# ---- encoder_gen_flat ----
Fig. 1: encoder_gen_flat, drive-strength map
(2 px per um)
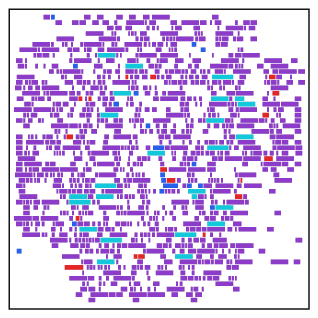
Fig. 2: encoder_gen_flat, placement by cell class
(2 px per um) Fill, decap, tap and diode cells in gray.
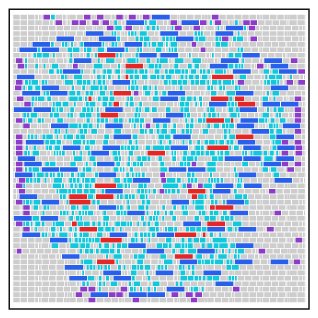
Fig. 3: encoder_gen_flat, selected gate families
(2 px per um)
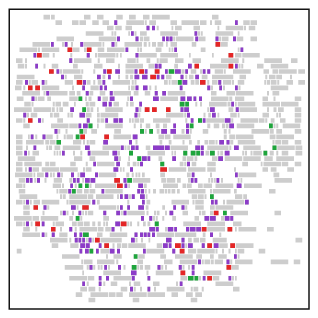
[src/rtl/encoder_gen_if.sv]
// Encoder generator control/observation bundle.
// master drives the period/enable controls and observes the waveform;
// slave is the generator side.
interface encoder_gen_if #(
  parameter int WIDTH     = 32,
  parameter int CNT_WIDTH = 16
);
  logic                 enable;
  logic                 load;
  logic [WIDTH-1:0]     period_in;
  logic                 encoder;
  logic [WIDTH-1:0]     active_period;
  logic                 cycle_start;
  logic [CNT_WIDTH-1:0] pulse_count;

  modport master (
    output enable,
    output load,
    output period_in,
    input  encoder,
    input  active_period,
    input  cycle_start,
    input  pulse_count
  );

  modport slave (
    input  enable,
    input  load,
    input  period_in,
    output encoder,
    output active_period,
    output cycle_start,
    output pulse_count
  );
endinterface

[src/rtl/encoder_gen.sv]
// Emulated encoder waveform generator.
// Produces a square wave of programmable period P (high floor(P/2) cycles,
// low P-floor(P/2) cycles). Period changes and enable changes are applied
// only at period boundaries or while idle, so a started period always
// completes. pulse_count counts started periods, wrapping naturally.
module encoder_gen #(
  parameter int WIDTH     = 32,
  parameter int CNT_WIDTH = 16
) (
  input  logic          clk,
  input  logic          reset,
  encoder_gen_if.slave  bus
);

  typedef enum logic [1:0] {
    IDLE,
    HIGH,
    LOW
  } state_t;

  state_t               r_state;
  logic                 r_encoder;
  logic                 r_cycle_start;
  logic [WIDTH-1:0]     r_active;
  logic [WIDTH-1:0]     r_pending;
  logic                 r_pend_valid;
  logic [CNT_WIDTH-1:0] r_pulse_count;
  logic [WIDTH-1:0]     r_count;

  logic [WIDTH-1:0]     w_cand;
  logic                 w_cand_ok;
  logic [WIDTH-1:0]     w_cand_high_m1;
  logic [WIDTH-1:0]     w_act_low_m1;
  logic                 w_boundary;
  logic                 w_start;

  // Candidate period for the next start: a same-cycle load beats the
  // pending register, which beats repeating the active period.
  always_comb begin
    w_cand = r_active;
    if (bus.load) begin
      w_cand = bus.period_in;
    end else if (r_pend_valid) begin
      w_cand = r_pending;
    end
  end

  // P >= 2 means some bit above bit 0 is set.
  assign w_cand_ok      = |w_cand[WIDTH-1:1];
  // High phase is floor(P/2); counter holds remaining cycles minus one.
  assign w_cand_high_m1 = (w_cand >> 1) - WIDTH'(1);
  // Low phase is P - floor(P/2), taken from the period being generated.
  assign w_act_low_m1   = r_active - (r_active >> 1) - WIDTH'(1);

  assign w_boundary = (r_state == LOW) && (r_count == '0);
  assign w_start    = bus.enable && w_cand_ok &&
                      ((r_state == IDLE) || w_boundary);

  // Phase sequencer, period/pending bookkeeping and registered outputs.
  always_ff @(posedge clk or posedge reset) begin
    if (reset) begin
      r_state       <= IDLE;
      r_encoder     <= 1'b0;
      r_cycle_start <= 1'b0;
      r_active      <= '0;
      r_pending     <= '0;
      r_pend_valid  <= 1'b0;
      r_pulse_count <= '0;
      r_count       <= '0;
    end else begin
      r_cycle_start <= 1'b0;

      if (bus.load) begin
        r_pending    <= bus.period_in;
        r_pend_valid <= 1'b1;
      end

      // A start consumes the candidate; clearing pend_valid here also
      // overrides a same-cycle load so the loaded value is not reused.
      if (w_start) begin
        r_state       <= HIGH;
        r_active      <= w_cand;
        r_encoder     <= 1'b1;
        r_count       <= w_cand_high_m1;
        r_cycle_start <= 1'b1;
        r_pulse_count <= r_pulse_count + CNT_WIDTH'(1);
        r_pend_valid  <= 1'b0;
      end else begin
        case (r_state)
          IDLE: begin
            r_encoder <= 1'b0;
          end
          HIGH: begin
            if (r_count == '0) begin
              r_state   <= LOW;
              r_encoder <= 1'b0;
              r_count   <= w_act_low_m1;
            end else begin
              r_count <= r_count - WIDTH'(1);
            end
          end
          LOW: begin
            if (r_count == '0) begin
              r_state   <= IDLE;
              r_encoder <= 1'b0;
            end else begin
              r_count <= r_count - WIDTH'(1);
            end
          end
          default: begin
            r_state   <= IDLE;
            r_encoder <= 1'b0;
          end
        endcase
      end
    end
  end

  assign bus.encoder       = r_encoder;
  assign bus.cycle_start   = r_cycle_start;
  assign bus.active_period = r_active;
  assign bus.pulse_count   = r_pulse_count;

endmodule

[src/flat_wrapper.sv]
// flat-port wrapper written by rule: the top's interface ports become plain ports
module encoder_gen_flat 
#(
  parameter int WIDTH     = 32,
  parameter int CNT_WIDTH = 16
)
  (clk, reset, bus_enable, bus_load, bus_period_in, bus_encoder, bus_active_period, bus_cycle_start, bus_pulse_count);
  encoder_gen_if #(.WIDTH(WIDTH), .CNT_WIDTH(CNT_WIDTH)) bus_i ();
  input  logic clk;
  input  logic reset;
  input wire logic [$bits(bus_i.enable)-1:0] bus_enable;
  input wire logic [$bits(bus_i.load)-1:0] bus_load;
  input wire logic [$bits(bus_i.period_in)-1:0] bus_period_in;
  output wire logic [$bits(bus_i.encoder)-1:0] bus_encoder;
  output wire logic [$bits(bus_i.active_period)-1:0] bus_active_period;
  output wire logic [$bits(bus_i.cycle_start)-1:0] bus_cycle_start;
  output wire logic [$bits(bus_i.pulse_count)-1:0] bus_pulse_count;
  assign bus_i.enable = bus_enable;
  assign bus_i.load = bus_load;
  assign bus_i.period_in = bus_period_in;
  assign bus_encoder = bus_i.encoder;
  assign bus_active_period = bus_i.active_period;
  assign bus_cycle_start = bus_i.cycle_start;
  assign bus_pulse_count = bus_i.pulse_count;
  encoder_gen #(.WIDTH(WIDTH), .CNT_WIDTH(CNT_WIDTH)) u_core (.clk(clk), .reset(reset), .bus(bus_i));
endmodule
[config.mk]
export PLATFORM = sky130hd
export DESIGN_NAME = encoder_gen_flat
export DESIGN_NICKNAME = d
export VERILOG_FILES = /design/src/rtl/encoder_gen_if.sv /design/src/rtl/encoder_gen.sv /design/src/flat_wrapper.sv
export SDC_FILE = /design/constraint.sdc
export NUM_CORES = 1
export LEC_CHECK = 0
export CORE_UTILIZATION = 39
export CTS_CLUSTER_DIAMETER = 200
export DETAILED_ROUTE_END_ITERATION = 12
export PLACE_DENSITY = 0.6
export SYNTH_ARGS = -nofsm -noshare
export SYNTH_HDL_FRONTEND = slang
export SYNTH_SLANG_ARGS = --single-unit
[constraint.sdc]
create_clock -name clk -period 6.74 [get_ports clk]
set_input_delay 1.348 -clock clk [delete_from_list [all_inputs] [get_ports clk]]
set_output_delay 1.348 -clock clk [all_outputs]
set_load 0.02 [all_outputs]
==> results.toml <==
# flow metrics
[power_and_ir_drop]
ratio_of_total_power_to_cell_area_nw_per_um2 = 509.1
p_clk_w = 0.00106

[worst_setup_path]
setup.worst_path.start_class = "input port"

[route]
route.detailed.drc = 0

[global_route]
residual_overflow_from_global_routing = 0
grt_pass1_wl_mm = 36.98
grt_util_overall = 0.2118
number_of_global_route_vias_before_repair = 7043

[yosys]
yosys.cell_types.count = 63
synthTopCellsByArea = "sky130_fd_sc_hd__dfrtp_1 (35%), sky130_fd_sc_hd__o21ai_0 (7.7%), sky130_fd_sc_hd__ha_1 (5.6%)"
seq_area_frac_synth = 0.3470
ys_sh_adder = 0.05872

[timing]
fin_crit_sh = 0.7107
tns_ns = 0

[placed_design]
dp_hpwl_mm = 16.17

[clock_network]
cts_inserted_buffers = 17

[outcome]
outcome = "complete, no violations"
Notes on Fig. 1 above:
legend:
  purple:
    size: x1 and smaller
    cells: 1064
  cyan:
    size: x6 and larger
    cells: 25
  blue:
    size: x3 and x4
    cells: 18
  red:
    size: x2
    cells: 18
final critical-path setup slack: 1.950 ns
P&R area growth vs syn: 20.60%
nonclk buf count: 96

Notes on Fig. 2 above:
legend:
  cyan:
    class: remaining logic cells
    cells: 880
  red:
    class: clock drivers and dummy loads
    cells: 32
  purple:
    class: remaining buffers and delay cells
    cells: 96
  blue:
    class: registers
    cells: 117
site row count: 53
final design instance area without fill: 10180 um2
sequential portion of the cell area: 0.2878
area of the placeable core: 21090 um2

Notes on Fig. 3 above:
legend:
  red:
    family: non-inverting ao/oa cells
    cells: 42
    most_used: o21a_1
    where: widely spread
  green:
    family: and/or cells
    cells: 38
    most_used: and3_1
  purple:
    family: aoi and oai cells
    cells: 267
    most_used: o21ai_0
logic share of the area: 0.4886
final std cells w/o fill: 1400
most instantiated logic cell after routing: sky130_fd_sc_hd__o21ai_0

==> cell type report <==
class	count	area, um2	area share
repair buffers	96	930.9	0.09148
inverters	87	329.1	0.03234
multi-input cells	793	4972	0.4886
clock inverters	13	227.7	0.02238
clock buffers	19	442.9	0.04353
well taps	275	344.1	0.03381
flip-flops and latches	117	2929	0.2878
==> layer usage <==
metal / track usage / share of wire
met1: 0.2965 / 0.48
met2: 0.3337 / 0.46
met3: 0.03456 / 0.048
met4: 0.06378 / 0.014
met5: 0 / 0
==> registers in the layout (all words and copies together) (netlist names) <==
name                      flops
u_core.bus.cycle_start        1
u_core.bus.encoder            1
u_core.r_state                2
u_core.r_count               32
u_core.bus.active_period     32
u_core.r_pend_valid           1
u_core.bus.pulse_count       16
u_core.r_pending             32
==> metrics by stage <==
step                      hold slack, ns    util  setup WS [ns]  cell area, um2  cells
after floorplan                   0.4805       -          2.291            8438   1046
after global placement            0.4619  0.4508          1.599            9505   1368
after detailed placement          0.4631  0.4508          1.490            9505   1368
after CTS                         0.4745  0.4826          1.913           10180   1400
after global routing              0.4835  0.4826          1.494           10180   1400
final                             0.4686  0.4826          1.950           10180   1400

# ---- regfile_wr_arbiter ----
$ cat src/rtl/regfile_wr_arbiter.sv
// Write-port owner for the 2R1W register file: clears registers 1..DEPTH-1 after reset,
// then shares WE3/A3/WD3 between NREQ writeback sources with round-robin valid/ready arbitration.
module regfile_wr_arbiter #(
  parameter  int NREQ  = 4,
  parameter  int DEPTH = 32,
  parameter  int WIDTH = 32,
  localparam int AW    = $clog2(DEPTH),
  localparam int IDW   = (NREQ > 1) ? $clog2(NREQ) : 1
) (
  input  logic                  clk,
  input  logic                  rst_n,
  input  logic                  hold,
  input  logic [NREQ-1:0]       req_valid,
  input  logic [NREQ*AW-1:0]    req_addr,
  input  logic [NREQ*WIDTH-1:0] req_data,
  output logic [NREQ-1:0]       req_ready,
  output logic                  we3,
  output logic [AW-1:0]         a3,
  output logic [WIDTH-1:0]      wd3,
  output logic [IDW-1:0]        grant_id,
  output logic                  init_done
);

  // One extra bit so the wrapped distance (i + NREQ - rr_ptr) never overflows.
  localparam int DW = IDW + 1;

  typedef enum logic {
    ST_INIT = 1'b0,
    ST_RUN  = 1'b1
  } state_t;

  state_t           state_reg;
  logic [AW-1:0]    init_ptr_reg;
  logic [IDW-1:0]   rr_ptr_reg;
  logic             we3_reg;
  logic [AW-1:0]    a3_reg;
  logic [WIDTH-1:0] wd3_reg;
  logic [IDW-1:0]   grant_id_reg;
  logic             init_done_reg;

  logic [AW-1:0]    addr_arr [NREQ];
  logic [WIDTH-1:0] data_arr [NREQ];
  logic [DW-1:0]    dist_arr [NREQ];
  logic [DW-1:0]    rr_ext;

  logic [NREQ-1:0]  grant_next;
  logic [IDW-1:0]   winner_next;
  logic [DW-1:0]    best_dist;
  logic             found;
  logic             arb_en;
  logic             transfer;
  logic [AW-1:0]    sel_addr;
  logic [WIDTH-1:0] sel_data;
  logic [IDW-1:0]   rr_ptr_next;

  assign rr_ext = {1'b0, rr_ptr_reg};

  // Distance of each requester from the round-robin pointer, in search order.
  generate
    for (genvar gi = 0; gi < NREQ; gi++) begin : g_req
      assign addr_arr[gi] = req_addr[gi*AW +: AW];
      assign data_arr[gi] = req_data[gi*WIDTH +: WIDTH];
      assign dist_arr[gi] = (DW'(gi) >= rr_ext) ? (DW'(gi) - rr_ext)
                                                : (DW'(gi + NREQ) - rr_ext);
    end
  endgenerate

  assign arb_en = (state_reg == ST_RUN) && !hold;

  always_comb begin
    grant_next  = '0;
    winner_next = '0;
    best_dist   = '0;
    found       = 1'b0;
    sel_addr    = '0;
    sel_data    = '0;
    for (int i = 0; i < NREQ; i++) begin
      if (req_valid[i] && (!found || dist_arr[i] < best_dist)) begin
        found       = 1'b1;
        best_dist   = dist_arr[i];
        winner_next = IDW'(i);
      end
    end
    for (int i = 0; i < NREQ; i++) begin
      grant_next[i] = arb_en && found && (winner_next == IDW'(i));
      sel_addr      = sel_addr | (addr_arr[i] & {AW{grant_next[i]}});
      sel_data      = sel_data | (data_arr[i] & {WIDTH{grant_next[i]}});
    end
  end

  assign req_ready   = grant_next;
  assign transfer    = |(req_valid & grant_next);
  assign rr_ptr_next = (winner_next == IDW'(NREQ - 1)) ? '0 : winner_next + IDW'(1);

  always_ff @(posedge clk) begin
    if (!rst_n) begin
      state_reg     <= ST_INIT;
      init_ptr_reg  <= AW'(1);
      rr_ptr_reg    <= '0;
      we3_reg       <= 1'b0;
      a3_reg        <= '0;
      wd3_reg       <= '0;
      grant_id_reg  <= '0;
      init_done_reg <= 1'b0;
    end else begin
      case (state_reg)
        ST_INIT: begin
          we3_reg      <= 1'b1;
          a3_reg       <= init_ptr_reg;
          wd3_reg      <= '0;
          init_ptr_reg <= init_ptr_reg + AW'(1);
          if (init_ptr_reg == AW'(DEPTH - 1)) begin
            state_reg     <= ST_RUN;
            init_done_reg <= 1'b1;
          end
        end
        ST_RUN: begin
          if (transfer) begin
            // Address 0 is consumed but never written.
            we3_reg      <= (sel_addr != '0);
            a3_reg       <= sel_addr;
            wd3_reg      <= sel_data;
            grant_id_reg <= winner_next;
            rr_ptr_reg   <= rr_ptr_next;
          end else begin
            we3_reg <= 1'b0;
          end
        end
        default: state_reg <= ST_INIT;
      endcase
    end
  end

  assign we3       = we3_reg;
  assign a3        = a3_reg;
  assign wd3       = wd3_reg;
  assign grant_id  = grant_id_reg;
  assign init_done = init_done_reg;

endmodule
$ cat config.mk
export PLATFORM = sky130hd
export DESIGN_NAME = regfile_wr_arbiter
export DESIGN_NICKNAME = d
export VERILOG_FILES = /design/src/rtl/regfile_wr_arbiter.sv
export SDC_FILE = /design/constraint.sdc
export NUM_CORES = 1
export LEC_CHECK = 0
export CORE_MARGIN = 3
export CORE_UTILIZATION = 32
export CTS_CLUSTER_DIAMETER = 50
export CTS_CLUSTER_SIZE = 30
export DETAILED_ROUTE_END_ITERATION = 12
export PLACE_DENSITY = 0.88
export SYNTH_ARGS = -nofsm -noshare
export SYNTH_HDL_FRONTEND = slang
export SYNTH_SLANG_ARGS = --single-unit
$ cat constraint.sdc
create_clock -name clk -period 5.5 [get_ports clk]
set_clock_uncertainty 0.2 [all_clocks]
set_input_delay 1.1 -clock clk [delete_from_list [all_inputs] [get_ports clk]]
set_output_delay 1.1 -clock clk [all_outputs]
set_load 0.02 [all_outputs]
==> results.toml <==
# flow metrics
[timing]
hold_ws_ns = 0.2896
rsz0062_at_grt = "false"
timing.final.max_slew_violations = 0

[layout]
mostFrequentLayoutCell = "sky130_fd_sc_hd__clkdlybuf4s50_1"
n_fill_cell = 735

[flow_run]
tool_warnings = 30
max-cap-violations = 0

[worst_setup_path]
r2r_start = "rr_ptr_reg[0]"
crit_fanout = 3
timing.critical_path.mode_cell = "sky130_fd_sc_hd__ha_1"

[route]
finalWirelength_mm = 12.19
route.detailed.drc = 0

[outcome]
outcome = "complete, no violations"

[power_and_ir_drop]
total_switching_power_w = 0.0001812
biggest_power_consumer_among_the_groups = "registers"
ir_worst_vdd_mv = 0.1003

[yosys]
yosysCellCount = 327
yosys.cell_types.count = 49
synth_dominant_cell_count = "sky130_fd_sc_hd__a21oi_1"
seq_area_frac_synth = 0.3363
number_of_enable_type_register_cells_in_the_synthesized_netlist = 0

[die]
die_height_um = 101.5

[min_path]
holdPathStages = 2

[clock_network]
cts.root.buffer_cell = "sky130_fd_sc_hd__clkbuf_8"

[global_route]
antenna_found_initial = 0
[worst min-delay path: stages (launching register included)]
cell,delay (ns)
sky130_fd_sc_hd__dfxtp_1,0.35
sky130_fd_sc_hd__a21oi_1,0.04
sky130_fd_sc_hd__nor2_1,0.07
[layer usage]
layer / GRT usage / up-vias / routed length [um]
met4: 0.06339 / 0 / 162
met5: 0 / - / 0
li1: - / 1701 / -
met1: 0.2834 / 1724 / 4878
met2: 0.4024 / 197 / 6241
met3: 0.05579 / 16 / 902
[logic make-up after synthesis]
family / Yosys count / synth area share
flops: 49 / 0.3363
compound gates: 175 / 0.4535
buf+inv: 45 / 0.07850
mux: 2 / 0.006864
xor+xnor: 2 / 0.006007
simple gates: 44 / 0.07594
fa+ha+maj: 10 / 0.04290
[cell type report]
class	instances	area [um2]	area share
clock inverters	3	22.52	0.004312
multi-input cells	233	1763	0.3376
clock buffers	5	68.82	0.01318
inverters	9	33.78	0.006469
repair buffers	226	2217	0.4245
flip-flops and latches	49	982.2	0.1881
well taps	108	135.1	0.02587
[repair_timing]
item                       CTS  global route
resized                     22             2
setup endpoints to repair    6            46
pin swaps                    0             2
setup buffers                0             1
Fig. 4: regfile_wr_arbiter, congestion heat map
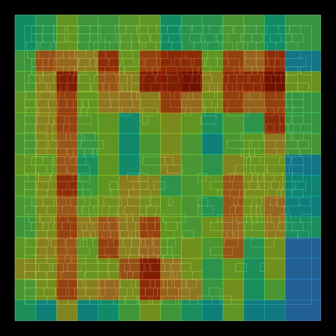
Util after Layout: 0.5931
most heavily used metal layer in global routing: met2
GR met3 Demand/Resource: 0.05579
met1 layer usage reported by global route: 0.2834
post-DR wirelength/cell: 19.25 um

Fig. 5: regfile_wr_arbiter, placement by cell class
(4 px per um) Fill, decap, tap and diode cells in gray.
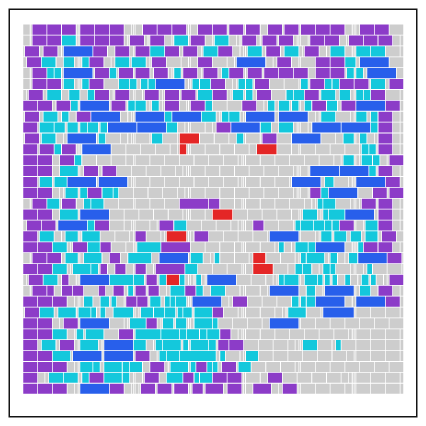
legend:
  blue:
    class: registers
    cells: 49
  cyan:
    class: remaining logic cells
    cells: 242
  purple:
    class: remaining buffers and delay cells
    cells: 226
  red:
    class: clock drivers and dummy loads
    cells: 8
area of the placeable core: 8806 um2
site row count: 34
sequential portion of the cell area: 0.1881
final design instance area without fill: 5223 um2

Fig. 6: regfile_wr_arbiter, drive-strength map
(4 px per um)
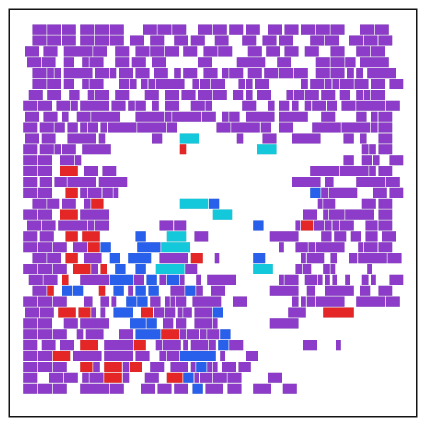
legend:
  blue:
    size: x3 and x4
    cells: 33
  cyan:
    size: x6 and larger
    cells: 8
  purple:
    size: x1 and smaller
    cells: 455
  red:
    size: x2
    cells: 29
P&R area growth vs syn: 79.06%
nonclk buf count: 226
final critical-path setup slack: 0.2170 ns


# ---- tl_a_arbiter_2to1 ----
[src/rtl/tl_arb_pkg.sv]
// Shared TileLink-UL constants, A-request payload, FSM state and beat helpers.
package tl_arb_pkg;

    localparam int unsigned OPC_W  = 3;
    localparam int unsigned SIZE_W = 3;
    localparam int unsigned SRC_W  = 2;
    localparam int unsigned ADDR_W = 36;
    localparam int unsigned MASK_W = 32;
    localparam int unsigned DATA_W = 256;

    localparam logic [OPC_W-1:0] PUT_FULL    = 3'd0;
    localparam logic [OPC_W-1:0] PUT_PARTIAL = 3'd1;
    localparam logic [OPC_W-1:0] GET         = 3'd4;
    localparam logic [OPC_W-1:0] ACK         = 3'd0;
    localparam logic [OPC_W-1:0] ACK_DATA    = 3'd1;

    typedef enum logic {
        IDLE  = 1'b0,
        BURST = 1'b1
    } state_t;

    typedef struct packed {
        logic [OPC_W-1:0]  opcode;
        logic [SIZE_W-1:0] size;
        logic [SRC_W-1:0]  source;
        logic [ADDR_W-1:0] address;
        logic [MASK_W-1:0] mask;
        logic [DATA_W-1:0] data;
    } a_req_t;

    // Puts carry data on A and may span several beats.
    function automatic logic has_data(input logic [OPC_W-1:0] opcode);
        return (opcode == PUT_FULL) || (opcode == PUT_PARTIAL);
    endfunction

    // Beats per message on a 32-byte bus: max(1, 2^(size-5)).
    function automatic int unsigned beats(input logic [SIZE_W-1:0] size);
        if (size <= 3'd5) begin
            return 32'd1;
        end
        return 32'd1 << (size - 3'd5);
    endfunction

endpackage

[src/rtl/tl_rr_grant2.sv]
// Two-way round-robin grant: a lone valid wins, a tie goes to the preferred master.
module tl_rr_grant2 (
    input  logic i_valid_0,
    input  logic i_valid_1,
    input  logic i_rr,
    output logic o_grant,
    output logic o_any
);

    assign o_grant = (i_valid_0 & i_valid_1) ? i_rr : i_valid_1;
    assign o_any   = i_valid_0 | i_valid_1;

endmodule

[src/rtl/tl_a_arbiter_2to1.sv]
// 2:1 TileLink-UL arbiter: round-robin A merge with burst lock, D demux by source tag.
module tl_a_arbiter_2to1
    import tl_arb_pkg::*;
#(
    parameter int unsigned MAX_SIZE = 6,
    parameter int unsigned BEAT_W   = 2
) (
    input  logic           clock,
    input  logic           reset,

    input  logic           auto_in_0_a_valid,
    input  logic [2:0]     auto_in_0_a_opcode,
    input  logic [2:0]     auto_in_0_a_size,
    input  logic [1:0]     auto_in_0_a_source,
    input  logic [35:0]    auto_in_0_a_address,
    input  logic [31:0]    auto_in_0_a_mask,
    input  logic [255:0]   auto_in_0_a_data,
    output logic           auto_in_0_a_ready,
    input  logic           auto_in_0_d_ready,
    output logic           auto_in_0_d_valid,
    output logic [2:0]     auto_in_0_d_opcode,
    output logic [2:0]     auto_in_0_d_size,
    output logic [1:0]     auto_in_0_d_source,
    output logic           auto_in_0_d_denied,
    output logic [255:0]   auto_in_0_d_data,
    output logic           auto_in_0_d_corrupt,

    input  logic           auto_in_1_a_valid,
    input  logic [2:0]     auto_in_1_a_opcode,
    input  logic [2:0]     auto_in_1_a_size,
    input  logic [1:0]     auto_in_1_a_source,
    input  logic [35:0]    auto_in_1_a_address,
    input  logic [31:0]    auto_in_1_a_mask,
    input  logic [255:0]   auto_in_1_a_data,
    output logic           auto_in_1_a_ready,
    input  logic           auto_in_1_d_ready,
    output logic           auto_in_1_d_valid,
    output logic [2:0]     auto_in_1_d_opcode,
    output logic [2:0]     auto_in_1_d_size,
    output logic [1:0]     auto_in_1_d_source,
    output logic           auto_in_1_d_denied,
    output logic [255:0]   auto_in_1_d_data,
    output logic           auto_in_1_d_corrupt,

    output logic           auto_out_a_valid,
    output logic [2:0]     auto_out_a_opcode,
    output logic [2:0]     auto_out_a_size,
    output logic [2:0]     auto_out_a_source,
    output logic [35:0]    auto_out_a_address,
    output logic [31:0]    auto_out_a_mask,
    output logic [255:0]   auto_out_a_data,
    input  logic           auto_out_a_ready,
    input  logic           auto_out_d_valid,
    input  logic [2:0]     auto_out_d_opcode,
    input  logic [2:0]     auto_out_d_size,
    input  logic [2:0]     auto_out_d_source,
    input  logic           auto_out_d_denied,
    input  logic [255:0]   auto_out_d_data,
    input  logic           auto_out_d_corrupt,
    output logic           auto_out_d_ready
);

    state_t              r_state;
    logic                r_rr;
    logic                r_lock;
    logic [BEAT_W-1:0]   r_remain;

    state_t              w_state_nxt;
    logic                w_rr_nxt;
    logic                w_lock_nxt;
    logic [BEAT_W-1:0]   w_remain_nxt;

    logic                w_grant;
    logic                w_any;
    logic                w_sel;
    logic                w_out_valid;
    logic                w_gate;
    logic                w_fire;
    a_req_t              w_a0;
    a_req_t              w_a1;
    a_req_t              w_a_sel;
    logic [SIZE_W-1:0]   w_size_eff;
    logic [BEAT_W-1:0]   w_beats;

    assign w_a0 = {auto_in_0_a_opcode, auto_in_0_a_size, auto_in_0_a_source,
                   auto_in_0_a_address, auto_in_0_a_mask, auto_in_0_a_data};
    assign w_a1 = {auto_in_1_a_opcode, auto_in_1_a_size, auto_in_1_a_source,
                   auto_in_1_a_address, auto_in_1_a_mask, auto_in_1_a_data};

    tl_rr_grant2 u_grant (
        .i_valid_0 (auto_in_0_a_valid),
        .i_valid_1 (auto_in_1_a_valid),
        .i_rr      (r_rr),
        .o_grant   (w_grant),
        .o_any     (w_any)
    );

    // Pick the master driving A: fresh grant in IDLE, the locked master during a burst.
    always_comb begin
        w_sel       = w_grant;
        w_out_valid = w_any;
        w_gate      = w_any;
        if (r_state == BURST) begin
            w_sel       = r_lock;
            w_out_valid = r_lock ? auto_in_1_a_valid : auto_in_0_a_valid;
            w_gate      = 1'b1;
        end
    end

    assign w_a_sel    = w_sel ? w_a1 : w_a0;
    assign w_fire     = w_out_valid & auto_out_a_ready;
    assign w_size_eff = (w_a_sel.size > SIZE_W'(MAX_SIZE)) ? SIZE_W'(MAX_SIZE) : w_a_sel.size;
    assign w_beats    = BEAT_W'(beats(w_size_eff));

    assign auto_out_a_valid   = w_out_valid;
    assign auto_out_a_opcode  = w_a_sel.opcode;
    assign auto_out_a_size    = w_a_sel.size;
    assign auto_out_a_source  = {w_sel, w_a_sel.source};
    assign auto_out_a_address = w_a_sel.address;
    assign auto_out_a_mask    = w_a_sel.mask;
    assign auto_out_a_data    = w_a_sel.data;
    assign auto_in_0_a_ready  = auto_out_a_ready & w_gate & ~w_sel;
    assign auto_in_1_a_ready  = auto_out_a_ready & w_gate &  w_sel;

    // Next-state: rotate preference on message starts, lock and count multi-beat puts.
    always_comb begin
        w_state_nxt  = r_state;
        w_rr_nxt     = r_rr;
        w_lock_nxt   = r_lock;
        w_remain_nxt = r_remain;
        case (r_state)
            IDLE: begin
                if (w_fire) begin
                    w_rr_nxt = ~w_grant;
                    if (has_data(w_a_sel.opcode) && (w_beats > BEAT_W'(1))) begin
                        w_state_nxt  = BURST;
                        w_lock_nxt   = w_grant;
                        w_remain_nxt = w_beats - BEAT_W'(1);
                    end
                end
            end
            BURST: begin
                if (w_fire) begin
                    w_remain_nxt = r_remain - BEAT_W'(1);
                    if (r_remain == BEAT_W'(1)) begin
                        w_state_nxt = IDLE;
                    end
                end
            end
            default: w_state_nxt = IDLE;
        endcase
    end

    // Arbitration state register with synchronous active-low clear.
    always_ff @(posedge clock) begin
        if (!reset) begin
            r_state  <= IDLE;
            r_rr     <= 1'b0;
            r_lock   <= 1'b0;
            r_remain <= '0;
        end else begin
            r_state  <= w_state_nxt;
            r_rr     <= w_rr_nxt;
            r_lock   <= w_lock_nxt;
            r_remain <= w_remain_nxt;
        end
    end

    // Oversized requests are a protocol violation; they are handled as MAX_SIZE.
    a_size_legal: assert property (@(posedge clock) disable iff (!reset)
        !(auto_out_a_valid && (auto_out_a_size > SIZE_W'(MAX_SIZE))));

    // D responses are steered by the master tag in source[2].
    assign auto_out_d_ready    = auto_out_d_source[2] ? auto_in_1_d_ready : auto_in_0_d_ready;
    assign auto_in_0_d_valid   = auto_out_d_valid & ~auto_out_d_source[2];
    assign auto_in_1_d_valid   = auto_out_d_valid &  auto_out_d_source[2];
    assign auto_in_0_d_opcode  = auto_out_d_opcode;
    assign auto_in_1_d_opcode  = auto_out_d_opcode;
    assign auto_in_0_d_size    = auto_out_d_size;
    assign auto_in_1_d_size    = auto_out_d_size;
    assign auto_in_0_d_source  = auto_out_d_source[1:0];
    assign auto_in_1_d_source  = auto_out_d_source[1:0];
    assign auto_in_0_d_denied  = auto_out_d_denied;
    assign auto_in_1_d_denied  = auto_out_d_denied;
    assign auto_in_0_d_data    = auto_out_d_data;
    assign auto_in_1_d_data    = auto_out_d_data;
    assign auto_in_0_d_corrupt = auto_out_d_corrupt;
    assign auto_in_1_d_corrupt = auto_out_d_corrupt;

endmodule

[config.mk]
export PLATFORM = sky130hd
export DESIGN_NAME = tl_a_arbiter_2to1
export DESIGN_NICKNAME = d
export VERILOG_FILES = /design/src/rtl/tl_arb_pkg.sv /design/src/rtl/tl_rr_grant2.sv /design/src/rtl/tl_a_arbiter_2to1.sv
export SDC_FILE = /design/constraint.sdc
export NUM_CORES = 1
export LEC_CHECK = 0
export ABC_CLOCK_PERIOD_IN_PS = 3700
export CORE_AREA = 2 2 697 699
export CTS_CLUSTER_DIAMETER = 80
export CTS_CLUSTER_SIZE = 10
export DETAILED_ROUTE_END_ITERATION = 7
export DIE_AREA = 0 0 699 701
export PLACE_DENSITY = 0.3
export SLEW_MARGIN = 20
export SYNTH_ARGS = -nofsm -noshare
export SYNTH_HDL_FRONTEND = slang
export SYNTH_SLANG_ARGS = --single-unit
[constraint.sdc]
create_clock -name clock -period 3.7 [get_ports clock]
set_input_delay 0.37 -clock clock [delete_from_list [all_inputs] [get_ports clock]]
set_output_delay 0.37 -clock clock [all_outputs]
set_load 0.02 [all_outputs]
Fig. 7: tl_a_arbiter_2to1, congestion heat map
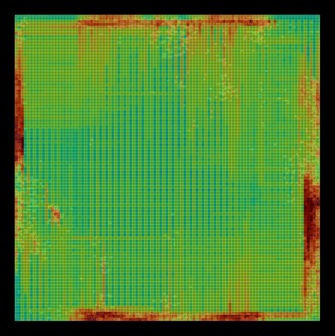
most heavily used metal layer in global routing: met2
post-DR wirelength/cell: 43.95 um
GRT Util Overall: 0.1354
met1 layer usage reported by global route: 0.1330
Util after Layout: 0.05102

Fig. 8: tl_a_arbiter_2to1, signal wires on met3
(1 px per um)
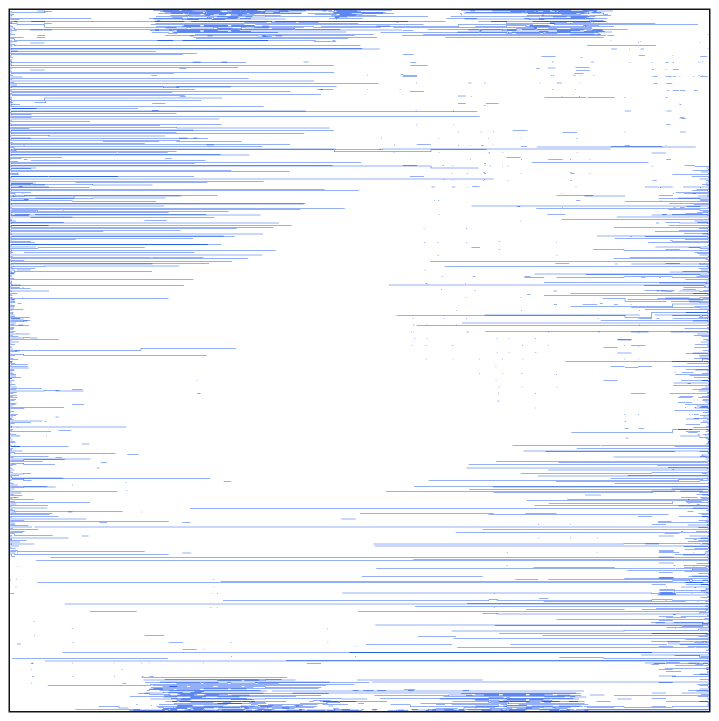
longest straight run: 674 um
wire length on this layer: 80.2 mm
wire length after detailed routing: 346.0 mm
GR met3 Demand/Resource: 0.1433
Via Count: 11.30k

flip-flops by register name, indices dropped and copies added, names as in the netlist:
name / flops
r_lock: 1
r_remain: 2
r_rr: 1
r_state: 1
timing repair:
item | in CTS | in global routing
setup endpoints to repair | 20 | 0
setup buffers | 0 | 0
gates resized | 2 | 0
cell type report:
type                       instances  share of cell area
antenna                           27            0.002749
timing repair buffer            1040              0.4920
clock buffer                       4            0.003207
multi-input combinational        369              0.1705
inverter                           3           0.0004581
tap                             6425              0.3270
sequential                         5            0.004072
worst max-delay path, stage by stage:
cell and delay [ns]:
sky130_fd_sc_hd__clkdlybuf4s50_1 0.61, sky130_fd_sc_hd__nand2b_1 0.26, sky130_fd_sc_hd__a31o_4 0.38, sky130_fd_sc_hd__buf_12 0.37, sky130_fd_sc_hd__buf_8 0.37, sky130_fd_sc_hd__mux2_2 0.45
sky130_fd_sc_hd__buf_12 0.15
through the flow:
stage                  util  TNS, ns  total power, W
floorplan                 -        0        0.001885
global placement    0.05075   -2.567        0.004558
detailed placement  0.05070   -3.551        0.004533
CTS                 0.05088        0        0.004733
global route        0.05096        0        0.004792
finish              0.05102        0        0.004563
==> results.toml <==
# flow metrics
[outcome]
outcome = "complete, no violations"

[yosys]
yosys_area_um2 = 8519
synth.mux.area_fraction = 0.4644
synth_dominant_cell_count = "sky130_fd_sc_hd__buf_4"
synth_cells = 949
synthTopCellsByArea = "sky130_fd_sc_hd__buf_4 (47%), sky130_fd_sc_hd__mux2_2 (38%), sky130_fd_sc_hd__mux2_4 (8.3%)"
yosysCellCount = 949

[timing]
timing.final.max_slew_violations = 0
rsz0062_at_grt = "false"
final_critical_path_setup_slack_ns = 0.1933
hold_ws_ns = 0.5163

[worst_setup_path]
crit_start = "auto_in_0_a_valid"
cp.arrival_ns = 3.14
setup.worst_path.end_class = "output port"

[clock_network]
cts_sinks = 5
clock_tree.htree_level_count = 1

[route]
antenna_violating_nets_post_route = 0
via_density_per_instance = 1.436

[power_and_ir_drop]
total_switching_power_w = 0.002470
ratio_of_total_power_to_cell_area_nw_per_um2 = 185.6
power.combinational.total_w = 0.00433
cell_internal_pwr_w = 0.002093

[layout]
n_fill_cell = 56880
mostFrequentLayoutCell = "sky130_fd_sc_hd__clkdlybuf4s50_1"
drive_gt1_frac = 0.4448

[die]
initial_utilization = 0.01768

# ---- wavelet_scale_engine_flat ----
Fig. 9: wavelet_scale_engine_flat, signal wires on met3
(1 px per um)
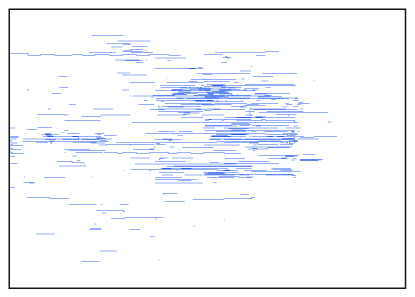
Fig. 10: wavelet_scale_engine_flat, congestion heat map
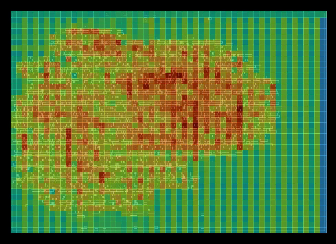
===== src/rtl/wavelet_scale_engine_if.sv =====
// rtl/wavelet_scale_engine_if.sv - sample, control and result signals of the wavelet scale engine
interface wavelet_scale_engine_if #(
    parameter int BITS_PER_ELEM  = 8,
    parameter int NUM_SCALES     = 4,
    parameter int SUM_TRUNCATION = 8
);
    logic signed [BITS_PER_ELEM-1:0] i_value;
    logic                            i_data_clk;
    logic [NUM_SCALES-1:0]           i_enable_mask;
    logic                            i_decimate;
    logic [7:0]                      i_select_output_channel;
    logic [SUM_TRUNCATION-1:0]       o_multiplexed_wavelet_out;
    logic                            o_valid;
    logic                            o_busy;
    logic                            o_overrun;
    logic                            o_active;

    modport master (
        output i_value, i_data_clk, i_enable_mask, i_decimate, i_select_output_channel,
        input  o_multiplexed_wavelet_out, o_valid, o_busy, o_overrun, o_active
    );

    modport slave (
        input  i_value, i_data_clk, i_enable_mask, i_decimate, i_select_output_channel,
        output o_multiplexed_wavelet_out, o_valid, o_busy, o_overrun, o_active
    );
endinterface


===== src/rtl/wavelet_scale_engine.sv =====
// rtl/wavelet_scale_engine.sv - multi-scale rolling average with a time-shared wavelet FIR MAC
module wavelet_scale_engine #(
    parameter int                          BITS_PER_ELEM  = 8,
    parameter int                          NUM_SCALES     = 4,
    parameter int                          FIR_NUM_ELEM   = 9,
    parameter logic [8*FIR_NUM_ELEM-1:0]   FILTER_VAL     = 72'hf6dcc51c7c1cc5dcf6,
    parameter int                          ACC_BITS       = 20,
    parameter int                          FIR_SHIFT      = 8,
    parameter int                          SUM_TRUNCATION = 8
) (
    input  logic                   clk,
    input  logic                   rst,
    wavelet_scale_engine_if.slave  bus
);
    localparam int HIST_LEN       = 2 ** NUM_SCALES;
    localparam int RS_BITS        = BITS_PER_ELEM + NUM_SCALES + 1;
    localparam int PROD_BITS      = BITS_PER_ELEM + 8;
    localparam int TAP_IDX_BITS   = $clog2(FIR_NUM_ELEM);
    localparam int SCALE_IDX_BITS = (NUM_SCALES > 1) ? $clog2(NUM_SCALES) : 1;

    localparam logic [SCALE_IDX_BITS-1:0] LAST_SCALE = SCALE_IDX_BITS'(NUM_SCALES - 1);
    localparam logic [TAP_IDX_BITS-1:0]   LAST_TAP   = TAP_IDX_BITS'(FIR_NUM_ELEM - 1);
    localparam logic signed [ACC_BITS-1:0] SAT_MAX   = ACC_BITS'((1 <<< (SUM_TRUNCATION - 1)) - 1);
    localparam logic signed [ACC_BITS-1:0] SAT_MIN   = ~SAT_MAX;

    localparam logic [2:0] ST_IDLE   = 3'd0;
    localparam logic [2:0] ST_UPDATE = 3'd1;
    localparam logic [2:0] ST_MAC    = 3'd2;
    localparam logic [2:0] ST_STORE  = 3'd3;
    localparam logic [2:0] ST_SKIP   = 3'd4;
    localparam logic [2:0] ST_DONE   = 3'd5;

    logic [2:0]                       sync_q, sync_d;
    logic [2:0]                       state_q, state_d;
    logic [SCALE_IDX_BITS-1:0]        scale_q, scale_d;
    logic [TAP_IDX_BITS-1:0]          tap_idx_q, tap_idx_d;
    logic signed [BITS_PER_ELEM-1:0]  sample_q, sample_d;
    logic signed [BITS_PER_ELEM-1:0]  hist_q [HIST_LEN];
    logic signed [BITS_PER_ELEM-1:0]  hist_d [HIST_LEN];
    logic signed [RS_BITS-1:0]        rs_q [NUM_SCALES];
    logic signed [RS_BITS-1:0]        rs_d [NUM_SCALES];
    logic signed [BITS_PER_ELEM-1:0]  avg_q [NUM_SCALES];
    logic signed [BITS_PER_ELEM-1:0]  avg_d [NUM_SCALES];
    logic signed [BITS_PER_ELEM-1:0]  tap_q [NUM_SCALES][FIR_NUM_ELEM];
    logic signed [BITS_PER_ELEM-1:0]  tap_d [NUM_SCALES][FIR_NUM_ELEM];
    logic signed [SUM_TRUNCATION-1:0] wav_q [NUM_SCALES];
    logic signed [SUM_TRUNCATION-1:0] wav_d [NUM_SCALES];
    logic signed [ACC_BITS-1:0]       acc_q, acc_d;
    logic [NUM_SCALES-1:0]            cnt_q, cnt_d;
    logic [NUM_SCALES-1:0]            part_q, part_d;
    logic [SUM_TRUNCATION-1:0]        out_q, out_d;
    logic                             overrun_q, overrun_d;
    logic                             active_q, active_d;

    logic                             strobe;
    logic signed [BITS_PER_ELEM-1:0]  avg_now [NUM_SCALES];
    logic signed [RS_BITS-1:0]        avg_full;
    logic signed [BITS_PER_ELEM-1:0]  mac_tap;
    logic signed [7:0]                mac_coef;
    logic signed [PROD_BITS-1:0]      mac_prod;
    logic signed [ACC_BITS-1:0]       prod_ext;
    logic signed [ACC_BITS-1:0]       acc_shift;
    logic signed [SUM_TRUNCATION-1:0] sat_val;

    // sync_q[1] is the settled copy of i_data_clk, sync_q[2] its previous value
    assign strobe = sync_q[1] & ~sync_q[2];

    always_comb begin
        mac_tap  = '0;
        mac_coef = '0;
        for (int s = 0; s < NUM_SCALES; s++) begin
            for (int k = 0; k < FIR_NUM_ELEM; k++) begin
                if (scale_q == SCALE_IDX_BITS'(s) && tap_idx_q == TAP_IDX_BITS'(k)) begin
                    mac_tap = tap_q[s][k];
                end
            end
        end
        for (int k = 0; k < FIR_NUM_ELEM; k++) begin
            if (tap_idx_q == TAP_IDX_BITS'(k)) begin
                mac_coef = FILTER_VAL[8*k +: 8];
            end
        end
        mac_prod = mac_tap * mac_coef;
        prod_ext = {{(ACC_BITS - PROD_BITS){mac_prod[PROD_BITS-1]}}, mac_prod};

        acc_shift = acc_q >>> FIR_SHIFT;
        if (acc_shift > SAT_MAX) begin
            sat_val = SAT_MAX[SUM_TRUNCATION-1:0];
        end else if (acc_shift < SAT_MIN) begin
            sat_val = SAT_MIN[SUM_TRUNCATION-1:0];
        end else begin
            sat_val = acc_shift[SUM_TRUNCATION-1:0];
        end
    end

    always_comb begin
        sync_d    = {sync_q[1:0], bus.i_data_clk};
        state_d   = state_q;
        scale_d   = scale_q;
        tap_idx_d = tap_idx_q;
        sample_d  = sample_q;
        hist_d    = hist_q;
        rs_d      = rs_q;
        avg_d     = avg_q;
        avg_now   = avg_q;
        avg_full  = '0;
        tap_d     = tap_q;
        wav_d     = wav_q;
        acc_d     = acc_q;
        cnt_d     = cnt_q;
        part_d    = part_q;
        overrun_d = overrun_q;
        active_d  = 1'b1;

        // A strobe that lands mid-computation is discarded, only flagged
        if (strobe && state_q != ST_IDLE) begin
            overrun_d = 1'b1;
        end

        case (state_q)
            ST_IDLE: begin
                if (strobe) begin
                    sample_d = bus.i_value;
                    state_d  = ST_UPDATE;
                end
            end
            ST_UPDATE: begin
                hist_d[0] = sample_q;
                for (int k = 1; k < HIST_LEN; k++) begin
                    hist_d[k] = hist_q[k-1];
                end
                for (int s = 0; s < NUM_SCALES; s++) begin
                    rs_d[s] = rs_q[s]
                            + {{(RS_BITS - BITS_PER_ELEM){sample_q[BITS_PER_ELEM-1]}}, sample_q}
                            - {{(RS_BITS - BITS_PER_ELEM){hist_q[(2 ** (s + 1)) - 1][BITS_PER_ELEM-1]}},
                               hist_q[(2 ** (s + 1)) - 1]};
                    avg_full   = rs_d[s] >>> (s + 1);
                    avg_now[s] = avg_full[BITS_PER_ELEM-1:0];
                    if (bus.i_enable_mask[s]) begin
                        avg_d[s] = avg_now[s];
                    end
                    part_d[s] = bus.i_enable_mask[s] &
                                (~bus.i_decimate | ((cnt_q & NUM_SCALES'((1 << s) - 1)) == '0));
                    if (part_d[s]) begin
                        tap_d[s][0] = avg_now[s];
                        for (int k = 1; k < FIR_NUM_ELEM; k++) begin
                            tap_d[s][k] = tap_q[s][k-1];
                        end
                    end
                end
                cnt_d     = cnt_q + 1'b1;
                scale_d   = '0;
                tap_idx_d = '0;
                state_d   = part_d[0] ? ST_MAC : ST_SKIP;
            end
            ST_MAC: begin
                acc_d = prod_ext;
                if (tap_idx_q != '0) begin
                    acc_d = acc_q + prod_ext;
                end
                if (tap_idx_q == LAST_TAP) begin
                    state_d = ST_STORE;
                end else begin
                    tap_idx_d = tap_idx_q + 1'b1;
                end
            end
            ST_STORE, ST_SKIP: begin
                if (state_q == ST_STORE) begin
                    wav_d[scale_q] = sat_val;
                end
                if (scale_q == LAST_SCALE) begin
                    state_d = ST_DONE;
                end else begin
                    scale_d   = scale_q + 1'b1;
                    tap_idx_d = '0;
                    state_d   = part_q[scale_d] ? ST_MAC : ST_SKIP;
                end
            end
            ST_DONE: begin
                state_d = ST_IDLE;
            end
            default: begin
                state_d = ST_IDLE;
            end
        endcase

        // Channels 0..N-1 are wavelet results, N..2N-1 the averages, anything else reads zero
        out_d = '0;
        for (int s = 0; s < NUM_SCALES; s++) begin
            if (bus.i_select_output_channel == 8'(s)) begin
                out_d = wav_q[s];
            end
            if (bus.i_select_output_channel == 8'(s + NUM_SCALES)) begin
                out_d = SUM_TRUNCATION'(avg_q[s]);
            end
        end
    end

    always_ff @(posedge clk or posedge rst) begin
        if (rst) begin
            sync_q    <= '0;
            state_q   <= ST_IDLE;
            scale_q   <= '0;
            tap_idx_q <= '0;
            sample_q  <= '0;
            for (int k = 0; k < HIST_LEN; k++) begin
                hist_q[k] <= '0;
            end
            for (int s = 0; s < NUM_SCALES; s++) begin
                rs_q[s]  <= '0;
                avg_q[s] <= '0;
                wav_q[s] <= '0;
                for (int k = 0; k < FIR_NUM_ELEM; k++) begin
                    tap_q[s][k] <= '0;
                end
            end
            acc_q     <= '0;
            cnt_q     <= '0;
            part_q    <= '0;
            out_q     <= '0;
            overrun_q <= 1'b0;
            active_q  <= 1'b0;
        end else begin
            sync_q    <= sync_d;
            state_q   <= state_d;
            scale_q   <= scale_d;
            tap_idx_q <= tap_idx_d;
            sample_q  <= sample_d;
            hist_q    <= hist_d;
            rs_q      <= rs_d;
            avg_q     <= avg_d;
            tap_q     <= tap_d;
            wav_q     <= wav_d;
            acc_q     <= acc_d;
            cnt_q     <= cnt_d;
            part_q    <= part_d;
            out_q     <= out_d;
            overrun_q <= overrun_d;
            active_q  <= active_d;
        end
    end

    assign bus.o_multiplexed_wavelet_out = out_q;
    assign bus.o_valid                   = (state_q == ST_DONE);
    assign bus.o_busy                    = (state_q != ST_IDLE);
    assign bus.o_overrun                 = overrun_q;
    assign bus.o_active                  = active_q;
endmodule

===== src/flat_wrapper.sv =====
// flat-port wrapper written by rule: the top's interface ports become plain ports
module wavelet_scale_engine_flat 
#(
    parameter int                          BITS_PER_ELEM  = 8,
    parameter int                          NUM_SCALES     = 4,
    parameter int                          FIR_NUM_ELEM   = 9,
    parameter logic [8*FIR_NUM_ELEM-1:0]   FILTER_VAL     = 72'hf6dcc51c7c1cc5dcf6,
    parameter int                          ACC_BITS       = 20,
    parameter int                          FIR_SHIFT      = 8,
    parameter int                          SUM_TRUNCATION = 8
)
  (clk, rst, bus_i_value, bus_i_data_clk, bus_i_enable_mask, bus_i_decimate, bus_i_select_output_channel, bus_o_multiplexed_wavelet_out, bus_o_valid, bus_o_busy, bus_o_overrun, bus_o_active);
  wavelet_scale_engine_if #(.BITS_PER_ELEM(BITS_PER_ELEM), .NUM_SCALES(NUM_SCALES), .SUM_TRUNCATION(SUM_TRUNCATION)) bus_i ();
  input  logic clk;
  input  logic rst;
  input wire logic [$bits(bus_i.i_value)-1:0] bus_i_value;
  input wire logic [$bits(bus_i.i_data_clk)-1:0] bus_i_data_clk;
  input wire logic [$bits(bus_i.i_enable_mask)-1:0] bus_i_enable_mask;
  input wire logic [$bits(bus_i.i_decimate)-1:0] bus_i_decimate;
  input wire logic [$bits(bus_i.i_select_output_channel)-1:0] bus_i_select_output_channel;
  output wire logic [$bits(bus_i.o_multiplexed_wavelet_out)-1:0] bus_o_multiplexed_wavelet_out;
  output wire logic [$bits(bus_i.o_valid)-1:0] bus_o_valid;
  output wire logic [$bits(bus_i.o_busy)-1:0] bus_o_busy;
  output wire logic [$bits(bus_i.o_overrun)-1:0] bus_o_overrun;
  output wire logic [$bits(bus_i.o_active)-1:0] bus_o_active;
  assign bus_i.i_value = bus_i_value;
  assign bus_i.i_data_clk = bus_i_data_clk;
  assign bus_i.i_enable_mask = bus_i_enable_mask;
  assign bus_i.i_decimate = bus_i_decimate;
  assign bus_i.i_select_output_channel = bus_i_select_output_channel;
  assign bus_o_multiplexed_wavelet_out = bus_i.o_multiplexed_wavelet_out;
  assign bus_o_valid = bus_i.o_valid;
  assign bus_o_busy = bus_i.o_busy;
  assign bus_o_overrun = bus_i.o_overrun;
  assign bus_o_active = bus_i.o_active;
  wavelet_scale_engine #(.BITS_PER_ELEM(BITS_PER_ELEM), .NUM_SCALES(NUM_SCALES), .FIR_NUM_ELEM(FIR_NUM_ELEM), .FILTER_VAL(FILTER_VAL), .ACC_BITS(ACC_BITS), .FIR_SHIFT(FIR_SHIFT), .SUM_TRUNCATION(SUM_TRUNCATION)) u_core (.clk(clk), .rst(rst), .bus(bus_i));
endmodule

===== config.mk =====
export PLATFORM = sky130hd
export DESIGN_NAME = wavelet_scale_engine_flat
export DESIGN_NICKNAME = d
export VERILOG_FILES = /design/src/rtl/wavelet_scale_engine_if.sv /design/src/rtl/wavelet_scale_engine.sv /design/src/flat_wrapper.sv
export SDC_FILE = /design/constraint.sdc
export NUM_CORES = 2
export LEC_CHECK = 0
export CAP_MARGIN = 20
export CORE_ASPECT_RATIO = 0.7
export CORE_MARGIN = 2
export CORE_UTILIZATION = 30
export DETAILED_ROUTE_END_ITERATION = 10
export REMOVE_ABC_BUFFERS = 1
export SLEW_MARGIN = 20
export SYNTH_ARGS = -nofsm -noshare
export SYNTH_HDL_FRONTEND = slang
export SYNTH_SLANG_ARGS = --single-unit
export TNS_END_PERCENT = 50

===== constraint.sdc =====
create_clock -name clk -period 47.3 [get_ports clk]
set_input_delay 9.46 -clock clk [delete_from_list [all_inputs] [get_ports clk]]
set_output_delay 9.46 -clock clk [all_outputs]
set_load 0.05 [all_outputs]

==> results.toml <==
# flow metrics
[timing]
fin_crit_sh = 0.2598
maxClockFrequency_ghz = 0.08137

[worst_setup_path]
worst-r2r-cell-count = 33
crit_fanout = 16
cpLargestDelayFamily = "buffers and inverters"
r2r_start = "u_core.tap_idx_q[0]"
critical-path-slowest-cell = "sky130_fd_sc_hd__nor3_1"
timing.critical_path.cells = "nor3_1, inv_1, clkdlybuf4s50_1"

[min_path]
holdPathStages = 0

[outcome]
outcome = "complete, no violations"

[clock_network]
clock_tree.htree_level_count = 2
clock_insertion_delay_worst_skew_ns = 0.64

[layout]
lay_top_cells = "sky130_fd_sc_hd__nand2_1 (837), sky130_fd_sc_hd__dfrtp_1 (569), sky130_fd_sc_hd__inv_1 (250)"

[die]
fp.dieW_um = 394.7
rows = 100
die_height_um = 277.5

[yosys]
largest_area_cell = "sky130_fd_sc_hd__dfrtp_1"
number_of_enable_type_register_cells_in_the_synthesized_netlist = 0

[global_route]
number_of_global_route_vias_before_repair = 23320

[route]
detail_route.first_pass.iterations = 6
About Fig. 9:
share of all routed wire: 9.1%
longest straight run: 166 um
main direction: horizontal
nets with wire on the layer: 266
wire length on this layer: 8250 um
Via Count: 24.51k
GR met3 Demand/Resource: 0.03748
wire length after detailed routing: 90.86 mm

About Fig. 10:
post-DR wirelength/cell: 18.77 um
GRT Util Overall: 0.1647
met2 Track Usage GR: 0.2186
Util after Layout: 0.3379
most heavily used metal layer in global routing: met1

final cells by class:
| cell class | count | area share |
|---|---|---|
| clock inverters | 27 | 0.008549 |
| flip-flops and latches | 571 | 0.3986 |
| well taps | 1428 | 0.04983 |
| clock buffers | 81 | 0.04854 |
| inverters | 253 | 0.02669 |
| repair buffers | 73 | 0.01839 |
| multi-input cells | 2407 | 0.4494 |
cells by family (layout without fill, tap and decap cells):
logic type                 count (synthesis)  count (layout)  share of synthesized area
AOI/OAI and AO/OA                        657             657                     0.1302
xor gates and xnor gates                  77              77                    0.02104
adders and majority gates                197             197                    0.09915
buffers and inverters                    434             434                    0.05332
DFF                                      571             571                     0.4458
muxes                                    212             212                    0.07472
other                                      1               1                  0.0001170
and+or+nand+nor                         1263            1263                     0.1756
through the flow:
stage	util	hold slack, ns	instances	setup WS [ns]	instance area (um2)
finish	0.3379	0.3569	4840	35.01	35860
CTS	0.3377	0.3697	4839	34.98	35830
global placement	0.3184	0.3319	4731	34.79	33780
detailed placement	0.3184	0.3365	4731	34.77	33780
global route	0.3379	0.3827	4840	34.91	35860
floorplan	-	0.3312	3231	21.87	31290

# ---- sram_reader ----
===== src/rtl/sram_reader_pkg.sv =====
// Shared frame-buffer geometry, pixel/address widths and the reader state encoding.
// Latency: n/a (constants and types only).
// Backpressure: n/a. Also used by the frame-buffer writer so both ports agree on layout.
package sram_reader_pkg;

   // Source frame as stored in BRAM, one RGB444 word per pixel, row-major.
   localparam int SRC_W       = 320;
   localparam int SRC_H       = 240;
   localparam int FRAME_WORDS = SRC_W * SRC_H;   // 76800

   // Displayed active area after 2x upscale in both axes.
   localparam int DST_W = 2 * SRC_W;              // 640
   localparam int DST_H = 2 * SRC_H;              // 480

   localparam int PIX_W  = 12;
   localparam int ADDR_W = 17;

   typedef enum logic [1:0] {
      WAIT_FRAME,   // idle until the first vsync rising edge after reset
      VBLANK,       // counters cleared, waiting for the first active line
      LINE,         // issuing one read per DE cycle
      HBLANK        // between active lines
   } rd_state_t;

endpackage


===== src/rtl/sram_reader_sync_delay.sv =====
// Fixed-depth shift register used to align timing/control bits with BRAM read data.
// Latency: DEPTH cycles. Backpressure: none, advances every clock.
// Ports: clk, rst (sync, active-high, loads RST_VAL), d (W bits in), q (W bits out).
module sync_delay #(
   parameter int             DEPTH   = 3,
   parameter int             W       = 4,
   parameter logic [W-1:0]   RST_VAL = '0
) (
   input  logic         clk,
   input  logic         rst,
   input  logic [W-1:0] d,
   output logic [W-1:0] q
);

   logic [W-1:0] stage_q [DEPTH];

   always_ff @(posedge clk) begin
      if (rst) begin
         for (int i = 0; i < DEPTH; i++) begin
            stage_q[i] <= RST_VAL;
         end
      end else begin
         stage_q[0] <= d;
         for (int i = 1; i < DEPTH; i++) begin
            stage_q[i] <= stage_q[i-1];
         end
      end
   end

   assign q = stage_q[DEPTH-1];

endmodule


===== src/rtl/sram_reader.sv =====
// Reads the SRC_W x SRC_H frame buffer and emits a 2x-upscaled pixel stream with delayed sync/DE.
// Latency: pix_* follow vid_* by exactly READ_LAT+2 cycles; pix_data is valid alongside pix_de.
// Backpressure: none; timing generator drives, BRAM must honour READ_LAT (1 or 2).
// Ports: clk/rst; vid_de/vid_hsync/vid_vsync from timing gen; bram_addr/bram_en/bram_rdata to
//        the BRAM read port; pix_data/pix_de/pix_hsync/pix_vsync to the encoder; frame_err sticky.
module sram_reader
   import sram_reader_pkg::*;
#(
   parameter int SRC_W    = sram_reader_pkg::SRC_W,
   parameter int SRC_H    = sram_reader_pkg::SRC_H,
   parameter int READ_LAT = 1,
   parameter int ADDR_W   = sram_reader_pkg::ADDR_W,
   parameter int PIX_W    = sram_reader_pkg::PIX_W
) (
   input  logic              clk,
   input  logic              rst,
   input  logic              vid_de,
   input  logic              vid_hsync,
   input  logic              vid_vsync,
   input  logic [PIX_W-1:0]  bram_rdata,
   output logic [ADDR_W-1:0] bram_addr,
   output logic              bram_en,
   output logic [PIX_W-1:0]  pix_data,
   output logic              pix_de,
   output logic              pix_hsync,
   output logic              pix_vsync,
   output logic              frame_err
);

   localparam int DEPTH  = READ_LAT + 2;
   localparam int COL_W  = $clog2(2 * SRC_W + 1);
   localparam int LINE_W = $clog2(2 * SRC_H + 1);
   localparam logic [COL_W-1:0]  COL_MAX  = COL_W'(2 * SRC_W);
   localparam logic [LINE_W-1:0] LINE_MAX = LINE_W'(2 * SRC_H);

   rd_state_t          state_q, state_d;
   logic               vs_prev_q;
   logic               vs_edge;
   logic [COL_W-1:0]   col_cnt_q;
   logic [LINE_W-1:0]  line_cnt_q;
   logic [ADDR_W-1:0]  row_base_q;
   logic [ADDR_W-1:0]  rd_addr;
   logic               line_active;
   logic               in_range;
   logic               rd_req;
   logic               overrun;
   logic               line_end;
   logic [PIX_W-1:0]   rdata_q;
   logic [3:0]         dly_q;
   logic               blank_d;

   assign vs_edge = vid_vsync & ~vs_prev_q;

   // ---------------------------------------------------------------- state register
   always_ff @(posedge clk) begin
      if (rst) begin
         state_q <= WAIT_FRAME;
      end else begin
         state_q <= state_d;
      end
   end

   // ---------------------------------------------------------------- next state
   always_comb begin
      state_d = state_q;
      case (state_q)
         WAIT_FRAME: if (vs_edge) state_d = VBLANK;
         VBLANK:     if (vid_de)  state_d = LINE;
         LINE:       if (!vid_de) state_d = HBLANK;
         HBLANK:     if (vid_de)  state_d = LINE;
         default:    state_d = WAIT_FRAME;
      endcase
      // A vsync edge always restarts the frame; a truncated frame simply resynchronises.
      if (state_q != WAIT_FRAME && vs_edge) begin
         state_d = VBLANK;
      end
   end

   // ---------------------------------------------------------------- FSM decode
   // Any DE cycle outside WAIT_FRAME is treated as an active pixel, so the first DE cycle
   // after VBLANK/HBLANK already issues its read. The vsync edge has priority over DE.
   always_comb begin
      line_active = 1'b0;
      in_range    = 1'b0;
      rd_req      = 1'b0;
      overrun     = 1'b0;
      line_end    = 1'b0;
      rd_addr     = row_base_q + ADDR_W'(col_cnt_q >> 1);

      line_active = (state_q != WAIT_FRAME) && vid_de && !vs_edge;
      in_range    = (col_cnt_q < COL_MAX) && (line_cnt_q < LINE_MAX);
      rd_req      = line_active && in_range;
      overrun     = line_active && !in_range;
      line_end    = (state_q == LINE) && !vid_de && !vs_edge;
   end

   // ---------------------------------------------------------------- position counters
   // row_base steps by SRC_W after every odd destination line, giving (line>>1)*SRC_W
   // without a multiplier. It only advances for legal lines, so it tops out at FRAME_WORDS,
   // which is never issued because the line after that is already out of range.
   always_ff @(posedge clk) begin
      if (rst || vs_edge) begin
         col_cnt_q  <= '0;
         line_cnt_q <= '0;
         row_base_q <= '0;
      end else if (line_end) begin
         col_cnt_q <= '0;
         if (line_cnt_q < LINE_MAX) begin
            line_cnt_q <= line_cnt_q + LINE_W'(1);
            if (line_cnt_q[0]) begin
               row_base_q <= row_base_q + ADDR_W'(SRC_W);
            end
         end
      end else if (line_active && (col_cnt_q < COL_MAX)) begin
         col_cnt_q <= col_cnt_q + COL_W'(1);
      end
   end

   // ---------------------------------------------------------------- BRAM request / status
   always_ff @(posedge clk) begin
      if (rst) begin
         vs_prev_q <= 1'b0;
         bram_en   <= 1'b0;
         bram_addr <= '0;
         frame_err <= 1'b0;
         rdata_q   <= '0;
      end else begin
         vs_prev_q <= vid_vsync;
         bram_en   <= rd_req;
         if (rd_req) begin
            bram_addr <= rd_addr;
         end
         if (overrun) begin
            frame_err <= 1'b1;
         end
         rdata_q <= bram_rdata;
      end
   end

   // ---------------------------------------------------------------- alignment
   // {de, hsync, vsync, blank}; blank resets to 1 so stale BRAM data captured right
   // after reset can never reach pix_data.
   sync_delay #(
      .DEPTH   (DEPTH),
      .W       (4),
      .RST_VAL (4'b0001)
   ) u_sync_delay (
      .clk (clk),
      .rst (rst),
      .d   ({vid_de, vid_hsync, vid_vsync, ~rd_req}),
      .q   (dly_q)
   );

   assign pix_de    = dly_q[3];
   assign pix_hsync = dly_q[2];
   assign pix_vsync = dly_q[1];
   assign blank_d   = dly_q[0];

   // Both operands are registers, so the encoder still sees a clean registered pixel.
   assign pix_data = blank_d ? '0 : rdata_q;

endmodule


===== config.mk =====
export PLATFORM = sky130hd
export DESIGN_NAME = sram_reader
export DESIGN_NICKNAME = d
export VERILOG_FILES = /design/src/rtl/sram_reader_pkg.sv /design/src/rtl/sram_reader_sync_delay.sv /design/src/rtl/sram_reader.sv
export SDC_FILE = /design/constraint.sdc
export NUM_CORES = 1
export LEC_CHECK = 0
export CAP_MARGIN = 30
export CORE_ASPECT_RATIO = 1.4
export CORE_MARGIN = 4
export CORE_UTILIZATION = 47
export DETAILED_ROUTE_END_ITERATION = 12
export PLACE_DENSITY_LB_ADDON = 0.05
export RECOVER_POWER = 25
export REMOVE_ABC_BUFFERS = 1
export SYNTH_ARGS = -nofsm -noshare
export SYNTH_HDL_FRONTEND = slang
export SYNTH_SLANG_ARGS = --single-unit

===== constraint.sdc =====
create_clock -name clk -period 2.1 [get_ports clk]
set_input_delay 0.63 -clock clk [delete_from_list [all_inputs] [get_ports clk]]
set_output_delay 0.63 -clock clk [all_outputs]
set_load 0.1 [all_outputs]

Fig. 11: sram_reader, signal wires on met3
(4 px per um)
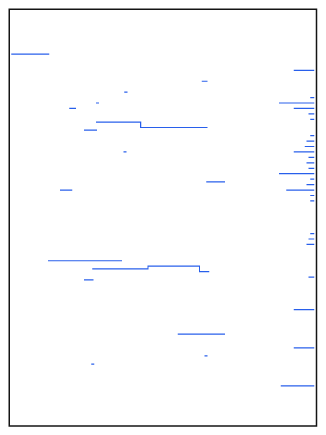
longest straight run: 18.2 um
share of all routed wire: 2.8%
main direction: horizontal
wire length after detailed routing: 6.677 mm
Via Count: 2613

==> results.toml <==
# flow metrics
[outcome]
outcome = "complete, no violations"

[route]
detail_route.first_pass.iterations = 4

[power_and_ir_drop]
power.combinational.total_w = 0.000256

[yosys]
yosysCellCount = 340
seq_area_frac_synth = 0.4870
synth.avg_cell_area_um2 = 9.068
synthesis.area_um2 = 3083

[global_route]
global_route.usage.met3 = 0.04167
antenna_found_initial = 0
grt_most_used_layer = "met2"
met1_layer_usage_reported_by_global_route = 0.2060

[timing]
hold_ws_ns = 0.4168
tns_ns = 0
rsz0062_at_grt = "false"

[placed_design]
place.detailed.instances = 473

[layout]
area_delta_synth_final_pct = 39.53
clk_share = 0.05207
lay_top_cells = "sky130_fd_sc_hd__dfxtp_1 (74), sky130_fd_sc_hd__nor2b_1 (34), sky130_fd_sc_hd__nand2_1 (32)"

[clock_network]
post_cts_buffers = 1

[worst_setup_path]
critical-path-max-stage-delay_ns = 0.48
reg2reg_setup_slack_ns = 0.14
regToRegEndpoint = "bram_addr[10]"
crit_required_ns = 2.38

[flow_run]
max-cap-violations = 0
-- sequential cells by signal, indices dropped and copies added (netlist names) --
register	cells
line_cnt_q	9
bram_en	1
bram_addr	17
rdata_q	12
frame_err	1
state_q	2
row_base_q	11
u_sync_delay.stage_q	12
col_cnt_q	10
-- cells in the mapped netlist, drive strengths merged, types with 2 or more instances --
| library cell | n |
|---|---|
| dfxtp | 75 |
| nor2b | 35 |
| nand2 | 32 |
| a21oi | 29 |
| nor2 | 24 |
| clkbuf | 15 |
| o31ai | 12 |
| or4 | 12 |
| o21ai | 11 |
| a211oi | 9 |
| inv | 9 |
| xnor2 | 9 |
| nand4 | 8 |
| or3 | 7 |
| ha | 6 |
| nand3 | 6 |
| xor2 | 6 |
| nor3 | 5 |
| o21a | 5 |
| nor4 | 4 |
| and3 | 3 |
| mux2i | 3 |
| nand2b | 2 |
| o2111ai | 2 |
| or2 | 2 |
-- logic make-up after synthesis --
logic type               count (synthesis)  synth area share
XOR/XNOR                                15           0.04261
flip-flops                              75            0.4870
AND/OR/NAND/NOR                        145            0.2573
multiplexers                             3          0.009741
adder cells (fa/ha/maj)                  7           0.03084
buffers and inverters                   25           0.03287
AND-OR/OR-AND                           70            0.1396

# ---- ddr_ca_dly_lane_ctrl ----
===== config.mk =====
export PLATFORM = sky130hd
export DESIGN_NAME = ddr_ca_dly_lane_ctrl
export DESIGN_NICKNAME = d
export VERILOG_FILES = /design/src/rtl/ddr_ca_dly_pkg.sv /design/src/rtl/ddr_ca_dly_tap_tracker.sv /design/src/rtl/ddr_ca_dly_lane_ctrl.sv
export SDC_FILE = /design/constraint.sdc
export NUM_CORES = 1
export LEC_CHECK = 0
export CAP_MARGIN = 20
export CORE_ASPECT_RATIO = 0.9
export CORE_UTILIZATION = 35
export DETAILED_ROUTE_END_ITERATION = 10
export PLACE_DENSITY = 0.6
export SLEW_MARGIN = 30
export SYNTH_ARGS = -nofsm -noshare
export SYNTH_HDL_FRONTEND = slang
export SYNTH_SLANG_ARGS = --single-unit

===== constraint.sdc =====
create_clock -name fab_clk -period 7.8 [get_ports fab_clk]
set_input_delay 0.78 -clock fab_clk [delete_from_list [all_inputs] [get_ports fab_clk]]
set_output_delay 0.78 -clock fab_clk [all_outputs]
set_load 0.03 [all_outputs]

===== src/rtl/ddr_ca_dly_pkg.sv =====
// ddr_ca_dly_pkg: shared types and constants for the CA/CS delay lane controller
package ddr_ca_dly_pkg;
  typedef enum logic [2:0] {IDLE, SETUP, PULSE, SETTLE, LOAD, DONE} state_t;
  typedef enum logic [1:0] {OP_UP = 2'b00, OP_DOWN = 2'b01, OP_LOAD = 2'b10, OP_ILLEGAL = 2'b11} op_t;
  localparam logic [3:0] IDLE_PAT = 4'b1111;
  localparam int STATS_W = 16;
endpackage


===== src/rtl/ddr_ca_dly_tap_tracker.sv =====
// ddr_ca_dly_tap_tracker: per-lane tap position registers with inc/dec/load and bound flags
// Ports: clk/rst (async active-high), sel one-hot lane, inc/dec/load strobes,
// tap_value packed per-lane taps, at_max/at_min per-lane bound flags.
module ddr_ca_dly_tap_tracker #(
  parameter int NUM_LANES = 8,
  parameter int TAP_W = 7,
  parameter int TAP_MAX = 127,
  parameter int TAP_DEFAULT = 1
) (
  input  logic                       clk,
  input  logic                       rst,
  input  logic [NUM_LANES-1:0]       sel,
  input  logic                       inc,
  input  logic                       dec,
  input  logic                       load,
  output logic [NUM_LANES*TAP_W-1:0] tap_value,
  output logic [NUM_LANES-1:0]       at_max,
  output logic [NUM_LANES-1:0]       at_min
);
  for (genvar i = 0; i < NUM_LANES; i++) begin : g_lane
    logic [TAP_W-1:0] q;
    // the bounds also clamp here so the tracked tap can never wrap
    always_ff @(posedge clk or posedge rst)
      if (rst) q <= TAP_W'(TAP_DEFAULT);
      else if (sel[i] && load) q <= TAP_W'(TAP_DEFAULT);
      else if (sel[i] && inc && !at_max[i]) q <= q + 1'b1;
      else if (sel[i] && dec && !at_min[i]) q <= q - 1'b1;
    assign at_max[i] = q == TAP_W'(TAP_MAX);
    assign at_min[i] = q == '0;
    assign tap_value[i*TAP_W +: TAP_W] = q;
  end
endmodule


===== src/rtl/ddr_ca_dly_lane_ctrl.sv =====
// ddr_ca_dly_lane_ctrl: multi-lane DDR3 CA/CS IOD delay-line controller and 4:1 TX/OE register stage
// Ports: fab_clk/arst (async active-high); req_* request handshake (lane, op, steps);
// rsp_* one-cycle completion; lane_busy/tap_value status; dl_* IOD delay-line controls;
// fab_tx_data/fab_oe_data in, tx_data/oe_data registered out (busy lane forced idle high).
// Optional: DDR_CA_DLY_STATS_EN adds err_count, a saturating count of error responses.
module ddr_ca_dly_lane_ctrl
  import ddr_ca_dly_pkg::*;
#(
  parameter int NUM_LANES = 8,
  parameter int TAP_W = 7,
  parameter int TAP_MAX = 127,
  parameter int TAP_DEFAULT = 1,
  parameter int SETTLE_CYCLES = 4,
  parameter int LANE_W = (NUM_LANES > 1) ? $clog2(NUM_LANES) : 1
) (
  input  logic                       fab_clk,
  input  logic                       arst,
  input  logic                       req_valid,
  output logic                       req_ready,
  input  logic [LANE_W-1:0]          req_lane,
  input  logic [1:0]                 req_op,
  input  logic [TAP_W-1:0]           req_steps,
  output logic                       rsp_valid,
  output logic                       rsp_err,
  output logic [TAP_W-1:0]           rsp_tap,
`ifdef DDR_CA_DLY_STATS_EN
  output logic [STATS_W-1:0]         err_count,
`endif
  output logic [NUM_LANES-1:0]       lane_busy,
  output logic [NUM_LANES*TAP_W-1:0] tap_value,
  output logic [NUM_LANES-1:0]       dl_move,
  output logic [NUM_LANES-1:0]       dl_direction,
  output logic [NUM_LANES-1:0]       dl_load,
  input  logic [NUM_LANES-1:0]       dl_out_of_range,
  input  logic [NUM_LANES*4-1:0]     fab_tx_data,
  input  logic [NUM_LANES*4-1:0]     fab_oe_data,
  output logic [NUM_LANES*4-1:0]     tx_data,
  output logic [NUM_LANES*4-1:0]     oe_data
);
  localparam int CNT_W = $clog2(SETTLE_CYCLES + 1);
  localparam int SPAN = 1 << LANE_W;
  // lane indices the request field can encode but that do not exist map to 0
  localparam logic [SPAN-1:0] LANE_OK = {SPAN{1'b1}} >> (SPAN - NUM_LANES);
  state_t state;
  op_t op_q;
  logic [LANE_W-1:0] lane_q;
  logic [TAP_W-1:0] steps_q;
  logic [CNT_W-1:0] cnt;
  logic [NUM_LANES-1:0] req_oh, lane_oh, at_max, at_min;
  logic [TAP_W-1:0] taps [NUM_LANES];
  logic [TAP_W-1:0] tap_sel;
  logic [NUM_LANES*4-1:0] tx_q, oe_q;
  logic legal, blocked, oor;
  assign req_ready = state == IDLE;
  assign req_oh = NUM_LANES'(1) << req_lane;
  assign lane_oh = NUM_LANES'(1) << lane_q;
  assign legal = LANE_OK[req_lane] && req_op != OP_ILLEGAL;
  assign tap_sel = taps[lane_q];
  assign blocked = op_q == OP_UP ? |(at_max & lane_oh) : |(at_min & lane_oh);
  assign oor = |(dl_out_of_range & lane_oh);
  ddr_ca_dly_tap_tracker #(
    .NUM_LANES(NUM_LANES), .TAP_W(TAP_W), .TAP_MAX(TAP_MAX), .TAP_DEFAULT(TAP_DEFAULT)
  ) u_tap (
    .clk(fab_clk), .rst(arst), .sel(lane_oh),
    .inc(state == PULSE && op_q == OP_UP),
    .dec(state == PULSE && op_q == OP_DOWN),
    .load(state == LOAD),
    .tap_value(tap_value), .at_max(at_max), .at_min(at_min)
  );
  // responses and strobes are set on the transition into their state so they are registered
  always_ff @(posedge fab_clk or posedge arst)
    if (arst) begin
      state <= IDLE;
      op_q <= OP_UP;
      lane_q <= '0;
      steps_q <= '0;
      cnt <= '0;
      lane_busy <= '0;
      dl_move <= '0;
      dl_direction <= '0;
      dl_load <= '0;
      rsp_valid <= 1'b0;
      rsp_err <= 1'b0;
      rsp_tap <= '0;
    end else begin
      dl_move <= '0;
      dl_load <= '0;
      rsp_valid <= 1'b0;
      rsp_err <= 1'b0;
      rsp_tap <= '0;
      case (state)
        IDLE: if (req_valid) begin
          lane_q <= req_lane;
          op_q <= op_t'(req_op);
          steps_q <= req_steps;
          if (!legal) begin
            state <= DONE;
            rsp_valid <= 1'b1;
            rsp_err <= 1'b1;
          end else begin
            lane_busy <= req_oh;
            if (req_op == OP_LOAD) begin
              state <= LOAD;
              dl_load <= req_oh;
            end else if (req_steps == '0) begin
              state <= DONE;
              rsp_valid <= 1'b1;
              rsp_tap <= taps[req_lane];
            end else begin
              state <= SETUP;
              dl_direction <= req_op == OP_UP ? req_oh : '0;
            end
          end
        end
        SETUP: if (blocked) begin
          state <= DONE;
          rsp_valid <= 1'b1;
          rsp_err <= 1'b1;
          rsp_tap <= tap_sel;
          dl_direction <= '0;
        end else begin
          state <= PULSE;
          dl_move <= lane_oh;
        end
        PULSE: begin
          state <= SETTLE;
          cnt <= CNT_W'(SETTLE_CYCLES - 1);
          steps_q <= steps_q - 1'b1;
        end
        LOAD: begin
          state <= SETTLE;
          cnt <= CNT_W'(SETTLE_CYCLES - 1);
        end
        SETTLE: if (cnt != '0) cnt <= cnt - 1'b1;
        else if (oor || op_q == OP_LOAD || steps_q == '0) begin
          state <= DONE;
          rsp_valid <= 1'b1;
          rsp_err <= oor;
          rsp_tap <= tap_sel;
          dl_direction <= '0;
        end else state <= SETUP;
        DONE: begin
          state <= IDLE;
          lane_busy <= '0;
        end
        default: state <= IDLE;
      endcase
    end
  always_ff @(posedge fab_clk or posedge arst)
    if (arst) begin
      tx_q <= '1;
      oe_q <= '1;
    end else begin
      tx_q <= fab_tx_data;
      oe_q <= fab_oe_data;
    end
  // the override follows lane_busy directly so the lane returns to live data right after DONE
  for (genvar i = 0; i < NUM_LANES; i++) begin : g_dp
    assign tx_data[4*i +: 4] = lane_busy[i] ? IDLE_PAT : tx_q[4*i +: 4];
    assign oe_data[4*i +: 4] = lane_busy[i] ? IDLE_PAT : oe_q[4*i +: 4];
    assign taps[i] = tap_value[i*TAP_W +: TAP_W];
  end
`ifdef DDR_CA_DLY_STATS_EN
  always_ff @(posedge fab_clk or posedge arst)
    if (arst) err_count <= '0;
    else if (rsp_valid && rsp_err && err_count != '1) err_count <= err_count + 1'b1;
`endif
endmodule


Fig. 12: ddr_ca_dly_lane_ctrl, placement by cell class
(2 px per um) Fill, decap, tap and diode cells in gray.
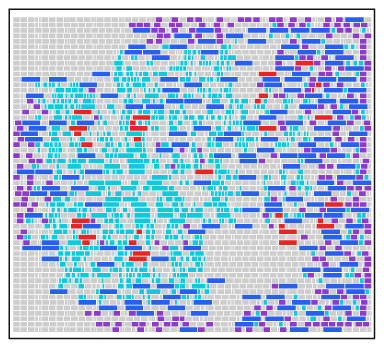
legend:
  blue:
    class: registers
    cells: 179
  cyan:
    class: remaining logic cells
    cells: 790
  purple:
    class: remaining buffers and delay cells
    cells: 262
  red:
    class: clock drivers and dummy loads
    cells: 32
site row count: 58
Util after Layout: 0.4826

Fig. 13: ddr_ca_dly_lane_ctrl, selected gate families
(2 px per um)
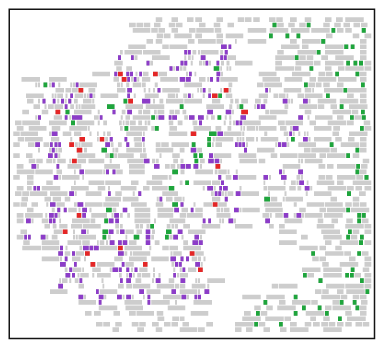
legend:
  purple:
    family: aoi and oai cells
    cells: 217
    most_used: o21ai_0
  green:
    family: and/or cells
    cells: 100
    most_used: or2_2
    where: widely spread
  red:
    family: non-inverting ao/oa cells
    cells: 25
    most_used: a21o_1
most instantiated logic cell after routing: sky130_fd_sc_hd__clkdlybuf4s50_1
final std cells w/o fill: 1623
logic share of the area: 0.3805

-- cell usage after synthesis, types with 19 or more instances --
cell type / n / area (um2)
sky130_fd_sc_hd__nand2_1: 97 / 364.1
sky130_fd_sc_hd__o31ai_1: 37 / 277.8
sky130_fd_sc_hd__clkbuf_1: 31 / 116.4
sky130_fd_sc_hd__a21o_1: 19 / 142.6
sky130_fd_sc_hd__or2_2: 68 / 425.4
sky130_fd_sc_hd__a21oi_1: 50 / 250.2
sky130_fd_sc_hd__dfrtp_1: 107 / 2678
sky130_fd_sc_hd__inv_1: 70 / 262.8
sky130_fd_sc_hd__nand3_1: 34 / 170.2
sky130_fd_sc_hd__nor3_1: 28 / 140.1
sky130_fd_sc_hd__ha_1: 43 / 538.0
sky130_fd_sc_hd__nor2_1: 44 / 165.2
sky130_fd_sc_hd__mux4_2: 28 / 630.6
sky130_fd_sc_hd__o21ai_0: 65 / 325.3
sky130_fd_sc_hd__dfstp_2: 72 / 1892
-- registers in the layout, indices dropped and copies added (netlist names), 7 cells and up --
signal          flops
u_tap.g_lane.q     56
oe_q               32
tx_q               32
dl_direction        8
dl_load             8
dl_move             8
lane_busy           8
rsp_tap             7
steps_q             7
==> results.toml <==
# flow metrics
[yosys]
synth.mux.area_fraction = 0.08285
yosysCellCount = 1013
synth_simple_gate_area_share = 0.1795
seq_area_frac_synth = 0.4483

[worst_setup_path]
critical-path-max-stage-delay_ns = 0.64
reg2reg_setup_slack_ns = 4.20
setup.worst_path.end_class = "flop"

[power_and_ir_drop]
total_switching_power_w = 0.002472
pwr-share-clk = 0.163

[min_path]
holdPathStages = 1

[route]
routed-wl-met3_mm = 2.129
avgRoutedWirePerCell_um = 19.08
antenna_violating_nets_post_route = 0

[flow_run]
max-cap-violations = 0

[global_route]
residual_overflow_from_global_routing = 0
grt_start_max_net_pins = 71

[die]
area_of_the_placeable_core_um2 = 28300

[timing]
period_needed_ns = 3.598
worst_slew_margin_rel = 0.4245

[clock_network]
post_cts_buffers = 0

[layout]
register_area_um2 = 4571
sequential_cell_total = 179

[outcome]
outcome = "complete, no violations"

# ---- mem_bus_arbiter ----
Fig. 14: mem_bus_arbiter, congestion heat map
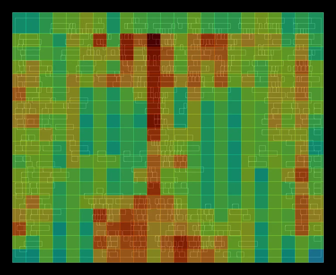
Fig. 15: mem_bus_arbiter, signal wires on met3
(3 px per um)
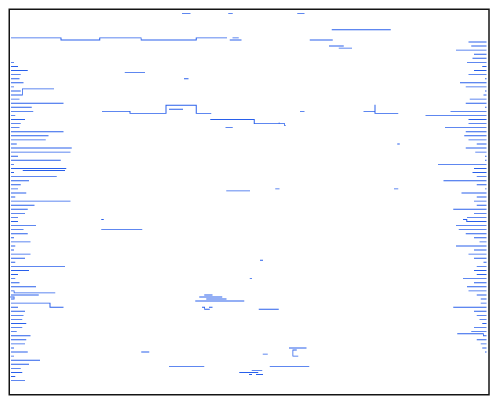
Fig. 16: mem_bus_arbiter, placement by cell class
(2 px per um) Fill, decap, tap and diode cells in gray.
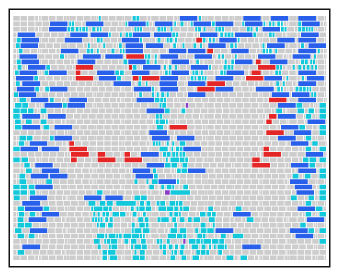
[config.mk]
export PLATFORM = sky130hd
export DESIGN_NAME = mem_bus_arbiter
export DESIGN_NICKNAME = d
export VERILOG_FILES = /design/src/rtl/mem_bus_arbiter.sv
export SDC_FILE = /design/constraint.sdc
export NUM_CORES = 1
export LEC_CHECK = 0
export CAP_MARGIN = 20
export CORE_ASPECT_RATIO = 0.8
export CORE_UTILIZATION = 35
export CTS_CLUSTER_SIZE = 28
export DETAILED_ROUTE_END_ITERATION = 8
export DONT_BUFFER_PORTS = 1
export PLACE_DENSITY_LB_ADDON = 0.25
export RECOVER_POWER = 100
export SLEW_MARGIN = 20
export SYNTH_ARGS = -nofsm -noshare
export SYNTH_HDL_FRONTEND = slang
export SYNTH_SLANG_ARGS = --single-unit
[constraint.sdc]
create_clock -name CLK -period 12.13 [get_ports CLK]
set_clock_uncertainty 0.05 [all_clocks]
set_input_delay 1.213 -clock CLK [delete_from_list [all_inputs] [get_ports CLK]]
set_output_delay 1.213 -clock CLK [all_outputs]
set_load 0.02 [all_outputs]
[src/rtl/mem_bus_arbiter.sv]
// Two-master arbiter for the data-memory window: address decode, round-robin
// grant, fixed-wait-state memory sequencing and error acknowledge.
module mem_bus_arbiter #(
  parameter logic [31:0] BASE_ADDR   = 32'h0000_4B00,
  parameter logic [31:0] WINDOW_SIZE = 32'h0000_0400,
  parameter int unsigned WAIT_CYCLES = 2
) (
  input  logic        CLK,
  input  logic        RST,
  input  logic        M0_REQ,
  input  logic        M0_WE,
  input  logic [31:0] M0_ADDR,
  input  logic [31:0] M0_WDATA,
  output logic [31:0] M0_RDATA,
  output logic        M0_ACK,
  output logic        M0_ERR,
  input  logic        M1_REQ,
  input  logic        M1_WE,
  input  logic [31:0] M1_ADDR,
  input  logic [31:0] M1_WDATA,
  output logic [31:0] M1_RDATA,
  output logic        M1_ACK,
  output logic        M1_ERR,
  output logic        MEM_CS,
  output logic        MEM_WE,
  output logic [31:0] MEM_ADDR,
  output logic [31:0] MEM_WDATA,
  input  logic [31:0] MEM_RDATA
);

  typedef enum logic [1:0] {
    IDLE   = 2'd0,
    ACCESS = 2'd1,
    RESP   = 2'd2
  } state_t;

  localparam logic [3:0] LP_WAIT = 4'(WAIT_CYCLES);

  state_t      r_state;
  logic [3:0]  r_cnt;
  logic        r_last;   // 0 = M0 granted last, 1 = M1
  logic        r_sel;
  logic        r_we;

  logic        w_any;
  logic        w_sel;
  logic        w_we;
  logic [31:0] w_addr;
  logic [31:0] w_wdata;
  logic [31:0] w_off;
  logic        w_in_win;

  // Contention goes to whichever master did not win the previous grant.
  assign w_any    = M0_REQ | M1_REQ;
  assign w_sel    = M1_REQ & (~M0_REQ | ~r_last);
  assign w_we     = w_sel ? M1_WE    : M0_WE;
  assign w_addr   = w_sel ? M1_ADDR  : M0_ADDR;
  assign w_wdata  = w_sel ? M1_WDATA : M0_WDATA;
  assign w_off    = w_addr - BASE_ADDR;
  assign w_in_win = (w_addr >= BASE_ADDR) && (w_off < WINDOW_SIZE);

  // NOTE: every register here, outputs included, uses non-blocking assignment so
  // all of them update together from pre-edge values; blocking would make the
  // result depend on statement order.
  always_ff @(posedge CLK or negedge RST) begin
    if (!RST) begin
      r_state   <= IDLE;
      r_cnt     <= '0;
      r_last    <= 1'b1;
      r_sel     <= 1'b0;
      r_we      <= 1'b0;
      M0_RDATA  <= '0;
      M0_ACK    <= 1'b0;
      M0_ERR    <= 1'b0;
      M1_RDATA  <= '0;
      M1_ACK    <= 1'b0;
      M1_ERR    <= 1'b0;
      MEM_CS    <= 1'b0;
      MEM_WE    <= 1'b0;
      MEM_ADDR  <= '0;
      MEM_WDATA <= '0;
    end else begin
      case (r_state)
        IDLE: begin
          if (w_any) begin
            r_sel  <= w_sel;
            r_last <= w_sel;
            r_we   <= w_we;
            r_cnt  <= '0;
            if (w_in_win) begin
              r_state   <= ACCESS;
              MEM_CS    <= 1'b1;
              MEM_WE    <= w_we;
              MEM_ADDR  <= w_off;
              MEM_WDATA <= w_wdata;
            end else begin
              r_state <= RESP;
            end
          end
        end

        ACCESS: begin
          if (r_cnt == LP_WAIT) begin
            if (!r_we) begin
              if (r_sel) M1_RDATA <= MEM_RDATA;
              else       M0_RDATA <= MEM_RDATA;
            end
            M0_ACK    <= ~r_sel;
            M1_ACK    <= r_sel;
            MEM_CS    <= 1'b0;
            MEM_WE    <= 1'b0;
            MEM_ADDR  <= '0;
            MEM_WDATA <= '0;
            r_state   <= RESP;
          end else begin
            r_cnt <= r_cnt + 4'd1;
          end
        end

        RESP: begin
          if (M0_ACK | M1_ACK) begin
            M0_ACK  <= 1'b0;
            M0_ERR  <= 1'b0;
            M1_ACK  <= 1'b0;
            M1_ERR  <= 1'b0;
            r_state <= IDLE;
          end else begin
            // Only an out-of-window grant arrives here without an ACK pending.
            M0_ACK <= ~r_sel;
            M0_ERR <= ~r_sel;
            M1_ACK <= r_sel;
            M1_ERR <= r_sel;
            if (!r_we) begin
              if (r_sel) M1_RDATA <= '0;
              else       M0_RDATA <= '0;
            end
          end
        end

        default: r_state <= IDLE;
      endcase
    end
  end

endmodule

==> results.toml <==
# flow metrics
[timing]
fin_crit_sh = 0.5975
worst_slew_margin_rel = -1.894
timing.final.max_slew_violations = 256

[yosys]
synthTopLogicFamily = "AND-OR/OR-AND gates"
yosys.cell_types.count = 58
top_area_frac = 0.5119
register_bit_total_from_synthesis = 143
synthesis.area_um2 = 6942

[clock_network]
post_cts_buffers = 0
clock_tree.htree_level_count = 4

[flow_run]
max-cap-violations = 5

[outcome]
failed_checks = "max-capacitance violations, max-slew violations"
outcome = "finished, violations left"

[worst_setup_path]
critical-path-max-stage-delay_ns = 3.04
cpLargestDelayFamily = "buffers and inverters"
worst-r2r-cell-count = 14

[power_and_ir_drop]
biggest_power_consumer_among_the_groups = "registers"
pwr-share-clk = 0.307

[route]
route.detailed.drc = 0

[placed_design]
count_of_input_and_output_buffers = 0
About Fig. 14:
GR met3 Demand/Resource: 0.05144
met1 layer usage reported by global route: 0.2051

About Fig. 15:
nets with wire on the layer: 183
share of all routed wire: 7.1%
wire length on this layer: 1220 um
main direction: horizontal
longest straight run: 20.0 um
Via Count: 4877
wire length after detailed routing: 17.22 mm

About Fig. 16:
legend:
  blue:
    class: registers
    cells: 143
  red:
    class: clock drivers and dummy loads
    cells: 32
  purple:
    class: remaining buffers and delay cells
    cells: 3
  cyan:
    class: remaining logic cells
    cells: 460
site row count: 45
area of the placeable core: 19200 um2
final design instance area without fill: 7412 um2
Util after Layout: 0.3861

-- through the flow --
step	cells	hold WS, ns	cell area, um2
2_1_floorplan	645	0.4006	6942
6_report	896	0.4369	7412
5_1_grt	896	0.4118	7412
3_3_place_gp	864	0.4190	7107
4_1_cts	896	0.4148	7672
3_5_place_dp	864	0.4339	7111
-- final cells by class --
class / instances / area, um2
multi-input combinational: 456 / 2918
tap: 258 / 322.8
inverter: 4 / 15.01
fill: 1872 / 11790
clock buffer: 18 / 439.2
timing repair buffer: 3 / 15.01
sequential: 143 / 3580
clock inverter: 14 / 122.6
-- state kept, by name, indices dropped and copies added, names as in the netlist --
name	cells
M0_RDATA	32
M1_RDATA	32
MEM_ADDR	32
MEM_WDATA	32
r_cnt	4
r_state	2
M0_ACK	1
M0_ERR	1
M1_ACK	1
M1_ERR	1
MEM_CS	1
MEM_WE	1
r_last	1
r_sel	1
r_we	1
-- per-layer routing --
layer,wire length [um],global-route usage
met1,7296,0.2051
met2,8391,0.2779
met3,1215,0.05144
met4,319,0.06222
met5,0,0

# ---- mem_arbiter ----
Fig. 17: mem_arbiter, placement by cell class
(4 px per um) Fill, decap, tap and diode cells in gray.
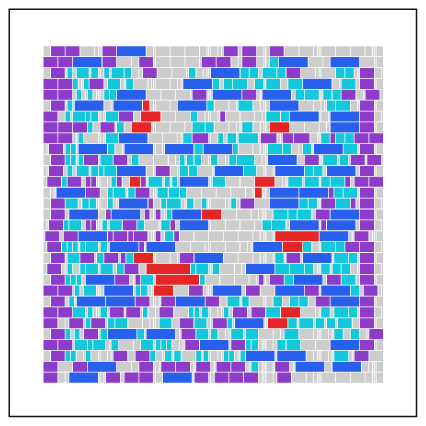
--- src/rtl/mem_arbiter.sv ---
// rtl/mem_arbiter.sv - two-port round-robin arbiter in front of the Hack memory bus
// One single-word transaction at a time: IDLE -> ACCESS -> ACK -> IDLE.
module mem_arbiter #(
  parameter int READ_LATENCY = 1
) (
  input  logic        CLK,
  input  logic        reset,
  input  logic        a_req,
  input  logic [14:0] a_addr,
  input  logic [15:0] a_wdata,
  input  logic        a_we,
  output logic        a_ack,
  output logic [15:0] a_rdata,
  input  logic        b_req,
  input  logic [14:0] b_addr,
  input  logic [15:0] b_wdata,
  input  logic        b_we,
  output logic        b_ack,
  output logic [15:0] b_rdata,
  output logic [14:0] mem_address,
  output logic [15:0] mem_dataIn,
  output logic        mem_load,
  input  logic [15:0] mem_dataOut
);

  localparam logic [1:0] S_IDLE   = 2'd0;
  localparam logic [1:0] S_ACCESS = 2'd1;
  localparam logic [1:0] S_ACK    = 2'd2;

  localparam int CW = (READ_LATENCY < 1) ? 1 : $clog2(READ_LATENCY + 1);
  localparam logic [CW-1:0] CNT_INIT = CW'(READ_LATENCY);

  logic [1:0]    state;
  logic          owner;       // 0 = port A, 1 = port B
  logic          last_grant;  // same encoding as owner
  logic          we_q;
  logic [CW-1:0] cnt;
  logic          any_req;
  logic          grant_b;

  // On a tie, the port that was not granted last time wins.
  always_comb begin
    any_req = a_req | b_req;
    grant_b = b_req & (~a_req | ~last_grant);
  end

  assign mem_load = (state == S_ACCESS) && we_q;

  always_ff @(posedge CLK) begin
    if (reset) begin
      state       <= S_IDLE;
      owner       <= 1'b0;
      last_grant  <= 1'b1;
      we_q        <= 1'b0;
      cnt         <= '0;
      a_ack       <= 1'b0;
      b_ack       <= 1'b0;
      a_rdata     <= '0;
      b_rdata     <= '0;
      mem_address <= '0;
      mem_dataIn  <= '0;
    end else begin
      case (state)
        S_IDLE: begin
          a_ack <= 1'b0;
          b_ack <= 1'b0;
          if (any_req) begin
            owner       <= grant_b;
            last_grant  <= grant_b;
            mem_address <= grant_b ? b_addr  : a_addr;
            mem_dataIn  <= grant_b ? b_wdata : a_wdata;
            we_q        <= grant_b ? b_we    : a_we;
            cnt         <= CNT_INIT;
            state       <= S_ACCESS;
          end
        end
        S_ACCESS: begin
          if (we_q || cnt == '0) begin
            a_ack <= ~owner;
            b_ack <= owner;
            if (!we_q) begin
              if (owner) b_rdata <= mem_dataOut;
              else       a_rdata <= mem_dataOut;
            end
            state <= S_ACK;
          end else begin
            cnt <= cnt - 1'b1;
          end
        end
        S_ACK: begin
          a_ack <= 1'b0;
          b_ack <= 1'b0;
          state <= S_IDLE;
        end
        default: state <= S_IDLE;
      endcase
    end
  end

endmodule
--- config.mk ---
export PLATFORM = sky130hd
export DESIGN_NAME = mem_arbiter
export DESIGN_NICKNAME = d
export VERILOG_FILES = /design/src/rtl/mem_arbiter.sv
export SDC_FILE = /design/constraint.sdc
export NUM_CORES = 1
export LEC_CHECK = 0
export CAP_MARGIN = 15
export CORE_MARGIN = 8
export CORE_UTILIZATION = 42
export CTS_BUF_LIST = sky130_fd_sc_hd__clkbuf_4 sky130_fd_sc_hd__clkbuf_8
export DETAILED_ROUTE_END_ITERATION = 7
export GPL_TIMING_DRIVEN = 0
export HOLD_SLACK_MARGIN = 0.15
export PLACE_DENSITY = 0.83
export SLEW_MARGIN = 5
export SYNTH_ARGS = -nofsm -noshare
export SYNTH_HDL_FRONTEND = slang
export SYNTH_SLANG_ARGS = --single-unit
--- constraint.sdc ---
create_clock -name CLK -period 3.1 [get_ports CLK]
set_input_delay 0.62 -clock CLK [delete_from_list [all_inputs] [get_ports CLK]]
set_output_delay 0.62 -clock CLK [all_outputs]
set_load 0.01 [all_outputs]
==> results.toml <==
# flow metrics
[global_route]
grt_most_used_layer = "met2"
met1_layer_usage_reported_by_global_route = 0.2224

[layout]
logic_area_um2 = 1505

[outcome]
outcome = "complete, no violations"

[clock_network]
clock_tree.htree_level_count = 3

[min_path]
min-delay-path-class = "reg -> reg"

[timing]
final.setup_skew_ns = 0.007179
fin_crit_sh = 0.7377

[yosys]
synth.mux.area_fraction = 0.1045
synthesis.area_um2 = 3065
post_synth_xor_area_fraction = 0
yosysCellCount = 341
synthTopCellsByArea = "sky130_fd_sc_hd__dfxtp_1 (46%), sky130_fd_sc_hd__mux2i_1 (10%), sky130_fd_sc_hd__nand2b_1 (10%)"

[worst_setup_path]
cpLargestDelayFamily = "buffers and inverters"

[power_and_ir_drop]
total_switching_power_w = 0.0006695

[route]
finalWirelength_mm = 9.929
## Picture notes: Fig. 17
legend:
  red:
    class: clock drivers and dummy loads
    cells: 16
  blue:
    class: registers
    cells: 71
  purple:
    class: remaining buffers and delay cells
    cells: 177
  cyan:
    class: remaining logic cells
    cells: 241
Util after Layout: 0.6851
area of the placeable core: 7176 um2
site row count: 31

-- worst min-delay path, stage by stage, from the launching register on --
cell and delay [ns]:
sky130_fd_sc_hd__dfxtp_1 0.32, sky130_fd_sc_hd__nand2b_1 0.06, sky130_fd_sc_hd__mux2i_1 0.05
-- kinds of logic after synthesis --
logic type	count (synthesis)
compound gates	76
buf+inv	30
flops	71
mux	32
simple gates	132
-- registers in the layout (all words and copies together) (netlist names) --
name,flops
a_ack,1
a_rdata,16
b_ack,1
b_rdata,16
cnt,1
last_grant,1
mem_address,15
mem_dataIn,16
owner,1
state,2
we_q,1
-- power groups by stage --
stage          Combinational, W  Clock (W)  Sequential (W)
3_5_place_dp           0.000586          0         0.00106
5_1_grt                0.000637   0.000960         0.00105
3_3_place_gp           0.000578          0         0.00106
2_1_floorplan          0.000234          0         0.00109
6_report               0.000586   0.000911         0.00104
4_1_cts                0.000589   0.000922         0.00104
-- metrics by stage --
stage                     cells  utilization  setup WS (ns)  total power, W
after floorplan             341            -          1.493        0.001323
after global placement      588       0.6509         0.6715        0.001635
after detailed placement    588       0.6509         0.5704        0.001646
after CTS                   604       0.6851         0.7851        0.002551
after global routing        604       0.6851         0.7166        0.002649
final                       604       0.6851         0.8132        0.002537

# ---- ni_dec ----
$ cat src/rtl/global.vh
// ---------------------------------------------------------------------------
// Shared flit geometry for the DEC router and its network interface.
// Flit layout (MSB..LSB): valid | x_dst | y_dst | x_src | y_src | data
// ---------------------------------------------------------------------------
`ifndef GLOBAL_VH
`define GLOBAL_VH

`define WIDTH_CORD 2
`define WIDTH_DATA 16
`define WIDTH_PORT 25
`define WIDTH_PV   4

`define POS_VALID  24
`define POS_X_DST  23:22
`define POS_Y_DST  21:20
`define POS_X_SRC  19:18
`define POS_Y_SRC  17:16
`define POS_DATA   15:0

`endif

$ cat src/rtl/ni_dec_pkg.sv
`include "global.vh"
`default_nettype none
// +-------------------------------------------------------------------------+
// | Module   : ni_dec_pkg                                                   |
// | Purpose  : Widths, productive-vector bit names and a popcount helper    |
// |            shared by the DEC network interface and its sub-blocks.      |
// | Revision : 1.0 - initial release                                        |
// +-------------------------------------------------------------------------+
package ni_dec_pkg;

  localparam int W_CORD = `WIDTH_CORD;
  localparam int W_DATA = `WIDTH_DATA;
  localparam int W_PORT = `WIDTH_PORT;
  localparam int W_PV   = `WIDTH_PV;
  localparam int W_XY   = 2 * W_CORD;
  // Injection entries are stored without the valid bit; it is added on the way out.
  localparam int W_INJ  = W_PORT - 1;
  // Ejection entries keep only what the core sees: {src, data}.
  localparam int W_EJ   = W_XY + W_DATA;

  // Bit positions inside a productive vector; same N,E,S,W order as nbr_valid.
  typedef enum logic [1:0] {
    PV_W = 2'd0,
    PV_S = 2'd1,
    PV_E = 2'd2,
    PV_N = 2'd3
  } pv_bit_e;

  function automatic logic [2:0] popcount4(input logic [3:0] v);
    return 3'(v[0]) + 3'(v[1]) + 3'(v[2]) + 3'(v[3]);
  endfunction

endpackage
`default_nettype wire

$ cat src/rtl/ni_dec_fifo_sync.sv
`include "global.vh"
`default_nettype none
// +-------------------------------------------------------------------------+
// | Module   : fifo_sync                                                    |
// | Purpose  : Single-clock FIFO with registered pointers and a             |
// |            combinational head read. Pointers carry one extra wrap bit   |
// |            so full and empty are distinguishable.                       |
// | Ports    : clk, rst_n (async, active-low)                               |
// |            push/din   - write; taken when not full, or when full and    |
// |                         popped in the same cycle                        |
// |            pop        - remove head; ignored when empty                 |
// |            full/empty - status from the registered pointers             |
// |            head       - oldest entry (undefined while empty)            |
// | Revision : 1.0 - initial release                                        |
// +-------------------------------------------------------------------------+
module fifo_sync #(
  parameter int WIDTH = 8,
  parameter int DEPTH = 4
) (
  input  logic             clk,
  input  logic             rst_n,
  input  logic             push,
  input  logic [WIDTH-1:0] din,
  input  logic             pop,
  output logic             full,
  output logic             empty,
  output logic [WIDTH-1:0] head
);

  localparam int AW = $clog2(DEPTH);

  logic [AW:0]      wr_ptr;
  logic [AW:0]      rd_ptr;
  logic [WIDTH-1:0] mem [DEPTH];
  logic             do_push;
  logic             do_pop;

  // A push into a full FIFO is safe when the head leaves on the same edge:
  // the slot being written is the one being vacated.
  assign do_pop  = pop && !empty;
  assign do_push = push && (!full || do_pop);

  always_ff @(posedge clk or negedge rst_n) begin
    if (!rst_n) begin
      wr_ptr <= '0;
      rd_ptr <= '0;
    end else begin
      if (do_push) wr_ptr <= wr_ptr + 1'b1;
      if (do_pop)  rd_ptr <= rd_ptr + 1'b1;
    end
  end

  // Storage needs no reset: the pointers alone decide what is valid.
  always_ff @(posedge clk) begin
    if (do_push) mem[wr_ptr[AW-1:0]] <= din;
  end

  assign empty = (wr_ptr == rd_ptr);
  assign full  = (wr_ptr[AW] != rd_ptr[AW]) && (wr_ptr[AW-1:0] == rd_ptr[AW-1:0]);
  assign head  = mem[rd_ptr[AW-1:0]];

endmodule
`default_nettype wire

$ cat src/rtl/rc.sv
`include "global.vh"
`default_nettype none
// +-------------------------------------------------------------------------+
// | Module   : rc                                                           |
// | Purpose  : Minimal-path route computation. Marks every output port that |
// |            moves a flit closer to its destination (x grows east, y      |
// |            grows north). A flit already at its node gets an empty PV.  |
// | Ports    : dst_x, dst_y - destination coordinate                        |
// |            pv           - productive vector {N,E,S,W}                   |
// | Revision : 1.0 - initial release                                        |
// +-------------------------------------------------------------------------+
module rc
  import ni_dec_pkg::*;
#(
  parameter int CORD_X = 0,
  parameter int CORD_Y = 0
) (
  input  logic [W_CORD-1:0] dst_x,
  input  logic [W_CORD-1:0] dst_y,
  output logic [W_PV-1:0]   pv
);

  localparam logic [W_CORD-1:0] MY_X = W_CORD'(CORD_X);
  localparam logic [W_CORD-1:0] MY_Y = W_CORD'(CORD_Y);

  always_comb begin
    pv = '0;
    if (dst_y > MY_Y) pv[PV_N] = 1'b1;
    if (dst_x > MY_X) pv[PV_E] = 1'b1;
    if (dst_y < MY_Y) pv[PV_S] = 1'b1;
    if (dst_x < MY_X) pv[PV_W] = 1'b1;
  end

endmodule
`default_nettype wire

$ cat src/rtl/ni_dec.sv
`include "global.vh"
`default_nettype none
// +-------------------------------------------------------------------------+
// | Module   : ni_dec                                                       |
// | Purpose  : Network interface between a core and the local port of a    |
// |            DEC router node. Queues core packets and injects them when   |
// |            the router has a free slot; absorbs every ejected flit into  |
// |            a FIFO drained by the core. Reports starvation, ejection     |
// |            overflow and traffic counts.                                 |
// | Ports    : clk, reset (async, active-low)                               |
// |            core_tx_*  - core -> NI packet handshake                     |
// |            nbr_valid  - router input occupancy {N,E,S,W}                |
// |            dinLocal / PVLocal - flit and productive vector to router    |
// |            doutLocal  - flit ejected by router (never back-pressured)   |
// |            core_rx_*  - NI -> core packet handshake                     |
// |            starve, eject_overflow, inj_count, ej_count - status         |
// | Revision : 1.0 - initial release                                        |
// +-------------------------------------------------------------------------+
module ni_dec
  import ni_dec_pkg::*;
#(
  parameter int CORD_X       = 0,
  parameter int CORD_Y       = 0,
  parameter int INJ_DEPTH    = 4,
  parameter int EJ_DEPTH     = 4,
  parameter int INJ_THRESH   = 4,
  parameter int STARVE_LIMIT = 16
) (
  input  logic                    clk,
  input  logic                    reset,
  input  logic                    core_tx_valid,
  output logic                    core_tx_ready,
  input  logic [2*`WIDTH_CORD-1:0] core_tx_dst,
  input  logic [`WIDTH_DATA-1:0]  core_tx_data,
  input  logic [3:0]              nbr_valid,
  output logic [`WIDTH_PORT-1:0]  dinLocal,
  output logic [`WIDTH_PV-1:0]    PVLocal,
  input  logic [`WIDTH_PORT-1:0]  doutLocal,
  output logic                    core_rx_valid,
  input  logic                    core_rx_ready,
  output logic [2*`WIDTH_CORD-1:0] core_rx_src,
  output logic [`WIDTH_DATA-1:0]  core_rx_data,
  output logic                    starve,
  output logic                    eject_overflow,
  output logic [15:0]             inj_count,
  output logic [15:0]             ej_count
);

  localparam logic [W_CORD-1:0] MY_X = W_CORD'(CORD_X);
  localparam logic [W_CORD-1:0] MY_Y = W_CORD'(CORD_Y);
  localparam int                SW   = $clog2(STARVE_LIMIT + 1);
  localparam logic [SW-1:0]     SLIM = SW'(STARVE_LIMIT);

  // ---------------- injection path ----------------
  logic             inj_full;
  logic             inj_empty;
  logic             tx_push;
  logic             inject_ok;
  logic [W_INJ-1:0] inj_din;
  logic [W_INJ-1:0] inj_head;
  logic [W_PV-1:0]  head_pv;

  assign core_tx_ready = !inj_full;
  assign tx_push       = core_tx_valid && core_tx_ready;
  assign inj_din       = {core_tx_dst, MY_X, MY_Y, core_tx_data};

  fifo_sync #(
    .WIDTH (W_INJ),
    .DEPTH (INJ_DEPTH)
  ) u_inj_fifo (
    .clk   (clk),
    .rst_n (reset),
    .push  (tx_push),
    .din   (inj_din),
    .pop   (inject_ok),
    .full  (inj_full),
    .empty (inj_empty),
    .head  (inj_head)
  );

  rc #(
    .CORD_X (CORD_X),
    .CORD_Y (CORD_Y)
  ) u_rc (
    .dst_x (inj_head[`POS_X_DST]),
    .dst_y (inj_head[`POS_Y_DST]),
    .pv    (head_pv)
  );

  // Decided in the same cycle from live nbr_valid: the router latches its
  // neighbour flits and dinLocal on the same edge.
  assign inject_ok = !inj_empty && (int'(popcount4(nbr_valid)) < INJ_THRESH);

  always_comb begin
    dinLocal = '0;
    PVLocal  = '0;
    if (inject_ok) begin
      dinLocal = {1'b1, inj_head};
      PVLocal  = head_pv;
    end
  end

  // ---------------- starvation ----------------
  logic [SW-1:0] starve_cnt;
  logic [SW-1:0] starve_nxt;

  always_comb begin
    starve_nxt = starve_cnt;
    if (inj_empty || inject_ok) begin
      starve_nxt = '0;
    end else if (starve_cnt != SLIM) begin
      starve_nxt = starve_cnt + 1'b1;
    end
  end

  always_ff @(posedge clk or negedge reset) begin
    if (!reset) begin
      starve_cnt <= '0;
      starve     <= 1'b0;
      inj_count  <= '0;
    end else begin
      starve_cnt <= starve_nxt;
      starve     <= (starve_nxt == SLIM);
      if (inject_ok) inj_count <= inj_count + 16'd1;
    end
  end

  // ---------------- ejection path ----------------
  logic            ej_full;
  logic            ej_empty;
  logic            ej_in_valid;
  logic            rx_pop;
  logic            ej_accept;
  logic [W_EJ-1:0] ej_din;
  logic [W_EJ-1:0] ej_head;
  logic            unused_dout_dst;

  assign ej_in_valid = doutLocal[`POS_VALID];
  assign rx_pop      = core_rx_valid && core_rx_ready;
  // A full FIFO can still take the flit if the core drains the head this cycle.
  assign ej_accept   = ej_in_valid && (!ej_full || rx_pop);
  assign ej_din      = {doutLocal[`POS_X_SRC], doutLocal[`POS_Y_SRC], doutLocal[`POS_DATA]};
  // Destination fields of an ejected flit always name this node.
  assign unused_dout_dst = ^{doutLocal[`POS_X_DST], doutLocal[`POS_Y_DST]};

  fifo_sync #(
    .WIDTH (W_EJ),
    .DEPTH (EJ_DEPTH)
  ) u_ej_fifo (
    .clk   (clk),
    .rst_n (reset),
    .push  (ej_accept),
    .din   (ej_din),
    .pop   (rx_pop),
    .full  (ej_full),
    .empty (ej_empty),
    .head  (ej_head)
  );

  assign core_rx_valid = !ej_empty;
  // Outputs are zeroed while empty so stale storage never leaks to the core.
  assign core_rx_src   = core_rx_valid ? ej_head[W_EJ-1:W_DATA] : '0;
  assign core_rx_data  = core_rx_valid ? ej_head[W_DATA-1:0]    : '0;

  always_ff @(posedge clk or negedge reset) begin
    if (!reset) begin
      eject_overflow <= 1'b0;
      ej_count       <= '0;
    end else begin
      if (ej_in_valid && !ej_accept) eject_overflow <= 1'b1;
      if (ej_accept)                 ej_count       <= ej_count + 16'd1;
    end
  end

endmodule
`default_nettype wire

$ cat config.mk
export PLATFORM = sky130hd
export DESIGN_NAME = ni_dec
export DESIGN_NICKNAME = d
export VERILOG_FILES = /design/src/rtl/ni_dec_pkg.sv /design/src/rtl/ni_dec_fifo_sync.sv /design/src/rtl/rc.sv /design/src/rtl/ni_dec.sv
export VERILOG_INCLUDE_DIRS = /design/src /design/src/rtl
export SDC_FILE = /design/constraint.sdc
export NUM_CORES = 1
export LEC_CHECK = 0
export CAP_MARGIN = 0
export CORE_AREA = 3 3 139 141
export DETAILED_ROUTE_END_ITERATION = 10
export DIE_AREA = 0 0 142 144
export GPL_ROUTABILITY_DRIVEN = 0
export PLACE_DENSITY = 0.75
export SYNTH_ARGS = -nofsm -noshare
export SYNTH_HDL_FRONTEND = slang
export SYNTH_SLANG_ARGS = --single-unit
$ cat constraint.sdc
create_clock -name clk -period 2.1 [get_ports clk]
set_input_delay 0.42 -clock clk [delete_from_list [all_inputs] [get_ports clk]]
set_output_delay 0.42 -clock clk [all_outputs]
set_load 0.05 [all_outputs]
Fig. 18: ni_dec, signal wires on met3
(3 px per um)
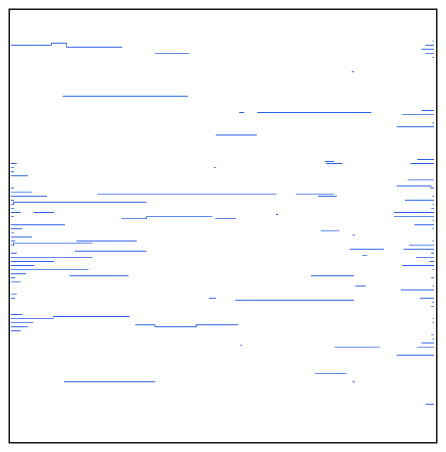
nets with wire on the layer: 96
share of all routed wire: 5.4%
longest straight run: 59.6 um
main direction: horizontal
wire length on this layer: 978 um
GR met3 Demand/Resource: 0.03472
wire length after detailed routing: 18.12 mm

Fig. 19: ni_dec, congestion heat map
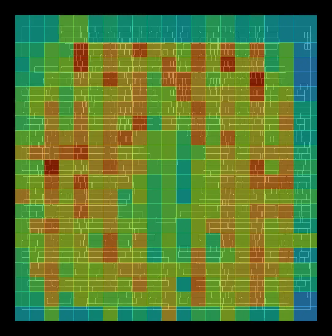
Util after Layout: 0.6534
met1 layer usage reported by global route: 0.2370
GRT Util Overall: 0.1808
post-DR wirelength/cell: 19.57 um
met2 Track Usage GR: 0.3173

[registers in the layout, indices dropped and copies added, names as in the netlist]
signal,cells
ej_count,16
u_ej_fifo.mem,80
u_ej_fifo.wr_ptr,3
u_inj_fifo.wr_ptr,3
u_inj_fifo.rd_ptr,3
inj_count,16
u_ej_fifo.rd_ptr,3
starve_cnt,5
eject_overflow,1
u_inj_fifo.mem,80
starve,1
[layer usage]
layer	GRT usage	up-vias	routed length, um
li1	-	2244	-
met1	0.2370	2580	7315
met2	0.3173	139	9600
met3	0.03472	20	978
met4	0.03990	0	228
met5	0	-	0
[cell usage in the layout (no fill, tap or decap), drive strengths merged, types with 9 or more instances in the layout]
| cell type | instances |
|---|---|
| edfxtp | 160 |
| nor2 | 10 |
| dlygate4sd2 | 31 |
| ha | 14 |
| nand2 | 17 |
| inv | 11 |
| mux4 | 40 |
| and2 | 49 |
| and3 | 9 |
| clkbuf | 30 |
| dfrtp | 51 |
| nand3 | 13 |
| clkdlybuf4s50 | 45 |
| clkinv | 10 |
| xor2 | 15 |
| nand4 | 14 |
| buf | 101 |
| xnor2 | 32 |
==> results.toml <==
# flow metrics
[outcome]
outcome = "finished, violations left"
failed_checks = "negative setup slack"

[worst_setup_path]
worst_setup_path_endpoint = "dinLocal[11]"
critical-path-slowest-cell = "sky130_fd_sc_hd__mux4_2"
worst_path_depth = 5
cpLargestDelayFamily = "multiplexers"

[route]
route.detailed.drc = 0

[yosys]
ys_sh_adder = 0.02241
yosys-top-cells-count = "sky130_fd_sc_hd__edfxtp_1 (160), sky130_fd_sc_hd__dfrtp_1 (51), sky130_fd_sc_hd__and2_1 (49), sky130_fd_sc_hd__mux4_2 (39), sky130_fd_sc_hd__xnor2_1 (30)"
synth.avg_cell_area_um2 = 17.56
synth_dominant_cell_count = "sky130_fd_sc_hd__edfxtp_1"
synth_cells = 496

[timing]
worst_slew_margin_rel = 0.6598
final_critical_path_setup_slack_ns = -0.3982
setup_violations = 44

[layout]
insertedDiodeCount = 0
comb_area_share = 0.2170

[min_path]
min-delay-path-class = "in -> async"

# ---- spi_sram_responder ----
Fig. 20: spi_sram_responder, signal wires on met3
(1 px per um)
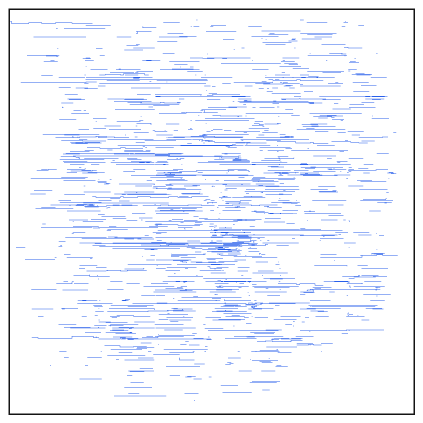
Fig. 21: spi_sram_responder, placement by cell class
(1 px per um) Fill, decap, tap and diode cells in gray.
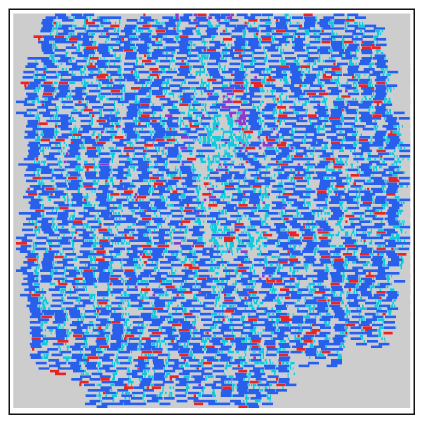
File: src/rtl/spi_sram_pkg.sv
// Shared definitions for the SPI serial-SRAM responder: command opcodes,
// mode-register value and the transaction state encoding.
package spi_sram_pkg;

  localparam logic [7:0] CMD_READ  = 8'h03;
  localparam logic [7:0] CMD_WRITE = 8'h02;
  localparam logic [7:0] CMD_RDMR  = 8'h05;
  localparam logic [7:0] MODE_SEQ  = 8'h40;

  typedef enum logic [2:0] {
    ST_IDLE,
    ST_CMD,
    ST_ADDR_HI,
    ST_ADDR_LO,
    ST_RD_DATA,
    ST_WR_DATA,
    ST_RDMR_DATA,
    ST_IGNORE
  } state_e;

endpackage

File: src/rtl/spi_pin_sync.sv
// Brings the asynchronous SPI pins into the clk domain and derives single-cycle
// SPI clock edge strobes; every output lags its pin by SYNC_STAGES clk.
module spi_pin_sync #(
  parameter int SYNC_STAGES = 2
) (
  input  logic clk,
  input  logic rst_n,
  input  logic spi_select,
  input  logic spi_clk,
  input  logic spi_mosi,
  output logic sclk_rise,
  output logic sclk_fall,
  output logic sel_active,
  output logic mosi_s
);

  logic [SYNC_STAGES-1:0] sclk_q, sclk_d;
  logic [SYNC_STAGES-1:0] sel_q, sel_d;
  logic [SYNC_STAGES-1:0] mosi_q, mosi_d;
  logic                   sclk_prev_q, sclk_prev_d;

  always_comb begin
    sclk_d      = {sclk_q[SYNC_STAGES-2:0], spi_clk};
    sel_d       = {sel_q[SYNC_STAGES-2:0], spi_select};
    mosi_d      = {mosi_q[SYNC_STAGES-2:0], spi_mosi};
    sclk_prev_d = sclk_q[SYNC_STAGES-1];
  end

  // Select resets to its deasserted (high) level so reset never looks like a transaction.
  always_ff @(posedge clk or negedge rst_n) begin
    if (!rst_n) begin
      sclk_q      <= '0;
      sel_q       <= '1;
      mosi_q      <= '0;
      sclk_prev_q <= 1'b0;
    end else begin
      sclk_q      <= sclk_d;
      sel_q       <= sel_d;
      mosi_q      <= mosi_d;
      sclk_prev_q <= sclk_prev_d;
    end
  end

  assign sclk_rise  = sclk_q[SYNC_STAGES-1] & ~sclk_prev_q;
  assign sclk_fall  = ~sclk_q[SYNC_STAGES-1] & sclk_prev_q;
  assign sel_active = ~sel_q[SYNC_STAGES-1];
  assign mosi_s     = mosi_q[SYNC_STAGES-1];

endmodule

File: src/rtl/spi_sram_responder.sv
// SPI mode-0 serial SRAM emulation (READ/WRITE/RDMR, 16-bit sequential address)
// backed by an internal byte array, fully oversampled by the system clock.
module spi_sram_responder
  import spi_sram_pkg::*;
#(
  parameter int DEPTH       = 256,
  parameter int SYNC_STAGES = 2
) (
  input  logic clk,
  input  logic rst_n,
  input  logic spi_select,
  input  logic spi_clk,
  input  logic spi_mosi,
  output logic spi_miso,
  output logic active,
  output logic wr_pulse,
  output logic cmd_err
);

  localparam int AW = (DEPTH > 1) ? $clog2(DEPTH) : 1;

  logic sclk_rise, sclk_fall, sel_active, mosi_s;

  spi_pin_sync #(.SYNC_STAGES(SYNC_STAGES)) u_sync (
    .clk        (clk),
    .rst_n      (rst_n),
    .spi_select (spi_select),
    .spi_clk    (spi_clk),
    .spi_mosi   (spi_mosi),
    .sclk_rise  (sclk_rise),
    .sclk_fall  (sclk_fall),
    .sel_active (sel_active),
    .mosi_s     (mosi_s)
  );

  state_e      state_q, state_d;
  logic [2:0]  bit_cnt_q, bit_cnt_d;
  logic [6:0]  shift_q, shift_d;
  logic [15:0] addr_q, addr_d;
  logic [7:0]  tx_q, tx_d;
  logic        miso_q, miso_d;
  logic        is_wr_q, is_wr_d;
  logic        cmd_err_q, cmd_err_d;
  logic        wr_pulse_q, wr_pulse_d;

  logic [7:0]  mem [DEPTH];
  logic [7:0]  rx_byte;
  logic        byte_done;
  logic [15:0] nxt_addr;
  logic [7:0]  rd_data;
  logic        mem_we;

  assign rx_byte   = {shift_q, mosi_s};
  assign byte_done = sclk_rise && (bit_cnt_q == 3'd7);
  // One adder serves the first read address, every auto-increment and its prefetch.
  assign nxt_addr  = (state_q == ST_ADDR_LO) ? {addr_q[15:8], rx_byte} : addr_q + 16'd1;
  assign rd_data   = mem[nxt_addr[AW-1:0]];

  always_comb begin
    state_d    = state_q;
    bit_cnt_d  = bit_cnt_q;
    shift_d    = shift_q;
    addr_d     = addr_q;
    tx_d       = tx_q;
    miso_d     = miso_q;
    is_wr_d    = is_wr_q;
    cmd_err_d  = cmd_err_q;
    wr_pulse_d = 1'b0;
    mem_we     = 1'b0;

    if (sclk_rise && state_q != ST_IDLE) begin
      bit_cnt_d = bit_cnt_q + 3'd1;
      shift_d   = rx_byte[6:0];
    end
    if (sclk_fall && (state_q == ST_RD_DATA || state_q == ST_RDMR_DATA)) begin
      miso_d = tx_q[7];
      tx_d   = {tx_q[6:0], 1'b0};
    end

    case (state_q)
      ST_IDLE: begin
        if (sel_active) begin
          state_d   = ST_CMD;
          bit_cnt_d = 3'd0;
        end
      end
      ST_CMD: begin
        if (byte_done) begin
          case (rx_byte)
            CMD_READ:  begin is_wr_d = 1'b0; state_d = ST_ADDR_HI; end
            CMD_WRITE: begin is_wr_d = 1'b1; state_d = ST_ADDR_HI; end
            CMD_RDMR:  begin tx_d = MODE_SEQ; state_d = ST_RDMR_DATA; end
            default:   begin cmd_err_d = 1'b1; state_d = ST_IGNORE; end
          endcase
        end
      end
      ST_ADDR_HI: begin
        if (byte_done) begin
          addr_d  = {rx_byte, addr_q[7:0]};
          state_d = ST_ADDR_LO;
        end
      end
      ST_ADDR_LO: begin
        if (byte_done) begin
          addr_d  = nxt_addr;
          tx_d    = rd_data;
          state_d = is_wr_q ? ST_WR_DATA : ST_RD_DATA;
        end
      end
      ST_RD_DATA: begin
        if (byte_done) begin
          addr_d = nxt_addr;
          tx_d   = rd_data;
        end
      end
      ST_WR_DATA: begin
        if (byte_done) begin
          mem_we     = 1'b1;
          wr_pulse_d = 1'b1;
          addr_d     = nxt_addr;
        end
      end
      ST_RDMR_DATA: begin
        if (byte_done) tx_d = MODE_SEQ;
      end
      ST_IGNORE: ;
      default: state_d = ST_IDLE;
    endcase

    // Deselect wins over the state, but an edge seen in the same cycle still commits above.
    if (!sel_active && state_q != ST_IDLE) begin
      state_d   = ST_IDLE;
      bit_cnt_d = 3'd0;
      miso_d    = 1'b0;
    end
  end

  always_ff @(posedge clk or negedge rst_n) begin
    if (!rst_n) begin
      state_q    <= ST_IDLE;
      bit_cnt_q  <= 3'd0;
      shift_q    <= 7'd0;
      addr_q     <= 16'd0;
      tx_q       <= 8'd0;
      miso_q     <= 1'b0;
      is_wr_q    <= 1'b0;
      cmd_err_q  <= 1'b0;
      wr_pulse_q <= 1'b0;
    end else begin
      state_q    <= state_d;
      bit_cnt_q  <= bit_cnt_d;
      shift_q    <= shift_d;
      addr_q     <= addr_d;
      tx_q       <= tx_d;
      miso_q     <= miso_d;
      is_wr_q    <= is_wr_d;
      cmd_err_q  <= cmd_err_d;
      wr_pulse_q <= wr_pulse_d;
    end
  end

  always_ff @(posedge clk) begin
    if (mem_we) mem[addr_q[AW-1:0]] <= rx_byte;
  end

  assign spi_miso = miso_q;
  assign active   = (state_q != ST_IDLE);
  assign wr_pulse = wr_pulse_q;
  assign cmd_err  = cmd_err_q;

endmodule

File: config.mk
export PLATFORM = sky130hd
export DESIGN_NAME = spi_sram_responder
export DESIGN_NICKNAME = d
export VERILOG_FILES = /design/src/rtl/spi_sram_pkg.sv /design/src/rtl/spi_pin_sync.sv /design/src/rtl/spi_sram_responder.sv
export SDC_FILE = /design/constraint.sdc
export NUM_CORES = 2
export LEC_CHECK = 0
export ABC_AREA = 1
export CAP_MARGIN = 25
export CELL_PAD_IN_SITES_DETAIL_PLACEMENT = 0
export CELL_PAD_IN_SITES_GLOBAL_PLACEMENT = 1
export CORE_MARGIN = 3
export CORE_UTILIZATION = 53
export DETAILED_ROUTE_END_ITERATION = 6
export HOLD_SLACK_MARGIN = 0.02
export PLACE_DENSITY_LB_ADDON = 0.25
export SLEW_MARGIN = 20
export SYNTH_ARGS = -nofsm -noshare
export SYNTH_HDL_FRONTEND = slang
export SYNTH_SLANG_ARGS = --single-unit
File: constraint.sdc
create_clock -name clk -period 7.8 [get_ports clk]
set_input_delay 0.78 -clock clk [delete_from_list [all_inputs] [get_ports clk]]
set_output_delay 0.78 -clock clk [all_outputs]
set_load 0.03 [all_outputs]
==> results.toml <==
# flow metrics
[placed_design]
dp_hpwl_mm = 125.7
gp_congestion = 0.9204

[worst_setup_path]
timing.critical_path.mode_cell = "sky130_fd_sc_hd__nand3_1"
crit_fanout = 82

[yosys]
top_area_frac = 0.7348
yosys.area_share.aoi = 0.1005
yosys_area_um2 = 83700
synth-warning-count = 0

[layout]
num-nets-final = 6360
n_fill_cell = 12240
layout.clock_buffers = 269
drive_gt1_frac = 0.06366

[outcome]
failed_checks = "design-rule violations"
outcome = "finished, violations left"

[clock_network]
worst_setup_hold_path_clk_slew_ns = 0.06
clock_insertion_delay_worst_skew_ns = 0.83
cts.root.buffer_cell = "sky130_fd_sc_hd__clkbuf_16"

[power_and_ir_drop]
sequential_logic_power_w = 0.0140
power_leakage_nw = 29.38

[die]
design.die.area_um2 = 162700
die_height_um = 403.4

[global_route]
number_of_global_route_vias_before_repair = 50230

[flow_run]
max-cap-violations = 0

[route]
route.detailed.drc = 3
avgRoutedWirePerCell_um = 26.93
About Fig. 20:
share of all routed wire: 8.8%
wire length on this layer: 20.3 mm
nets with wire on the layer: 441
main direction: horizontal
longest straight run: 137 um
Via Count: 53.54k
wire length after detailed routing: 231.0 mm
GR met3 Demand/Resource: 0.05386

About Fig. 21:
legend:
  blue:
    class: registers
    cells: 2088
  cyan:
    class: remaining logic cells
    cells: 3952
  purple:
    class: remaining buffers and delay cells
    cells: 95
  red:
    class: clock drivers and dummy loads
    cells: 384
site row count: 145
area of the placeable core: 156600 um2

[metal layers]
metal,wire (um),vias up,track usage
met4,9135,8,0.1085
met2,106900,2411,0.4322
met5,47,-,0
met1,94660,26850,0.4032
met3,20310,424,0.05386
li1,-,23850,-
[critical path: cells and delay by family (launching register included)]
family,cells,cell delay (ns)
buf+inv,3,1.29
simple gates,15,2.47
flops,1,0.73
[worst min path at each step]
stage	cells after the start	slack [ns]	startpoint	end
finish	0	0.35	u_sync.sclk_q[0]	u_sync.sclk_q[1]
floorplan	0	0.33	u_sync.mosi_q[0]	u_sync.mosi_q[1]
global placement	0	0.33	u_sync.sclk_q[0]	u_sync.sclk_q[1]
CTS	1	0.30	spi_select	u_sync.sel_q[0]
detailed placement	0	0.34	u_sync.sclk_q[0]	u_sync.sclk_q[1]
global route	1	0.34	spi_select	u_sync.sel_q[0]
[through the flow]
step                hold slack (ns)  instances  setup slack, ns  area (um2)    util
floorplan                    0.3312       6525            2.310       83700       -
global placement             0.3333       8185            3.186       85230  0.5444
detailed placement           0.3420       8187            3.223       85270  0.5446
CTS                          0.3006       8572            3.142       91890  0.5869
global route                 0.3367       8577            2.891       91960  0.5873
finish                       0.3514       8578            3.070       91960  0.5874


==> gallery <==
Congestion heat map.
image #1
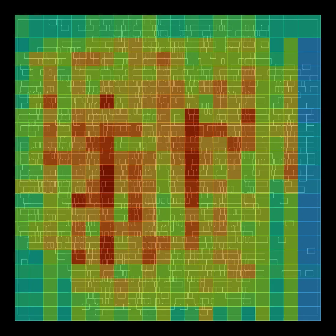
image #2
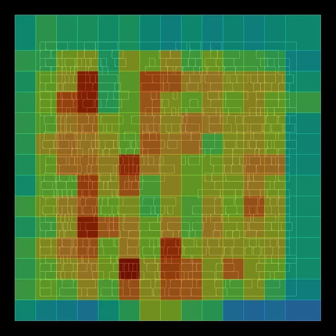
image #3
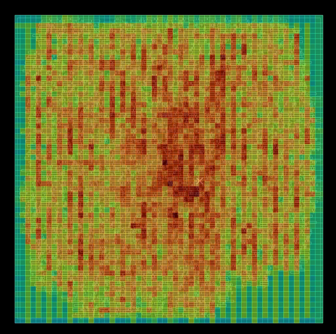
image #4
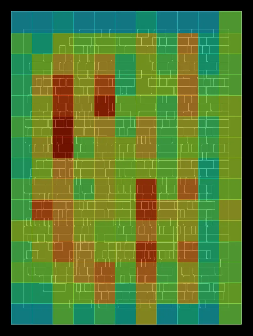
image #5
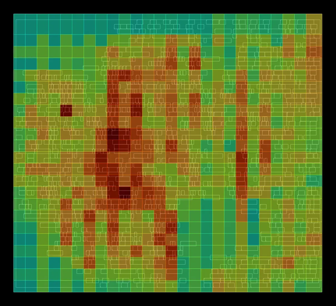
Of these, highest track usage: image #3
Of these, least wire per cell: image #4
- image #1 = encoder_gen_flat
- image #5 = ddr_ca_dly_lane_ctrl
- image #3 = spi_sram_responder
- image #2 = mem_arbiter
- image #4 = sram_reader


==> notes/layouts.md <==
Pictures saved along the way, in no particular order.

Drive-strength map.
picture 1
(2 px per um)
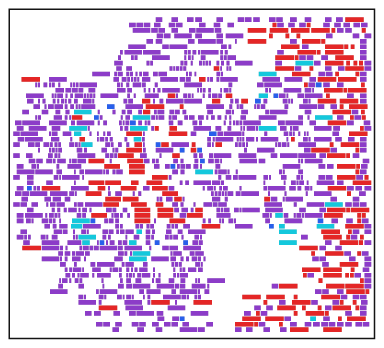
picture 2
(2 px per um)
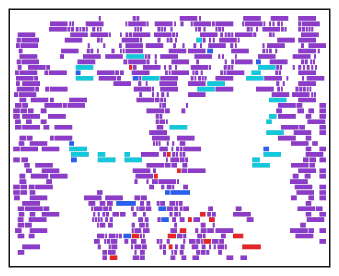
picture 3
(4 px per um)
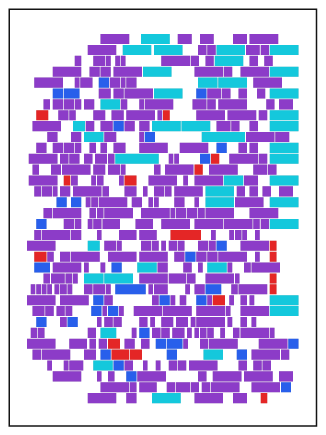
picture 4
(2 px per um)
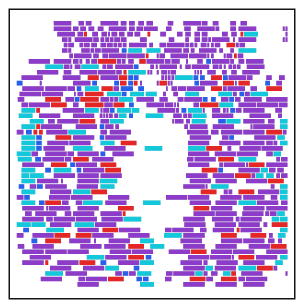
picture 5
(4 px per um)
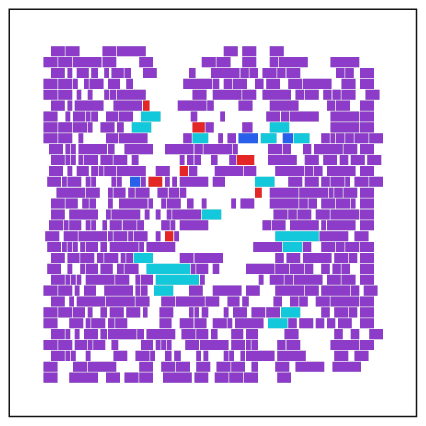
| picture | from |
|---|---|
| picture 1 | ddr_ca_dly_lane_ctrl |
| picture 3 | sram_reader |
| picture 5 | mem_arbiter |
| picture 4 | ni_dec |
| picture 2 | mem_bus_arbiter |
Of these, smallest die: picture 3
Of these, largest die: picture 1

Power figures rest on the tool's default switching activity, not on a simulated workload.
